######## isqrt_hypot ########
Figure 1. Signal wires on met3 (isqrt_hypot).
Scale bar: 100 um.
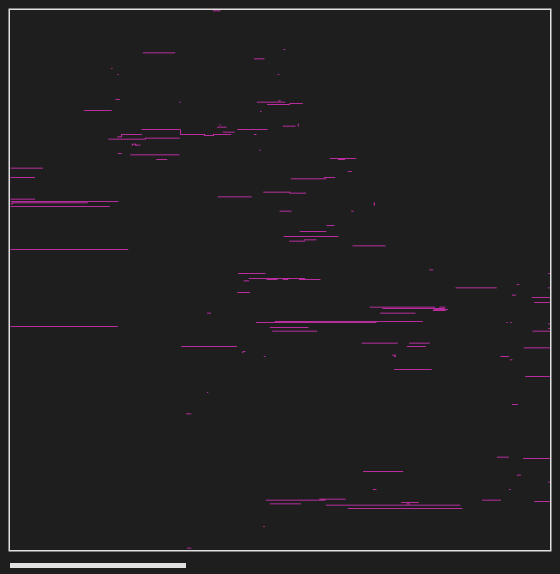

**src/rtl/isqrt_pkg.sv**
```systemverilog
// isqrt_pkg: shared state encoding and width helpers for the isqrt_hypot engine.
// Widths are functions of W so every instance derives its own from its parameter.
package isqrt_pkg;

    localparam int DEF_W = 16;

    typedef enum logic [2:0] {
        IDLE,
        LOAD,
        ITER,
        ROUND,
        DONE
    } state_e;

    function automatic int rw_of(input int w);
        return 2 * w + 2;
    endfunction

    function automatic int qw_of(input int w);
        return w + 1;
    endfunction

    function automatic int rmw_of(input int w);
        return w + 2;
    endfunction

    function automatic int cnt_w_of(input int w);
        return $clog2(w + 1);
    endfunction

endpackage

```
**src/rtl/isqrt_step.sv**
```systemverilog
// isqrt_step: one restoring digit-by-digit square-root iteration.
// Consumes two radicand bits and retires one root bit.
module isqrt_step #(
    parameter int W = 16
) (
    input  logic [W+1:0] rem_i,
    input  logic [W:0]   root_i,
    input  logic [1:0]   bits_i,
    output logic [W+1:0] rem_o,
    output logic [W:0]   root_o
);

    logic [W+3:0] r;
    logic [W+3:0] t;
    logic         ge;

    always_comb begin
        r      = {rem_i, bits_i};
        t      = {1'b0, root_i, 2'b01};
        ge     = r >= t;
        // rem <= 2*root bounds both branches to W+2 bits
        rem_o  = (W+2)'(ge ? r - t : r);
        root_o = (W+1)'({root_i, ge});
    end

endmodule

```
**src/rtl/isqrt_hypot.sv**
```systemverilog
// isqrt_hypot: iterative floor(sqrt(A)) or floor(sqrt(A*A+B*B)) behind a Start/Done handshake.
// Define ISQRT_ROUND_EN to add a ROUND state that rounds Q to nearest (Rem stays unrounded).
module isqrt_hypot
    import isqrt_pkg::*;
#(
    parameter int W = DEF_W
) (
    input  logic         Clk,
    input  logic         Reset,
    input  logic         Start,
    input  logic         Mode,
    input  logic [W-1:0] A,
    input  logic [W-1:0] B,
    output logic         Busy,
    output logic         Done,
    output logic [W:0]   Q,
    output logic [W+1:0] Rem
);

    localparam int RW    = rw_of(W);
    localparam int QW    = qw_of(W);
    localparam int RMW   = rmw_of(W);
    localparam int CNT_W = cnt_w_of(W);

    state_e           state_q, state_d;
    logic [RW-1:0]    rad_q, rad_d;
    logic [RMW-1:0]   rem_q, rem_d;
    logic [QW-1:0]    root_q, root_d;
    logic [CNT_W-1:0] cnt_q, cnt_d;
    logic [QW-1:0]    q_out_q, q_out_d;
    logic [RMW-1:0]   rem_out_q, rem_out_d;
    logic [RMW-1:0]   step_rem;
    logic [QW-1:0]    step_root;

    isqrt_step #(.W(W)) u_step (
        .rem_i  (rem_q),
        .root_i (root_q),
        .bits_i (rad_q[RW-1 -: 2]),
        .rem_o  (step_rem),
        .root_o (step_root)
    );

    always_ff @(posedge Clk or negedge Reset) begin
        if (!Reset) begin
            state_q   <= IDLE;
            rad_q     <= '0;
            rem_q     <= '0;
            root_q    <= '0;
            cnt_q     <= '0;
            q_out_q   <= '0;
            rem_out_q <= '0;
        end else begin
            state_q   <= state_d;
            rad_q     <= rad_d;
            rem_q     <= rem_d;
            root_q    <= root_d;
            cnt_q     <= cnt_d;
            q_out_q   <= q_out_d;
            rem_out_q <= rem_out_d;
        end
    end

    always_comb begin
        state_d = state_q;
        case (state_q)
            IDLE:    state_d = Start ? LOAD : IDLE;
            LOAD:    state_d = ITER;
`ifdef ISQRT_ROUND_EN
            ITER:    state_d = (cnt_q == '0) ? ROUND : ITER;
            ROUND:   state_d = DONE;
`else
            ITER:    state_d = (cnt_q == '0) ? DONE : ITER;
`endif
            DONE:    state_d = Start ? LOAD : IDLE;
            default: state_d = IDLE;
        endcase
    end

    always_comb begin
        Busy = (state_q == ITER) || (state_q == ROUND);
        Done = state_q == DONE;
        Q    = q_out_q;
        Rem  = rem_out_q;
    end

    always_comb begin
        rad_d     = rad_q;
        rem_d     = rem_q;
        root_d    = root_q;
        cnt_d     = cnt_q;
        q_out_d   = q_out_q;
        rem_out_d = rem_out_q;
        if (state_q == LOAD) begin
            rad_d  = Mode ? RW'(A) * RW'(A) + RW'(B) * RW'(B) : RW'(A);
            rem_d  = '0;
            root_d = '0;
            cnt_d  = CNT_W'(W);
        end else if (state_q == ITER) begin
            // radicand shifts left so the next bit pair is always at the top
            rad_d  = rad_q << 2;
            rem_d  = step_rem;
            root_d = step_root;
            cnt_d  = cnt_q - CNT_W'(1);
        end
`ifdef ISQRT_ROUND_EN
        if (state_q == ROUND) begin
            q_out_d   = root_q + QW'(rem_q > RMW'(root_q));
            rem_out_d = rem_q;
        end
`else
        if (state_q == ITER && cnt_q == '0) begin
            q_out_d   = step_root;
            rem_out_d = step_rem;
        end
`endif
    end

endmodule
```
**config.mk**
```make
export PLATFORM = sky130hd
export DESIGN_NAME = isqrt_hypot
export DESIGN_NICKNAME = d
export VERILOG_FILES = /design/src/rtl/isqrt_pkg.sv /design/src/rtl/isqrt_step.sv /design/src/rtl/isqrt_hypot.sv
export SDC_FILE = /design/constraint.sdc
export NUM_CORES = 1
export LEC_CHECK = 0
export ABC_AREA = 1
export CORE_MARGIN = 5
export CORE_UTILIZATION = 25
export CTS_BUF_LIST = sky130_fd_sc_hd__clkbuf_8 sky130_fd_sc_hd__clkbuf_16
export DETAILED_ROUTE_END_ITERATION = 7
export GPL_TIMING_DRIVEN = 0
export PLACE_DENSITY = 0.46
export SYNTH_ARGS = -nofsm -noshare
export SYNTH_HDL_FRONTEND = slang
export SYNTH_HIERARCHICAL = 1
export SYNTH_SLANG_ARGS = --single-unit
```
**constraint.sdc**
```tcl
create_clock -name Clk -period 2 [get_ports Clk]
set_clock_uncertainty 0.2 [all_clocks]
set_input_delay 0.3 -clock Clk [delete_from_list [all_inputs] [get_ports Clk]]
set_output_delay 0.3 -clock Clk [all_outputs]
set_load 0.03 [all_outputs]
```
######## sdram_stream_master ########
**src/rtl/sdram_stream_master.sv**
```systemverilog
// sdram_stream_master: linear block-transfer initiator for the SDRAM controller
// command FIFO. Write transfers turn a 16-bit stream into write commands; read
// transfers issue read commands under a credit limit and return readouts in
// order through a first-word-fall-through buffer.
//
// state | meaning
// ------+--------------------------------------------------------------
// IDLE  | waiting for a request; readouts arriving here are dropped
// WRITE | one write command per accepted stream word while not full
// READ  | read commands while credits remain and not full
// DRAIN | all reads issued; wait for in-flight and buffered words to clear
// DONE  | one-cycle completion pulse, then back to IDLE
module sdram_stream_master #(
    parameter int CREDITS = 16,
    parameter int LEN_W   = 16
) (
    input  logic             clk,
    input  logic             rst,
    input  logic             reqValid,
    output logic             reqReady,
    input  logic             reqIsWrite,
    input  logic [24:0]      reqAddr,
    input  logic [LEN_W-1:0] reqLen,
    input  logic             wdValid,
    output logic             wdReady,
    input  logic [15:0]      wdData,
    output logic             rdValid,
    input  logic             rdReady,
    output logic [15:0]      rdData,
    output logic [24:0]      rdAddr,
    output logic             done,
    output logic             rdErr,
    output logic             write,
    input  logic             full,
    output logic             isWrite,
    output logic [24:0]      address,
    output logic [1:0]       writeMask,
    output logic [15:0]      writeData,
    output logic             keepOpen,
    input  logic             readValid,
    input  logic [24:0]      raddr,
    input  logic [15:0]      rdata
);
    localparam int PW = (CREDITS > 1) ? $clog2(CREDITS) : 1;
    localparam int CW = PW + 1;

    typedef enum logic [2:0] {
        S_IDLE,
        S_WRITE,
        S_READ,
        S_DRAIN,
        S_DONE
    } state_t;

    state_t           state_q, state_d;
    logic [24:0]      cur_q, cur_d;
    logic [24:0]      exp_q, exp_d;
    logic [LEN_W-1:0] remain_q, remain_d;
    logic [CW-1:0]    inflight_q, inflight_d;
    logic [CW-1:0]    count_q, count_d;
    logic [PW-1:0]    wptr_q, wptr_d;
    logic [PW-1:0]    rptr_q, rptr_d;
    logic             err_q, err_d;
    logic [40:0]      buf_mem [CREDITS];

    logic             issue;
    logic             credit_ok;
    logic             capture;
    logic             push;
    logic             pop;
    logic [CW:0]      used;

    // Command issue, readout capture and next-state / counter updates.
    always_comb begin
        used      = {1'b0, inflight_q} + {1'b0, count_q};
        credit_ok = used < (CW+1)'(CREDITS);
        issue     = 1'b0;
        if (state_q == S_WRITE) begin
            issue = wdValid & ~full;
        end else if (state_q == S_READ) begin
            issue = ~full & credit_ok;
        end
        capture = readValid & (state_q != S_IDLE);
        push    = capture & (inflight_q != '0);
        pop     = (count_q != '0) & rdReady;

        state_d    = state_q;
        cur_d      = cur_q;
        exp_d      = exp_q;
        remain_d   = remain_q;
        inflight_d = inflight_q;
        count_d    = count_q;
        wptr_d     = wptr_q;
        rptr_d     = rptr_q;
        err_d      = err_q;

        // Readouts are only trusted when a read is outstanding; the address
        // check is advisory, the word is always delivered.
        if (push) begin
            inflight_d = inflight_d - CW'(1);
            exp_d      = exp_q + 25'd1;
            wptr_d     = wptr_q + PW'(1);
            count_d    = count_d + CW'(1);
            if (raddr != exp_q) begin
                err_d = 1'b1;
            end
        end else if (capture) begin
            err_d = 1'b1;
        end
        if (pop) begin
            rptr_d  = rptr_q + PW'(1);
            count_d = count_d - CW'(1);
        end

        unique case (state_q)
            S_IDLE: begin
                if (reqValid) begin
                    cur_d    = reqAddr;
                    exp_d    = reqAddr;
                    remain_d = reqLen;
                    err_d    = 1'b0;
                    if (reqLen == '0) begin
                        state_d = S_DONE;
                    end else if (reqIsWrite) begin
                        state_d = S_WRITE;
                    end else begin
                        state_d = S_READ;
                    end
                end
            end
            S_WRITE, S_READ: begin
                if (issue) begin
                    cur_d    = cur_q + 25'd1;
                    remain_d = remain_q - LEN_W'(1);
                    if (state_q == S_READ) begin
                        inflight_d = inflight_d + CW'(1);
                    end
                    if (remain_q == LEN_W'(1)) begin
                        state_d = (state_q == S_WRITE) ? S_DONE : S_DRAIN;
                    end
                end
            end
            // Uses next-cycle counts so done follows the final pop directly.
            S_DRAIN: begin
                if (inflight_d == '0 && count_d == '0) begin
                    state_d = S_DONE;
                end
            end
            S_DONE: begin
                state_d = S_IDLE;
            end
            default: begin
                state_d = S_IDLE;
            end
        endcase
    end

    // State and counter registers with synchronous reset.
    always_ff @(posedge clk) begin
        if (rst) begin
            state_q    <= S_IDLE;
            cur_q      <= '0;
            exp_q      <= '0;
            remain_q   <= '0;
            inflight_q <= '0;
            count_q    <= '0;
            wptr_q     <= '0;
            rptr_q     <= '0;
            err_q      <= 1'b0;
        end else begin
            state_q    <= state_d;
            cur_q      <= cur_d;
            exp_q      <= exp_d;
            remain_q   <= remain_d;
            inflight_q <= inflight_d;
            count_q    <= count_d;
            wptr_q     <= wptr_d;
            rptr_q     <= rptr_d;
            err_q      <= err_d;
        end
    end

    // Read buffer storage; contents need no reset since count gates rdValid.
    always_ff @(posedge clk) begin
        if (push) begin
            buf_mem[wptr_q] <= {raddr, rdata};
        end
    end

    assign reqReady  = (state_q == S_IDLE);
    assign write     = issue;
    assign wdReady   = issue & (state_q == S_WRITE);
    assign isWrite   = (state_q == S_WRITE);
    assign address   = cur_q;
    assign writeMask = 2'b11;
    assign writeData = (state_q == S_WRITE) ? wdData : 16'h0000;
    assign keepOpen  = ((state_q == S_WRITE) || (state_q == S_READ)) && (remain_q > LEN_W'(1));
    assign done      = (state_q == S_DONE);
    assign rdErr     = err_q;
    assign rdValid   = (count_q != '0);
    assign rdData    = buf_mem[rptr_q][15:0];
    assign rdAddr    = buf_mem[rptr_q][40:16];

endmodule

```
**config.mk**
```make
export PLATFORM = sky130hd
export DESIGN_NAME = sdram_stream_master
export DESIGN_NICKNAME = d
export VERILOG_FILES = /design/src/rtl/sdram_stream_master.sv
export SDC_FILE = /design/constraint.sdc
export NUM_CORES = 1
export LEC_CHECK = 0
export CORE_MARGIN = 2
export CORE_UTILIZATION = 40
export CTS_CLUSTER_DIAMETER = 60
export CTS_CLUSTER_SIZE = 40
export DETAILED_ROUTE_END_ITERATION = 6
export GPL_TIMING_DRIVEN = 0
export PLACE_DENSITY_LB_ADDON = 0.05
export REMOVE_ABC_BUFFERS = 1
export SLEW_MARGIN = 0
export SYNTH_ARGS = -nofsm -noshare
export SYNTH_HDL_FRONTEND = slang
export SYNTH_SLANG_ARGS = --single-unit
```
**constraint.sdc**
```tcl
create_clock -name clk -period 5.65 [get_ports clk]
set_clock_uncertainty 0.05 [all_clocks]
set_input_delay 0.8475 -clock clk [delete_from_list [all_inputs] [get_ports clk]]
set_output_delay 0.8475 -clock clk [all_outputs]
set_load 0.005 [all_outputs]
```
Figure 2. Cell classes on the final placement (sdram_stream_master).
Fill, decap, tap and diode cells in gray.
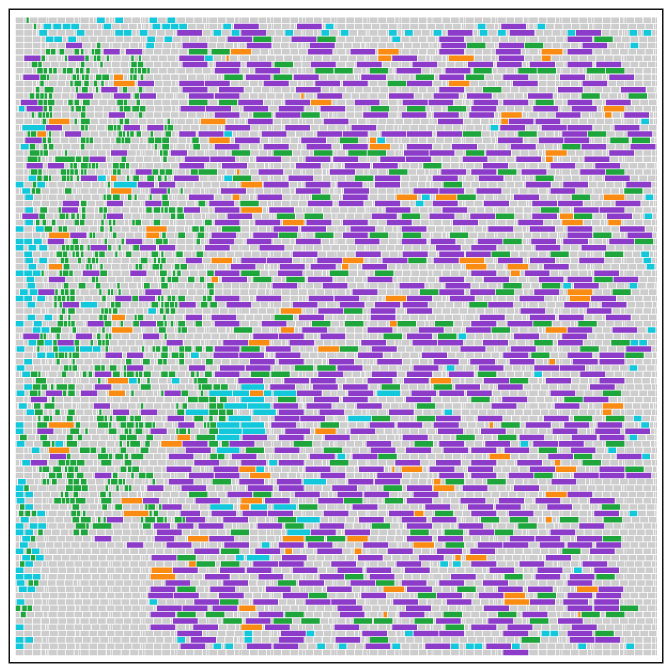
clock drivers and dummy loads: in orange, cells 108. all other logic: in green, cells 858. flip-flops: in purple, cells 748. other buffers and delay cells: in cyan, cells 225.
row cnt: 101
total core area: 75800 sq um

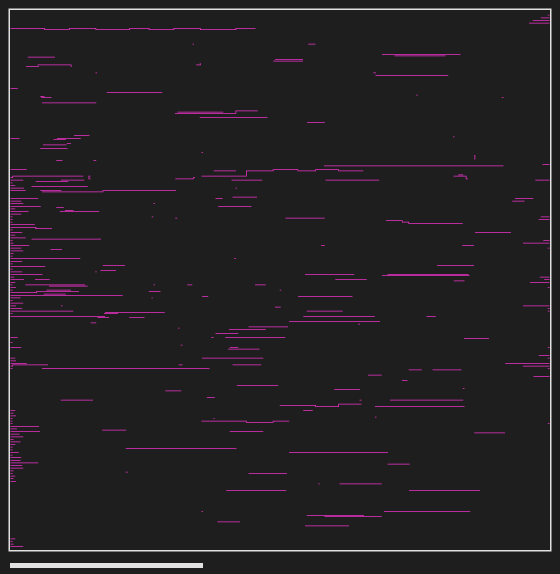
Figure 3: sdram_stream_master, signal wires on met3.
Scale bar: 100 um.
The layer carries 3360 um of wire. The layer holds 4.4% of the routed length. The wires run mostly horizontal. The longest straight run is 92.9 um.
Vias: 16.5k
DRT Wirelength: 76300 um
met3 track demand over resource: 2.66%

==> impl_metrics.ini, sdram_stream_master <==
; generated from flow reports
[die]
io_pins = 198
die_width_um = 280

[final_timing]
finalClockPeriodUsage_pct = 87.9
maxSlewViolCount = 0
whs_ns = 0.449

[synth]
syn_area_per_cell_sq_um = 17.9
yosysCellCount = 1704
ys_sh_adder_pct = 0.818
ys_sh_aoi_pct = 4.04
top_logic_kind = multiplexers
yosysSeqAreaShare_pct = 70.4
top_cell = edfxtp_1
common_cells = edfxtp_1 (656), mux4_2 (205), nor2_1 (104)
syn_inst = 1704

[worst_hold_path]
hold_start = remain_q[12]

[route]
viasPerCell = 5.65

[critical_path]
cpMostUsedCell = buf_16
cp_max_fo = 38
worst-path-stages = 6
worstSetupPathType = reg2out

[grt]
grt_pass1_wl_um = 113000
grt_max_degree = 67

[run_status]
status = finished, final reports clean

[clock_network]
root_buffer = clkbuf_16
holdBufCountCts = 0
clk_pin_slew_ns = 0.08
sdram_stream_master: state kept, by name, summed over array words and instances, names as in the netlist, named ones only:
signal / cells
rdErr: 1
rptr_q: 4
remain_q: 16
address: 25
exp_q: 25
buf_mem: 656
count_q: 5
state_q: 3
wptr_q: 4
inflight_q: 5
sdram_stream_master: layer usage:
| metal | up-vias | track usage (%) | part of all wire (%) |
|---|---|---|---|
| met5 | - | 0 | 0.067 |
| met4 | 8 | 4.02 | 1.7 |
| met3 | 92 | 2.66 | 4.4 |
| met2 | 379 | 32.2 | 48 |
| met1 | 8742 | 27.9 | 45 |
| li1 | 7269 | - | - |
sdram_stream_master: worst min-delay path, cell delays in order, from the launching register on:
cell	delay, ns
dfxtp_1	0.31
o21ai_0	0.07
a21oi_1	0.07
sdram_stream_master: final cells by class:
class                      count  area share [%]
sequential                   748            59.3
multi-input combinational    844            23.8
timing repair buffer         225            7.52
clock buffer                  58            3.93
tap                          978            3.37
clock inverter                50            1.91
inverter                      14           0.145
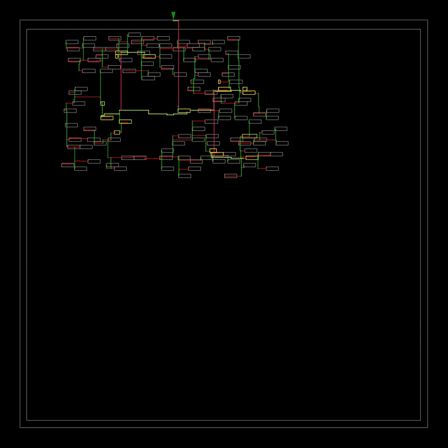
Figure 4: isqrt_hypot, the clock network.
clk latency late pin: 0.36 ns
flop count: 112
clk sinks: 112
CTS Buf Count: 9

Notes on Figure 1 above:
The longest straight run is 83.7 um. The wires run mostly horizontal.
met3 track demand over resource: 1.37%
Vias: 17.6k
DRT Wirelength: 65600 um

==> impl_metrics.ini, isqrt_hypot <==
; generated from flow reports
[run_status]
status = complete, but fails checks
violations = negative setup slack

[synth]
top_cell = inv_1
syn_inst = 2786

[final_timing]
finalSetupViolCount = 70
worst_slack_ns = -4.34
rsz0062_at_grt = yes
clock.fmax_mhz = 158
tightest_slew_ns = 0.719

[critical_path]
critPathBufInv = 8
reg2regPathDepth = 16
r2r-end = Rem[17]

[clock_network]
clk_pin_slew_ns = 0.08
ctsResizeCount = 638
cts_buffer_depth = 2
tritoncts = built

[die]
row_count = 108

[route]
first_pass_iters = 5

[worst_hold_path]
whs_path_depth = 4

[finish]
layout-drive-gt1-share_pct = 29.1

[grt]
grt_pass1_vias = 19213
isqrt_hypot: metal layers:
metal / share of wire (%) / track usage (%) / up-vias
li1: - / - / 8560
met1: 45 / 19.0 / 8759
met2: 50 / 25.8 / 188
met3: 2.5 / 1.37 / 44
met4: 1.7 / 2.29 / 0
met5: 0 / 0 / -
isqrt_hypot: flip-flops by register name (all words and copies together), names as in the netlist:
signal / cells
Q: 17
rem_q: 18
root_q: 17
Rem: 18
state_q: 3
cnt_q: 5
rad_q: 34
isqrt_hypot: layout make-up:
type / count / area [sq um] / area share [%]
Tap cell: 1155 / 1450 / 4.90
Timing Repair Buffer: 246 / 2420 / 8.22
Sequential cell: 112 / 2810 / 9.54
Clock inverter: 6 / 66.3 / 0.225
Multi-Input combinational cell: 1760 / 17800 / 60.5
Buffer: 107 / 1580 / 5.37
Antenna cell: 1 / 2.50 / 0.00849
Clock buffer: 10 / 239 / 0.811
Inverter: 805 / 3070 / 10.4

######## mem_bus_arbiter ########
Figure 5. The clock network (mem_bus_arbiter).
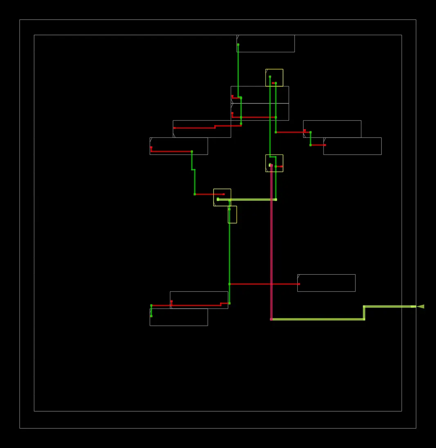

--- src/rtl/mem_bus_arbiter.sv ---
// mem_bus_arbiter: shares the MCU memory bus between the CPU port and one
// DMA-style requester. CPU has priority; a starvation counter forces a DMA
// slot after MAX_WAIT-1 denied contested cycles. Read data (1-cycle latency)
// is steered back to the requester recorded in the owner pipeline.
// Optional feature macro: MEM_BUS_ARBITER_DMA_LOCK_EN adds i_dma_lock, which
// lets a granted DMA hold the bus across consecutive cycles.
module mem_bus_arbiter #(
  parameter int unsigned ADDR_W   = 16,
  parameter int unsigned MAX_WAIT = 4
) (
  input  logic              clk,
  input  logic              rst,
  input  logic              i_cpu_rd,
  input  logic              i_cpu_wr,
  input  logic              i_cpu_byt,
  input  logic [ADDR_W-1:0] i_cpu_addr,
  input  logic [15:0]       i_cpu_wdata,
  output logic              o_cpu_stall,
  output logic [15:0]       o_cpu_rdata,
  output logic              o_cpu_rvalid,
  input  logic              i_dma_req,
  input  logic              i_dma_wr,
  input  logic [ADDR_W-1:0] i_dma_addr,
  input  logic [15:0]       i_dma_wdata,
`ifdef MEM_BUS_ARBITER_DMA_LOCK_EN
  input  logic              i_dma_lock,
`endif
  output logic              o_dma_gnt,
  output logic [15:0]       o_dma_rdata,
  output logic              o_dma_rvalid,
  output logic [ADDR_W-1:0] o_mem_addr,
  output logic              o_mem_wr,
  output logic              o_mem_byt,
  output logic [15:0]       o_mem_wdata,
  input  logic [15:0]       i_mem_rdata
);

  localparam int unsigned CNT_W = 8;
  localparam logic [CNT_W-1:0] WAIT_LAST = CNT_W'(MAX_WAIT - 1);

  typedef enum logic [1:0] {
    OWN_NONE = 2'd0,
    OWN_CPU  = 2'd1,
    OWN_DMA  = 2'd2
  } owner_t;

  owner_t           r_rd_owner;
  logic [CNT_W-1:0] r_wait_cnt;

  logic w_cpu_req;
  logic w_cpu_win;
  logic w_dma_win;
  logic w_lock_hold;

  assign w_cpu_req = i_cpu_rd | i_cpu_wr;

`ifdef MEM_BUS_ARBITER_DMA_LOCK_EN
  logic r_lock;

  assign w_lock_hold = r_lock & i_dma_lock & i_dma_req;

  // Lock is taken on a locked DMA grant and released when DMA drops lock or request.
  always_ff @(posedge clk or posedge rst) begin
    if (rst) begin
      r_lock <= 1'b0;
    end else if (!(i_dma_lock && i_dma_req)) begin
      r_lock <= 1'b0;
    end else if (w_dma_win) begin
      r_lock <= 1'b1;
    end
  end
`else
  assign w_lock_hold = 1'b0;
`endif

  // Per-cycle arbitration: lock, then CPU priority with forced DMA slot on starvation.
  always_comb begin
    w_cpu_win = 1'b0;
    w_dma_win = 1'b0;
    if (!rst) begin
      if (w_lock_hold) begin
        w_dma_win = 1'b1;
      end else if (w_cpu_req && i_dma_req) begin
        if (r_wait_cnt == WAIT_LAST) begin
          w_dma_win = 1'b1;
        end else begin
          w_cpu_win = 1'b1;
        end
      end else if (w_cpu_req) begin
        w_cpu_win = 1'b1;
      end else if (i_dma_req) begin
        w_dma_win = 1'b1;
      end
    end
  end

  // Bus mux driven by the winner; idle bus is all zeros.
  always_comb begin
    o_mem_addr  = '0;
    o_mem_wr    = 1'b0;
    o_mem_byt   = 1'b0;
    o_mem_wdata = '0;
    if (w_cpu_win) begin
      o_mem_addr  = i_cpu_addr;
      o_mem_wr    = i_cpu_wr;
      o_mem_byt   = i_cpu_byt;
      o_mem_wdata = i_cpu_wdata;
    end else if (w_dma_win) begin
      o_mem_addr  = i_dma_addr;
      o_mem_wr    = i_dma_wr;
      o_mem_wdata = i_dma_wdata;
    end
  end

  assign o_dma_gnt    = w_dma_win;
  assign o_cpu_stall  = ~rst & w_cpu_req & ~w_cpu_win;
  assign o_cpu_rvalid = (r_rd_owner == OWN_CPU);
  assign o_dma_rvalid = (r_rd_owner == OWN_DMA);
  assign o_cpu_rdata  = rst ? 16'h0000 : i_mem_rdata;
  assign o_dma_rdata  = rst ? 16'h0000 : i_mem_rdata;

  // Owner pipeline and starvation counter; a CPU rd+wr counts as a write.
  always_ff @(posedge clk or posedge rst) begin
    if (rst) begin
      r_rd_owner <= OWN_NONE;
      r_wait_cnt <= '0;
    end else begin
      if (w_cpu_win && !i_cpu_wr) begin
        r_rd_owner <= OWN_CPU;
      end else if (w_dma_win && !i_dma_wr) begin
        r_rd_owner <= OWN_DMA;
      end else begin
        r_rd_owner <= OWN_NONE;
      end

      if (!i_dma_req || w_dma_win || w_lock_hold) begin
        r_wait_cnt <= '0;
      end else if (r_wait_cnt != WAIT_LAST) begin
        r_wait_cnt <= r_wait_cnt + CNT_W'(1);
      end
    end
  end

endmodule
--- config.mk ---
export PLATFORM = sky130hd
export DESIGN_NAME = mem_bus_arbiter
export DESIGN_NICKNAME = d
export VERILOG_FILES = /design/src/rtl/mem_bus_arbiter.sv
export SDC_FILE = /design/constraint.sdc
export NUM_CORES = 1
export LEC_CHECK = 0
export CAP_MARGIN = 20
export CORE_AREA = 2 2 61 63
export CTS_BUF_LIST = sky130_fd_sc_hd__clkbuf_4
export DETAILED_ROUTE_END_ITERATION = 7
export DIE_AREA = 0 0 63 65
export DONT_BUFFER_PORTS = 1
export PLACE_DENSITY = 0.63
export SYNTH_ARGS = -nofsm -noshare
export SYNTH_HDL_FRONTEND = slang
export SYNTH_SLANG_ARGS = --single-unit
export TNS_END_PERCENT = 20
--- constraint.sdc ---
create_clock -name clk -period 2.3 [get_ports clk]
set_clock_uncertainty 0.15 [all_clocks]
set_input_delay 0.46 -clock clk [delete_from_list [all_inputs] [get_ports clk]]
set_output_delay 0.46 -clock clk [all_outputs]
set_load 0.02 [all_outputs]
######## mem_stage ########
<file path="src/rtl/mem_stage.sv">
// Memory-access pipeline stage: issues data-bus load/store requests, aligns and
// extends load data, and drives mem-stage forwarding/writeback and stall signals.
module mem_stage #(
    parameter int XLEN          = 64,
    parameter int RF_ADDR_WIDTH = 5
) (
    input  logic                     clk,
    input  logic                     rst_n,
    input  logic                     mem_valid,
    input  logic                     mem_req_mem,
    input  logic                     mem_is_load,
    input  logic [4:0]               mem_l_mask,
    input  logic                     mem_is_store,
    input  logic [3:0]               mem_s_mask,
    input  logic [1:0]               mem_size,
    input  logic [XLEN-1:0]          mem_addr,
    input  logic [XLEN-1:0]          mem_alu_res,
    input  logic [XLEN-1:0]          mem_store_data,
    input  logic                     mem_req_rf_i,
    input  logic [RF_ADDR_WIDTH-1:0] mem_rd_addr,
    output logic                     dbus_req,
    output logic                     dbus_we,
    output logic [XLEN-1:0]          dbus_addr,
    output logic [XLEN-1:0]          dbus_wdata,
    output logic [7:0]               dbus_wstrb,
    output logic [1:0]               dbus_size,
    input  logic                     dbus_gnt,
    input  logic                     dbus_rvalid,
    input  logic [XLEN-1:0]          dbus_rdata,
    output logic                     mem_stall,
    output logic                     mem_req_rf,
    output logic [RF_ADDR_WIDTH-1:0] mem_fw_rd_addr,
    output logic [XLEN-1:0]          mem_fw_data,
    output logic                     mem_wb_valid,
    output logic                     mem_exp_flag
);

    localparam logic [1:0] IDLE = 2'd0;
    localparam logic [1:0] REQ  = 2'd1;
    localparam logic [1:0] RESP = 2'd2;
    localparam logic [1:0] DONE = 2'd3;

    logic [1:0]      state, state_n;
    logic [XLEN-1:0] load_data_q, load_ext, shifted;
    logic [7:0]      strb_base;
    logic [2:0]      off;
    logic            access, misalign, go, sgn;

    assign off    = mem_addr[2:0];
    assign access = mem_valid & mem_req_mem;

    always_comb begin
        misalign = 1'b0;
        case (mem_size)
            2'd1:    misalign = mem_addr[0];
            2'd2:    misalign = |mem_addr[1:0];
            2'd3:    misalign = |mem_addr[2:0];
            default: misalign = 1'b0;
        endcase
        misalign = misalign & access;
    end

    assign go = access & ~misalign;

    always_comb begin
        state_n = state;
        case (state)
            IDLE: if (go) state_n = dbus_gnt ? (mem_is_load ? RESP : DONE) : REQ;
            REQ:  if (dbus_gnt) state_n = mem_is_load ? RESP : DONE;
            RESP: if (dbus_rvalid) state_n = DONE;
            default: state_n = IDLE;
        endcase
    end

    always_ff @(posedge clk) begin
        if (!rst_n) begin
            state       <= IDLE;
            load_data_q <= '0;
        end else begin
            state <= state_n;
            if (state == RESP && dbus_rvalid)
                load_data_q <= load_ext;
        end
    end

    // Request is only raised while waiting for a grant; inputs are held by the stall.
    assign dbus_req  = (state == IDLE && go) || (state == REQ);
    assign dbus_we   = mem_is_store;
    assign dbus_addr = mem_addr;
    assign dbus_size = mem_size;

    always_comb begin
        if (mem_s_mask[0])      dbus_wdata = {(XLEN/8){mem_store_data[7:0]}};
        else if (mem_s_mask[1]) dbus_wdata = {(XLEN/16){mem_store_data[15:0]}};
        else if (mem_s_mask[2]) dbus_wdata = {(XLEN/32){mem_store_data[31:0]}};
        else                    dbus_wdata = mem_store_data;
    end

    always_comb begin
        case (mem_size)
            2'd0:    strb_base = 8'h01;
            2'd1:    strb_base = 8'h03;
            2'd2:    strb_base = 8'h0F;
            default: strb_base = 8'hFF;
        endcase
    end

    assign dbus_wstrb = strb_base << off;

    // Beat is 8-byte aligned: move the addressed bytes to the bottom, then extend.
    assign shifted = dbus_rdata >> {off, 3'b000};
    assign sgn     = ~mem_l_mask[4];

    always_comb begin
        if (mem_l_mask[0])
            load_ext = {{(XLEN-8){sgn & shifted[7]}}, shifted[7:0]};
        else if (mem_l_mask[1])
            load_ext = {{(XLEN-16){sgn & shifted[15]}}, shifted[15:0]};
        else if (mem_l_mask[2])
            load_ext = {{(XLEN-32){sgn & shifted[31]}}, shifted[31:0]};
        else
            load_ext = shifted;
    end

    assign mem_stall      = go && (state != DONE);
    assign mem_wb_valid   = ~go || (state == DONE);
    assign mem_req_rf     = mem_valid & mem_req_rf_i & ~misalign;
    assign mem_fw_rd_addr = mem_rd_addr;
    assign mem_fw_data    = mem_is_load ? load_data_q : mem_alu_res;
    assign mem_exp_flag   = misalign;

endmodule

</file>
<file path="config.mk">
export PLATFORM = sky130hd
export DESIGN_NAME = mem_stage
export DESIGN_NICKNAME = d
export VERILOG_FILES = /design/src/rtl/mem_stage.sv
export SDC_FILE = /design/constraint.sdc
export NUM_CORES = 1
export LEC_CHECK = 0
export ABC_AREA = 1
export ABC_CLOCK_PERIOD_IN_PS = 1700
export CAP_MARGIN = 20
export CORE_AREA = 2 2 193 195
export CTS_CLUSTER_SIZE = 25
export DETAILED_ROUTE_END_ITERATION = 16
export DIE_AREA = 0 0 195 197
export PLACE_DENSITY = 0.49
export SETUP_SLACK_MARGIN = 0.2
export SLEW_MARGIN = 10
export SYNTH_ARGS = -nofsm -noshare
export SYNTH_HDL_FRONTEND = slang
export SYNTH_SLANG_ARGS = --single-unit
</file>
<file path="constraint.sdc">
create_clock -name clk -period 1.7 [get_ports clk]
set_input_delay 0.17 -clock clk [delete_from_list [all_inputs] [get_ports clk]]
set_output_delay 0.17 -clock clk [all_outputs]
set_load 0.03 [all_outputs]
</file>
######## des_round_ctrl_flat ########
<file path="src/rtl/des_pkg.sv">
// Shared types and constants for the iterative DES round controller.
// Holds the FSM state encoding, the fixed round count, the FIPS 46-3
// encrypt key-rotation schedule and the registered output bundle.
package des_pkg;

  localparam int unsigned DES_ROUNDS = 16;
  localparam int unsigned RND_W      = 5;
  localparam int unsigned SHIFT_W    = 2;

  typedef enum logic [1:0] {
    ST_IDLE  = 2'd0,
    ST_LOAD  = 2'd1,
    ST_ROUND = 2'd2,
    ST_DONE  = 2'd3
  } state_e;

  // Encrypt (left-rotate) amounts for rounds 1..16.
  localparam logic [SHIFT_W-1:0] KEY_SHIFT [1:DES_ROUNDS] = '{
    2'd1, 2'd1, 2'd2, 2'd2, 2'd2, 2'd2, 2'd2, 2'd2,
    2'd1, 2'd2, 2'd2, 2'd2, 2'd2, 2'd2, 2'd2, 2'd1
  };

  // Registered control outputs presented to the datapath.
  typedef struct packed {
    logic               in_ready;
    logic               busy;
    logic               ld;
    logic               round_en;
    logic [RND_W-1:0]   round_idx;
    logic [SHIFT_W-1:0] shift_amt;
    logic               shift_left;
    logic               last_round;
    logic               out_valid;
  } ctrl_out_t;

  localparam ctrl_out_t CTRL_OUT_RST = '{
    in_ready:   1'b1,
    busy:       1'b0,
    ld:         1'b0,
    round_en:   1'b0,
    round_idx:  '0,
    shift_amt:  '0,
    shift_left: 1'b1,
    last_round: 1'b0,
    out_valid:  1'b0
  };

  // Encrypt schedule lookup; rounds outside 1..16 rotate by zero.
  function automatic logic [SHIFT_W-1:0] key_shift(input logic [RND_W-1:0] rnd);
    logic [SHIFT_W-1:0] amt;
    amt = '0;
    if ((rnd >= RND_W'(1)) && (rnd <= RND_W'(DES_ROUNDS))) begin
      amt = KEY_SHIFT[rnd];
    end
    return amt;
  endfunction

endpackage

</file>
<file path="src/rtl/des_round_ctrl_if.sv">
// Handshake and datapath-control bundle of the DES round controller.
// slave : controller side (des_round_ctrl).
// master: environment side (upstream producer, downstream consumer, datapath).
interface des_round_ctrl_if;
  import des_pkg::*;

  logic               in_valid;
  logic               in_ready;
  logic               decrypt;
  logic               ld;
  logic               round_en;
  logic [RND_W-1:0]   round_idx;
  logic [SHIFT_W-1:0] shift_amt;
  logic               shift_left;
  logic               last_round;
  logic               out_valid;
  logic               out_ready;
  logic               busy;

  modport slave (
    input  in_valid, decrypt, out_ready,
    output in_ready, ld, round_en, round_idx, shift_amt, shift_left,
           last_round, out_valid, busy
  );

  modport master (
    output in_valid, decrypt, out_ready,
    input  in_ready, ld, round_en, round_idx, shift_amt, shift_left,
           last_round, out_valid, busy
  );

endinterface

</file>
<file path="src/rtl/des_shift_sched.sv">
// Key-schedule rotation decode for one DES round.
//   round_idx   in : round number 1..16 (anything else gives no shift)
//   dir         in : 0 = encrypt, 1 = decrypt
//   shift_amt_c out: C/D rotate amount
//   shift_left_c out: 1 = rotate left
module des_shift_sched
  import des_pkg::*;
(
  input  logic [RND_W-1:0]   round_idx,
  input  logic               dir,
  output logic [SHIFT_W-1:0] shift_amt_c,
  output logic               shift_left_c
);

  // Decrypt walks the encrypt table backwards (18 - round); round 1 uses
  // C16/D16 == C0/D0 directly, so it does not rotate.
  always_comb begin
    shift_amt_c  = '0;
    shift_left_c = ~dir;
    if (!dir) begin
      shift_amt_c = key_shift(round_idx);
    end else if (round_idx != RND_W'(1)) begin
      shift_amt_c = key_shift(RND_W'(DES_ROUNDS + 2) - round_idx);
    end
  end

endmodule

</file>
<file path="src/rtl/des_round_ctrl.sv">
// Sequencer for an iterative single-round DES datapath.
// Accepts a block on in_valid/in_ready, strobes ld for one cycle, runs 16
// round-enable cycles with the key rotation for the latched direction,
// then holds out_valid until out_ready.
//   clk   : rising-edge clock
//   rst_n : asynchronous active-low reset
//   bus   : des_round_ctrl_if.slave (handshakes and datapath controls)
// Every output is a flop loaded from the next-state decode, so nothing on
// the bus has a combinational path from in_valid or out_ready.
module des_round_ctrl
  import des_pkg::*;
(
  input  logic          clk,
  input  logic          rst_n,
  des_round_ctrl_if.slave bus
);

  state_e             state_q, state_d;
  logic [RND_W-1:0]   rnd_q, rnd_d;
  logic               dir_q, dir_d;
  ctrl_out_t          out_q, out_d;
  logic [SHIFT_W-1:0] sched_amt_c;
  logic               sched_left_c;

  // Rotation for the round about to be presented.
  des_shift_sched u_sched (
    .round_idx    (rnd_d),
    .dir          (dir_d),
    .shift_amt_c  (sched_amt_c),
    .shift_left_c (sched_left_c)
  );

  // State, round counter, direction and output registers.
  always_ff @(posedge clk or negedge rst_n) begin
    if (!rst_n) begin
      state_q <= ST_IDLE;
      rnd_q   <= '0;
      dir_q   <= 1'b0;
      out_q   <= CTRL_OUT_RST;
    end else begin
      state_q <= state_d;
      rnd_q   <= rnd_d;
      dir_q   <= dir_d;
      out_q   <= out_d;
    end
  end

  // Next-state and next-output decode.
  always_comb begin
    state_d = state_q;
    rnd_d   = rnd_q;
    dir_d   = dir_q;
    out_d   = CTRL_OUT_RST;

    case (state_q)
      ST_IDLE: begin
        if (bus.in_valid) begin
          dir_d   = bus.decrypt;
          state_d = ST_LOAD;
        end
      end
      ST_LOAD: begin
        rnd_d   = RND_W'(1);
        state_d = ST_ROUND;
      end
      ST_ROUND: begin
        if (rnd_q == RND_W'(DES_ROUNDS)) begin
          rnd_d   = '0;
          state_d = ST_DONE;
        end else begin
          rnd_d = rnd_q + RND_W'(1);
        end
      end
      ST_DONE: begin
        if (bus.out_ready) begin
          state_d = ST_IDLE;
        end
      end
      default: begin
        rnd_d   = '0;
        state_d = ST_IDLE;
      end
    endcase

    out_d.in_ready  = (state_d == ST_IDLE);
    out_d.busy      = (state_d != ST_IDLE);
    out_d.ld        = (state_d == ST_LOAD);
    out_d.out_valid = (state_d == ST_DONE);
    if (state_d == ST_ROUND) begin
      out_d.round_en   = 1'b1;
      out_d.round_idx  = rnd_d;
      out_d.shift_amt  = sched_amt_c;
      out_d.shift_left = sched_left_c;
      out_d.last_round = (rnd_d == RND_W'(DES_ROUNDS));
    end
  end

  assign bus.in_ready   = out_q.in_ready;
  assign bus.busy       = out_q.busy;
  assign bus.ld         = out_q.ld;
  assign bus.round_en   = out_q.round_en;
  assign bus.round_idx  = out_q.round_idx;
  assign bus.shift_amt  = out_q.shift_amt;
  assign bus.shift_left = out_q.shift_left;
  assign bus.last_round = out_q.last_round;
  assign bus.out_valid  = out_q.out_valid;

endmodule

</file>
<file path="src/flat_wrapper.sv">
// flat-port wrapper written by rule: the top's interface ports become plain ports
module des_round_ctrl_flat import des_pkg::*;
  (clk, rst_n, bus_in_valid, bus_decrypt, bus_out_ready, bus_in_ready, bus_ld, bus_round_en, bus_round_idx, bus_shift_amt, bus_shift_left, bus_last_round, bus_out_valid, bus_busy);
  des_round_ctrl_if bus_i ();
  input  logic clk;
  input  logic rst_n;
  input wire logic [$bits(bus_i.in_valid)-1:0] bus_in_valid;
  input wire logic [$bits(bus_i.decrypt)-1:0] bus_decrypt;
  input wire logic [$bits(bus_i.out_ready)-1:0] bus_out_ready;
  output wire logic [$bits(bus_i.in_ready)-1:0] bus_in_ready;
  output wire logic [$bits(bus_i.ld)-1:0] bus_ld;
  output wire logic [$bits(bus_i.round_en)-1:0] bus_round_en;
  output wire logic [$bits(bus_i.round_idx)-1:0] bus_round_idx;
  output wire logic [$bits(bus_i.shift_amt)-1:0] bus_shift_amt;
  output wire logic [$bits(bus_i.shift_left)-1:0] bus_shift_left;
  output wire logic [$bits(bus_i.last_round)-1:0] bus_last_round;
  output wire logic [$bits(bus_i.out_valid)-1:0] bus_out_valid;
  output wire logic [$bits(bus_i.busy)-1:0] bus_busy;
  assign bus_i.in_valid = bus_in_valid;
  assign bus_i.decrypt = bus_decrypt;
  assign bus_i.out_ready = bus_out_ready;
  assign bus_in_ready = bus_i.in_ready;
  assign bus_ld = bus_i.ld;
  assign bus_round_en = bus_i.round_en;
  assign bus_round_idx = bus_i.round_idx;
  assign bus_shift_amt = bus_i.shift_amt;
  assign bus_shift_left = bus_i.shift_left;
  assign bus_last_round = bus_i.last_round;
  assign bus_out_valid = bus_i.out_valid;
  assign bus_busy = bus_i.busy;
  des_round_ctrl u_core (.clk(clk), .rst_n(rst_n), .bus(bus_i));
endmodule
</file>
<file path="config.mk">
export PLATFORM = sky130hd
export DESIGN_NAME = des_round_ctrl_flat
export DESIGN_NICKNAME = d
export VERILOG_FILES = /design/src/rtl/des_pkg.sv /design/src/rtl/des_round_ctrl_if.sv /design/src/rtl/des_shift_sched.sv /design/src/rtl/des_round_ctrl.sv /design/src/flat_wrapper.sv
export SDC_FILE = /design/constraint.sdc
export NUM_CORES = 1
export LEC_CHECK = 0
export CORE_ASPECT_RATIO = 1.25
export CORE_UTILIZATION = 40
export CTS_CLUSTER_SIZE = 24
export DETAILED_ROUTE_END_ITERATION = 10
export SLEW_MARGIN = 30
export SYNTH_ARGS = -nofsm -noshare
export SYNTH_HDL_FRONTEND = slang
export SYNTH_SLANG_ARGS = --single-unit
export TNS_END_PERCENT = 10
</file>
<file path="constraint.sdc">
create_clock -name clk -period 2.7 [get_ports clk]
set_input_delay 0.54 -clock clk [delete_from_list [all_inputs] [get_ports clk]]
set_output_delay 0.54 -clock clk [all_outputs]
set_load 0.05 [all_outputs]
</file>
######## irq_pending_ctrl4 ########
$ cat src/rtl/irq_pkg.sv
`default_nettype none
// ============================================================================
//  Module      : irq_pkg
//  Description : Shared definitions for the four-channel interrupt front end
//                and the downstream 4-to-2 priority encoder stage.
//  Revision    : 1.0  initial release
// ============================================================================
package irq_pkg;

    localparam int N_CH = 4;
    localparam int ID_W = 2;

    // Presentation FSM states
    typedef enum logic [1:0] {
        IDLE    = 2'd0,
        PRESENT = 2'd1,
        GAP     = 2'd2
    } irq_state_e;

    // Highest set bit wins; channel 3 outranks channel 0. Returns 0 for an
    // all-zero vector, so callers must qualify with a reduction-OR.
    function automatic logic [ID_W-1:0] prio_enc(input logic [N_CH-1:0] vec);
        logic [ID_W-1:0] idx;
        idx = '0;
        for (int i = 0; i < N_CH; i++) begin
            if (vec[i]) begin
                idx = ID_W'(i);
            end
        end
        return idx;
    endfunction

endpackage : irq_pkg
`default_nettype wire

$ cat src/rtl/req_sync_edge.sv
`default_nettype none
// ============================================================================
//  Module      : req_sync_edge
//  Description : One request channel: multi-stage synchroniser, history flop
//                and a rising-edge pulse taken from the synchronised value.
//  Revision    : 1.0  initial release
// ============================================================================
module req_sync_edge #(
    parameter int SYNC_STAGES = 2
) (
    input  logic clk,
    input  logic rst_n,
    input  logic i_req,
    output logic o_edge
);

    logic [SYNC_STAGES-1:0] sync_q;
    logic [SYNC_STAGES-1:0] sync_d;
    logic                   hist_q;
    logic                   hist_d;

    // Shift the raw request into the synchroniser; history follows its last stage
    always_comb begin
        sync_d = {sync_q[SYNC_STAGES-2:0], i_req};
        hist_d = sync_q[SYNC_STAGES-1];
    end

    // Synchroniser and history registers; reset low so a line that is already
    // high at reset release still produces one edge
    always_ff @(posedge clk or negedge rst_n) begin
        if (!rst_n) begin
            sync_q <= '0;
            hist_q <= 1'b0;
        end else begin
            sync_q <= sync_d;
            hist_q <= hist_d;
        end
    end

    // The history flop keeps running regardless of enable, so edges are
    // always measured against the true previous sample
    assign o_edge = sync_q[SYNC_STAGES-1] & ~hist_q;

endmodule : req_sync_edge
`default_nettype wire

$ cat src/rtl/irq_pending_ctrl4.sv
`default_nettype none
// ============================================================================
//  Module      : irq_pending_ctrl4
//  Description : Four-channel interrupt front end. Edge-detects synchronised
//                requests into sticky pending bits, tracks per-channel
//                overflow, and presents the highest-priority unmasked
//                pending channel with a valid/ack handshake.
//  Revision    : 1.0  initial release
// ============================================================================
module irq_pending_ctrl4
    import irq_pkg::*;
#(
    parameter int SYNC_STAGES = 2
) (
    input  logic            clk,
    input  logic            rst_n,
    input  logic            en,
    input  logic [3:0]      req,
    input  logic [3:0]      mask,
    input  logic            irq_ack,
    input  logic            ovf_clr,
    output logic            irq_valid,
    output logic [1:0]      irq_id,
    output logic [3:0]      pending,
    output logic [3:0]      ovf
);

    // ------------------------------------------------------------------------
    // Per-channel synchroniser and edge detector
    // ------------------------------------------------------------------------
    logic [N_CH-1:0] w_edge;

    generate
        for (genvar g = 0; g < N_CH; g++) begin : g_ch
            req_sync_edge #(
                .SYNC_STAGES (SYNC_STAGES)
            ) u_req_sync_edge (
                .clk    (clk),
                .rst_n  (rst_n),
                .i_req  (req[g]),
                .o_edge (w_edge[g])
            );
        end
    endgenerate

    // ------------------------------------------------------------------------
    // State
    // ------------------------------------------------------------------------
    irq_state_e      state_q;
    irq_state_e      state_d;
    logic            irq_valid_q;
    logic            irq_valid_d;
    logic [ID_W-1:0] irq_id_q;
    logic [ID_W-1:0] irq_id_d;
    logic [N_CH-1:0] pending_q;
    logic [N_CH-1:0] pending_d;
    logic [N_CH-1:0] ovf_q;
    logic [N_CH-1:0] ovf_d;

    logic [N_CH-1:0] w_avail;
    logic [N_CH-1:0] w_set;
    logic [N_CH-1:0] w_clr;
    logic [N_CH-1:0] w_ovf_set;
    logic            w_ack_take;

    // Channels eligible for presentation
    assign w_avail = pending_q & ~mask;

    // Presentation FSM: priority is only evaluated in IDLE, so a later
    // higher-priority arrival never pre-empts the index being presented
    always_comb begin
        state_d     = state_q;
        irq_valid_d = 1'b0;
        irq_id_d    = irq_id_q;
        w_ack_take  = 1'b0;

        if (!en) begin
            state_d = IDLE;
        end else begin
            case (state_q)
                IDLE: begin
                    if (|w_avail) begin
                        state_d     = PRESENT;
                        irq_valid_d = 1'b1;
                        irq_id_d    = prio_enc(w_avail);
                    end
                end
                PRESENT: begin
                    // The consumer acked while valid was high, so the
                    // handshake completes even if mask rises in that cycle
                    if (irq_ack) begin
                        w_ack_take = 1'b1;
                        state_d    = GAP;
                    end else if (mask[irq_id_q]) begin
                        state_d = IDLE;
                    end else begin
                        irq_valid_d = 1'b1;
                    end
                end
                GAP: begin
                    state_d = IDLE;
                end
                default: begin
                    state_d = IDLE;
                end
            endcase
        end
    end

    // Pending and overflow update: a new edge beats a same-cycle ack clear,
    // and an overflow set beats a same-cycle ovf_clr
    always_comb begin
        w_clr     = N_CH'(w_ack_take) << irq_id_q;
        w_set     = w_edge & {N_CH{en}};
        w_ovf_set = w_set & pending_q & ~w_clr;
        pending_d = w_set | (pending_q & ~w_clr);
        ovf_d     = w_ovf_set | (ovf_q & ~{N_CH{ovf_clr}});
    end

    // All state and outputs registered with asynchronous reset
    always_ff @(posedge clk or negedge rst_n) begin
        if (!rst_n) begin
            state_q     <= IDLE;
            irq_valid_q <= 1'b0;
            irq_id_q    <= '0;
            pending_q   <= '0;
            ovf_q       <= '0;
        end else begin
            state_q     <= state_d;
            irq_valid_q <= irq_valid_d;
            irq_id_q    <= irq_id_d;
            pending_q   <= pending_d;
            ovf_q       <= ovf_d;
        end
    end

    assign irq_valid = irq_valid_q;
    assign irq_id    = irq_id_q;
    assign pending   = pending_q;
    assign ovf       = ovf_q;

endmodule : irq_pending_ctrl4
`default_nettype wire

$ cat config.mk
export PLATFORM = sky130hd
export DESIGN_NAME = irq_pending_ctrl4
export DESIGN_NICKNAME = d
export VERILOG_FILES = /design/src/rtl/irq_pkg.sv /design/src/rtl/req_sync_edge.sv /design/src/rtl/irq_pending_ctrl4.sv
export SDC_FILE = /design/constraint.sdc
export NUM_CORES = 1
export LEC_CHECK = 0
export ABC_AREA = 1
export CORE_MARGIN = 2
export CORE_UTILIZATION = 47
export DETAILED_ROUTE_END_ITERATION = 8
export PLACE_DENSITY = 0.8
export SYNTH_ARGS = -nofsm -noshare
export SYNTH_HDL_FRONTEND = slang
export SYNTH_SLANG_ARGS = --single-unit
$ cat constraint.sdc
create_clock -name clk -period 1.3 [get_ports clk]
set_input_delay 0.325 -clock clk [delete_from_list [all_inputs] [get_ports clk]]
set_output_delay 0.325 -clock clk [all_outputs]
set_load 0.05 [all_outputs]

==> screenshots <==
Signal metal coverage by tile.
shot_01.png
Scale bar: 20 um. The die is cut into 13 by 13 equal tiles; dark blue is low, red is high, scaled to the fullest tile. Values are wire area over tile area, all layers added.
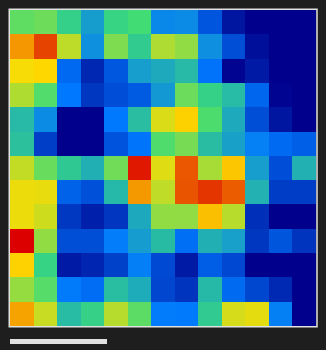
shot_02.png
Scale bar: 20 um. The die is cut into 11 by 13 equal tiles; dark blue is low, red is high, scaled to the fullest tile. Values are wire area over tile area, all layers added.
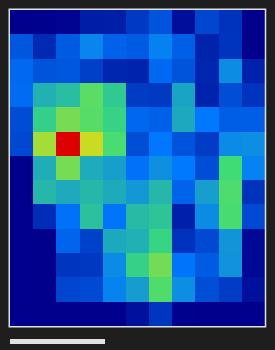
shot_03.png
Scale bar: 50 um. The die is cut into 39 by 39 equal tiles; dark blue is low, red is high, scaled to the fullest tile. Values are wire area over tile area, all layers added.
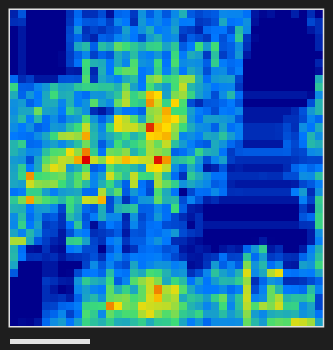
shot_04.png
Scale bar: 10 um. The die is cut into 10 by 10 equal tiles; dark blue is low, red is high, scaled to the fullest tile. Values are wire area over tile area, all layers added.
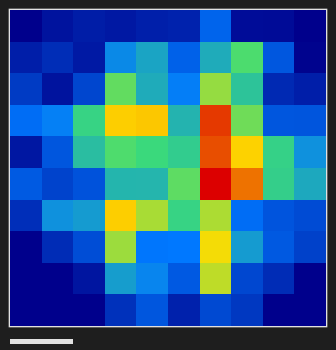
shot_03.png: mem_stage
shot_04.png: irq_pending_ctrl4
shot_02.png: des_round_ctrl_flat
shot_01.png: mem_bus_arbiter
The one with the largest die is shot_03.png.
The one with the smallest die is shot_04.png.

Figure 6. The clock network (irq_pending_ctrl4).
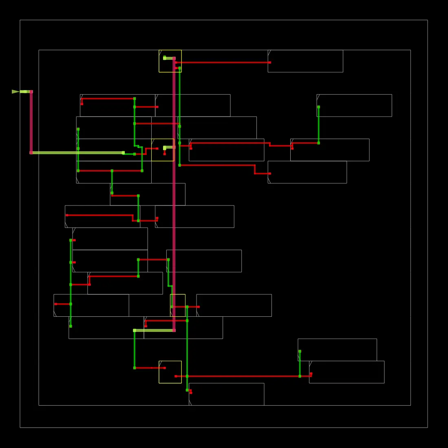
CTS Buf Count: 3
flop count: 25
clk sinks: 25

==> impl_metrics.ini, irq_pending_ctrl4 <==
; generated from flow reports
[final_timing]
clock.fmax_mhz = 773
maxSlewViolCount = 0
hold_violations = 0

[route]
routed_wl_um = 2130

[synth]
syn_area_per_cell_sq_um = 9.91
ys_sh_mux_pct = 0
syn_nets = 113
synthXorXnorAreaFrac_pct = 0

[place]
dp_hpwl_um = 1660
io_buffers = 23

[grt]
grt_pass1_wl_um = 3550

[run_status]
status = finished, final reports clean

[critical_path]
worstSetupPathType = reg2out
reg2reg_from = irq_id[0]
cp_max_fo = 4

[worst_hold_path]
hold_path.class = in2async

[finish]
layout-drive-gt1-share_pct = 27.8
diodes = 0

[pwr]
p_seq_share_pct = 40.9
power_density_nw_per_um2 = 1750
vdd_drop_max_mv = 0.891

[clock_network]
tritoncts = built

[die]
io_pins = 24
row_count = 16
-- irq_pending_ctrl4: synth_stat cells, drive strengths merged --
cell | instances | share of area (%)
dfrtp | 25 | 63
inv | 11 | 4.2
nand2 | 38 | 15
nand3 | 13 | 8.6
nand3b | 1 | 0.76
nor2 | 7 | 5.1
o21ai | 5 | 2.9
-- irq_pending_ctrl4: registers in the layout, summed over array words and instances, names as in the netlist --
signal and flops:
ovf 4, irq_valid 1, pending 4, g_ch.u_req_sync_edge.hist_q 4, g_ch.u_req_sync_edge.sync_q 8, state_q 2
irq_id 2
-- irq_pending_ctrl4: what timing repair did --
item,4_1_cts,5_1_grt
resized,3,3
buffers inserted,2,1
endpoints found under the hold margin,0,0
hold buffers,0,0
setup endpoints to repair,3,4
-- irq_pending_ctrl4: layout make-up --
cell class / instances / share of cell area, %
Multi-Input combinational cell: 64 / 22.2
Tap cell: 27 / 2.32
Timing Repair Buffer: 29 / 27.3
Inverter: 11 / 2.83
Clock inverter: 1 / 0.343
Sequential cell: 25 / 43.4
Clock buffer: 3 / 1.55
-- irq_pending_ctrl4: logic make-up after synthesis --
logic type             count (synthesis)
AND/OR/NAND/NOR                       59
flip-flops                            25
buffers and inverters                 11
AND-OR/OR-AND                          5
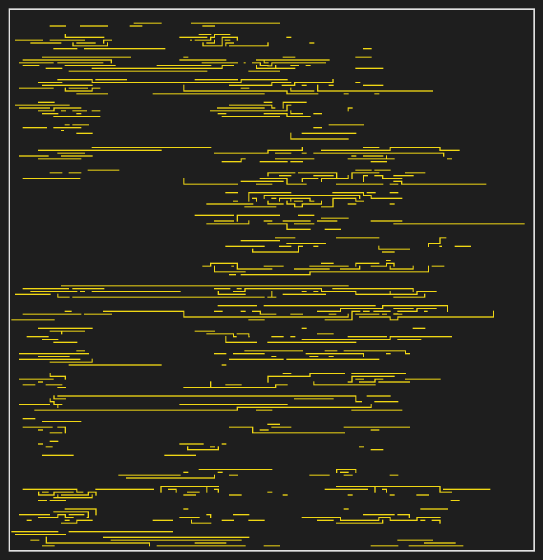
Figure 7: mem_bus_arbiter, M1 wires.
223 nets have wire on it. The longest straight run is 35.9 um. The layer carries 1840 um of wire.
Vias: 1280
DRT Wirelength: 4690 um
global-route met1 utilization: 25.6%

Notes on Figure 5 above:
clk sinks: 10
CTS Buf Count: 3
Clk. pwr: 131 uW
flop count: 10
CLK BUF: 3

==> impl_metrics.ini, mem_bus_arbiter <==
; generated from flow reports
[run_status]
status = complete, but fails checks
violations = negative setup slack

[grt]
grtUsageTotal_pct = 20.8

[critical_path]
crit_family = simple AND/OR/NAND/NOR gates
crit_path_end_kind = primary output
crit_chain = ha_2 > or4b_4 > o22ai_4 > buf_12 > clkbuf_16 > a32o_2
crit_required_ns = 1.69

[route]
dr_wl_met3_um = 436

[final_timing]
clock.fmax_mhz = 375
finalSetupViolCount = 36
hold_violations = 0
worst_slack_ns = -0.367

[pwr]
top_power_group = combinational cells

[worst_hold_path]
hold_start = i_dma_wr
hold_path.class = in2reg
mem_bus_arbiter: synthesized netlist by cell type (2+ instances only):
library cell,n,area share (%)
a21oi_1,3,1.2
a221oi_1,2,1.4
a32o_1,33,27
and2_1,2,1.0
buf_2,2,0.82
buf_4,16,9.8
buf_6,3,2.8
clkbuf_1,9,2.8
dfrtp_1,10,20
inv_1,2,0.61
nand2_1,4,1.2
nand3_1,3,1.2
nand4_1,3,1.5
nor2_1,4,1.2
nor2b_1,20,10
nor3_1,2,0.82
o21ai_0,4,1.6
or3_1,5,2.6
xor2_1,2,1.4
mem_bus_arbiter: area by class of cell:
class                   instances  share of cell area (%)
clock buffers                   3                    1.39
clock inverters                 1                   0.232
repair buffers                 44                    25.9
multi-input cells              98                    52.8
well taps                      48                    3.71
flip-flops and latches         10                    15.5
inverters                       2                   0.464
mem_bus_arbiter: repair_timing:
item	4_1_cts	5_1_grt
endpoints found under the setup margin	36	36
cloned	0	1
hold endpoints to repair	10	0
setup buffers	0	5
pin swaps	6	21
hold buffers	1	0
gates resized	32	9
mem_bus_arbiter: registers in the layout, indices dropped and copies added (netlist names):
name        flops
r_rd_owner      2
r_wait_cnt      8
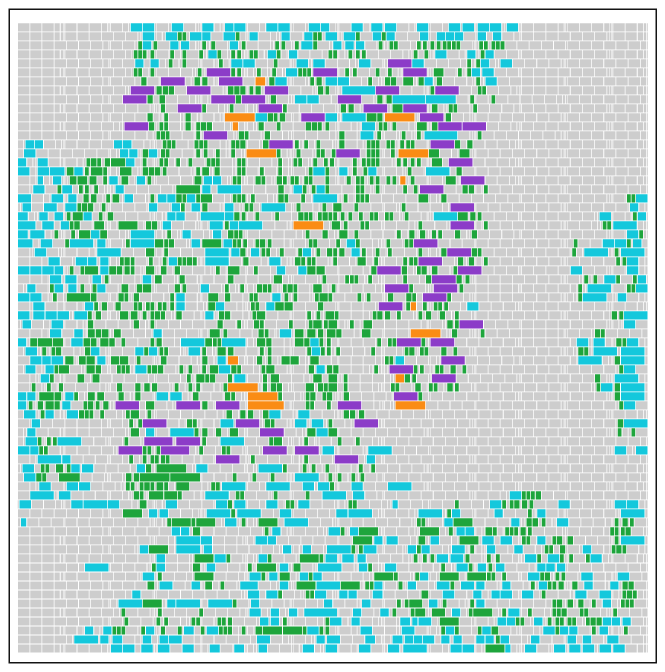
Figure 8: mem_stage, cell classes on the final placement.
Fill, decap, tap and diode cells in gray.
clock drivers and dummy loads: in orange, cells 16. all other logic: in green, cells 1123. other buffers and delay cells: in cyan, cells 539. flip-flops: in purple, cells 66.
total core area: 36300 sq um
final core utilization: 36.3%
sequential share of cell area: 10.1%
Final Cell Area: 13200 sq um

==> impl_metrics.ini, mem_stage <==
; generated from flow reports
[run_status]
status = finished, final reports clean

[clock_network]
insertion_delay_ns = 0.34
htreeDepth = 3

[critical_path]
crit_path_end_kind = primary output
r2r_slack_ns = 0.24

[place]
io_buffers = 357

[grt]
grt-busiest-layer = met2
grt_pass1_wl_um = 56300
grt_use_met1_pct = 25.5

[run]
tool_warnings = 34

[route]
ant_nets = 0

[pwr]
p_total_uw = 9110
p_comb_uw = 5220

[final_timing]
tightest_slew_ns = 0.392
maxSlewHeadroom_pct = 73.8

[synth]
common_cells = nand2_1 (620), o21ai_0 (111), buf_4 (88)

[die]
die_width_um = 195
chipHeight_um = 197

[worst_hold_path]
min_to = dbus_addr[10]
## mem_stage: worst register-to-register path, stage by stage, from the launching register on
cell,delay [ns]
dfxtp_4,0.37
inv_4,0.08
ha_4,0.14
nand2_4,0.08
a21oi_4,0.17
buf_6,0.14
buf_6,0.10
buf_12,0.10
clkbuf_16,0.13
a21oi_2,0.05
## mem_stage: cells by family after synthesis
logic type | after synthesis | synth area share (%)
adders and majority gates | 4 | 0.677
DFF | 66 | 17.9
and+or+nand+nor | 757 | 40.5
buffers and inverters | 256 | 19.2
AOI/OAI and AO/OA | 284 | 21.8
## mem_stage: repair_timing
| action | 4_1_cts | 5_1_grt |
|---|---|---|
| gates cloned | 5 | 1 |
| endpoints found under the setup margin | 140 | 55 |
| buffers inserted | 21 | 4 |
| gates resized | 89 | 41 |
| hold buffers | 0 | 0 |
| pin swaps | 15 | 19 |
## mem_stage: registers in the layout, summed over array words and instances, names as in the netlist
signal       count
load_data_q     64
state            2
## mem_stage: final cells by class
class                   instances  area, sq um
diodes                          4         10.0
clock buffers                   9          225
clock inverters                 7         70.1
fillers                      4004        23100
inverters                      77          300
multi-input cells            1046         5150
flip-flops and latches         66         1330
well taps                     468          586
repair buffers                539         5500
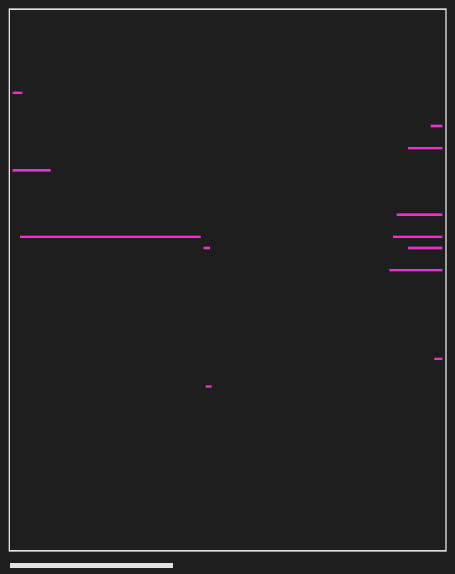
Figure 9: des_round_ctrl_flat, signal wires on met3.
Scale bar: 20 um.
The wires run mostly horizontal. 10 nets have wire on it. The longest straight run is 21.8 um. The layer holds 2.0% of the routed length.
met3 track demand over resource: 2.07%
DRT Wirelength: 2740 um
Vias: 977

==> impl_metrics.ini, des_round_ctrl_flat <==
; generated from flow reports
[run_status]
status = finished, final reports clean

[synth]
yosysWarnings = 0
synthArstFlopShare_pct = 100
ys_sh_simple_pct = 19.4
synthFlopType = dfrtp_1
yosysSeqAreaShare_pct = 41.9
yosys_area_sq_um = 1320

[finish]
num-nonclk-buffers = 37
layout-drive-gt1-share_pct = 36.1
logic_gate_count = 79
combGateArea_sq_um = 777
area_delta_synth_final_pct = 37.0

[grt]
grt_max_degree = 23
grt_pass1_wl_um = 4370
grt_use_met1_pct = 19.3
grt-busiest-layer = met2
grt_util_met2_pct = 31.9

[place]
gp_congestion = 0.803
placed_area_sq_um = 1660

[die]
tap_cells = 36

[clock_network]
insertion_delay_ns = 0.30
ctsResizeCount = 0

[pwr]
power.switching_uw = 913
-- des_round_ctrl_flat: power groups by stage --
stage | sequential, uW | combinational (uW) | clock (uW)
after floorplan | 667 | 679 | 0
after global placement | 465 | 1250 | 0
after detailed placement | 469 | 1290 | 0
after CTS | 462 | 1300 | 258
after global routing | 469 | 1510 | 271
final | 458 | 1380 | 247
-- des_round_ctrl_flat: synth_stat cells (all sizes together) (3+ instances only) --
| library cell | count | area share (%) |
|---|---|---|
| a21oi | 3 | 1.4 |
| and3 | 3 | 1.5 |
| dfrtp | 20 | 38 |
| ha | 14 | 13 |
| inv | 16 | 4.5 |
| mux2i | 4 | 3.0 |
| nand2 | 6 | 1.9 |
| nand2b | 3 | 2.0 |
| nor2 | 8 | 2.3 |
| o21ai | 3 | 1.4 |
| o22ai | 3 | 3.4 |
-- des_round_ctrl_flat: registers in the layout, indices dropped and copies added, names as in the netlist --
register               count
u_core.dir_q               1
u_core.bus.shift_amt       2
u_core.bus.round_idx       5
u_core.bus.shift_left      1
u_core.bus.in_ready        1
u_core.bus.busy            1
u_core.bus.ld              1
u_core.bus.last_round      1
u_core.bus.out_valid       1
u_core.state_q             2
u_core.bus.round_en        1
u_core.rnd_q               5


==> gallery <==
M1 wires.
picture 1
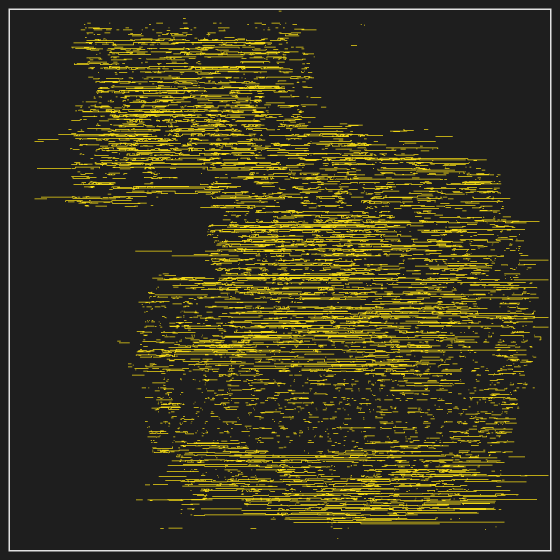
picture 2
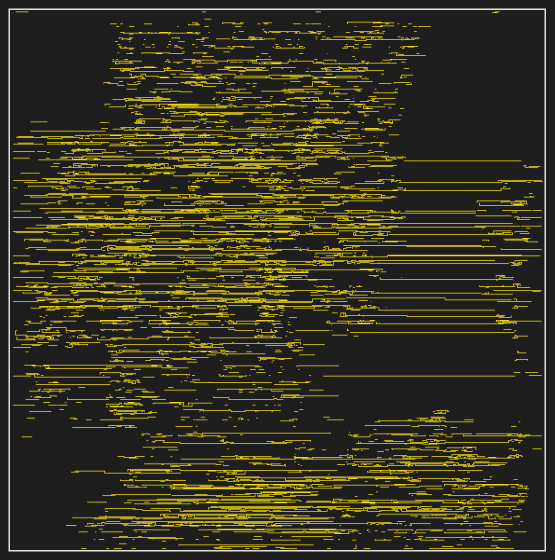
picture 3
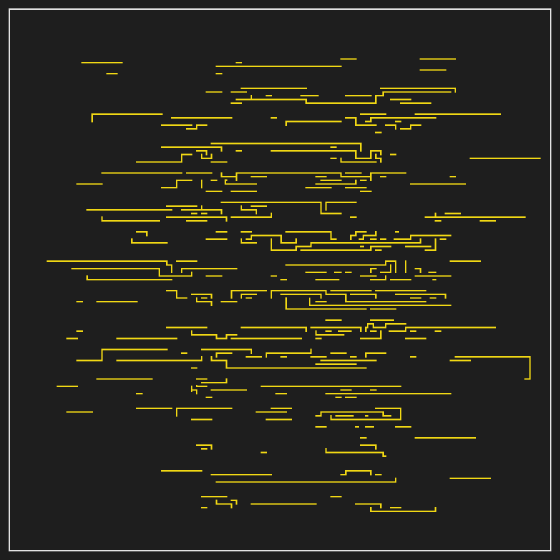
picture 4
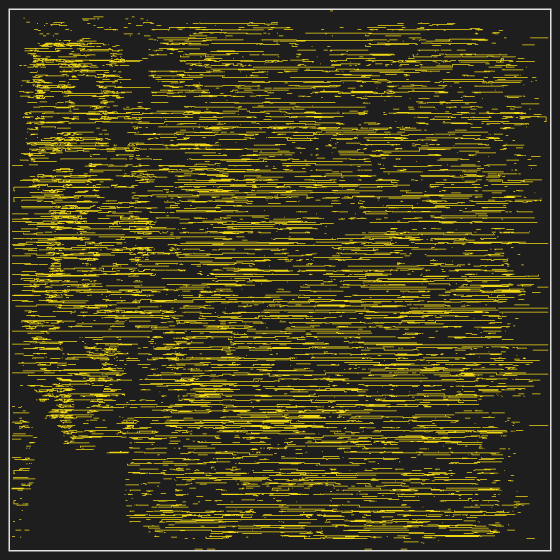
picture 5
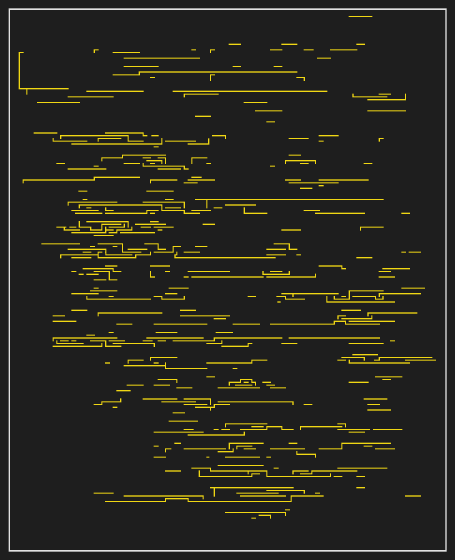
mem_stage -> picture 2
isqrt_hypot -> picture 1
sdram_stream_master -> picture 4
irq_pending_ctrl4 -> picture 3
des_round_ctrl_flat -> picture 5

Key to picture 4:
1880 nets have wire on it. The longest straight run is 89.2 um. The layer carries 34.6 mm of wire. The layer holds 45% of the routed length. The wires run mostly horizontal.


## Gallery

Cell classes on the final placement.
Fill, decap, tap and diode cells in gray.
image #1
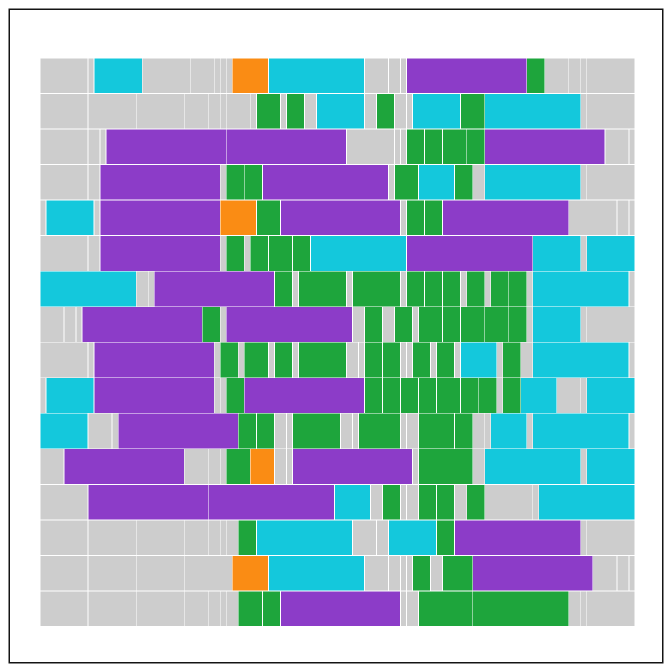
image #2
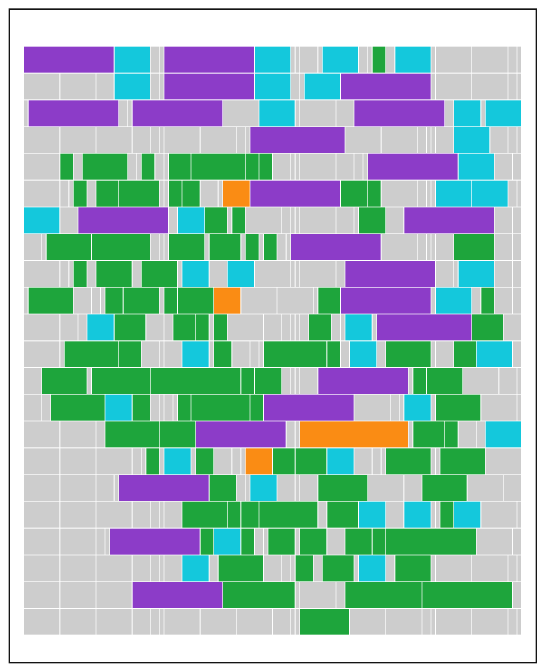
image #3
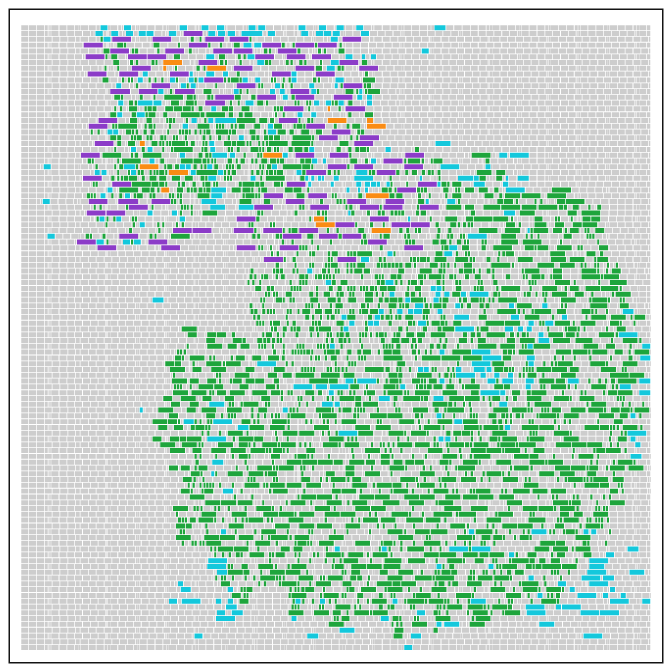
image #4
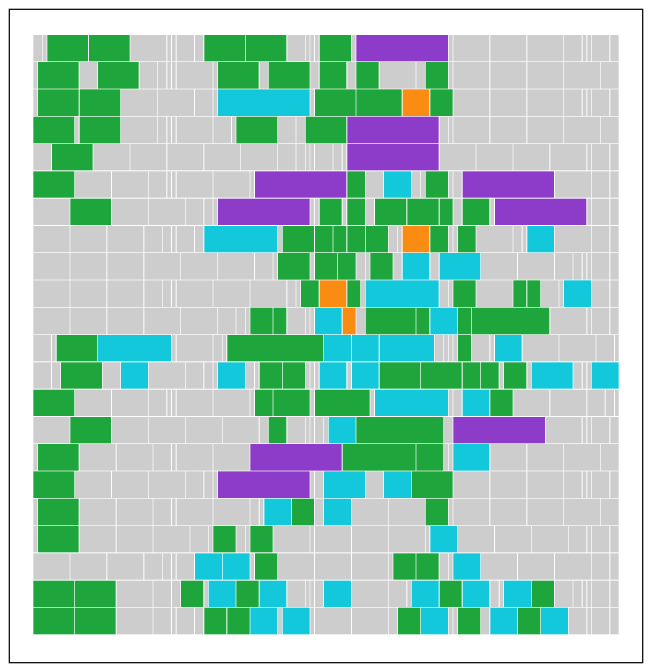
isqrt_hypot is image #3.
des_round_ctrl_flat is image #2.
mem_bus_arbiter is image #4.
irq_pending_ctrl4 is image #1.

Power and IR drop assume default switching activity.
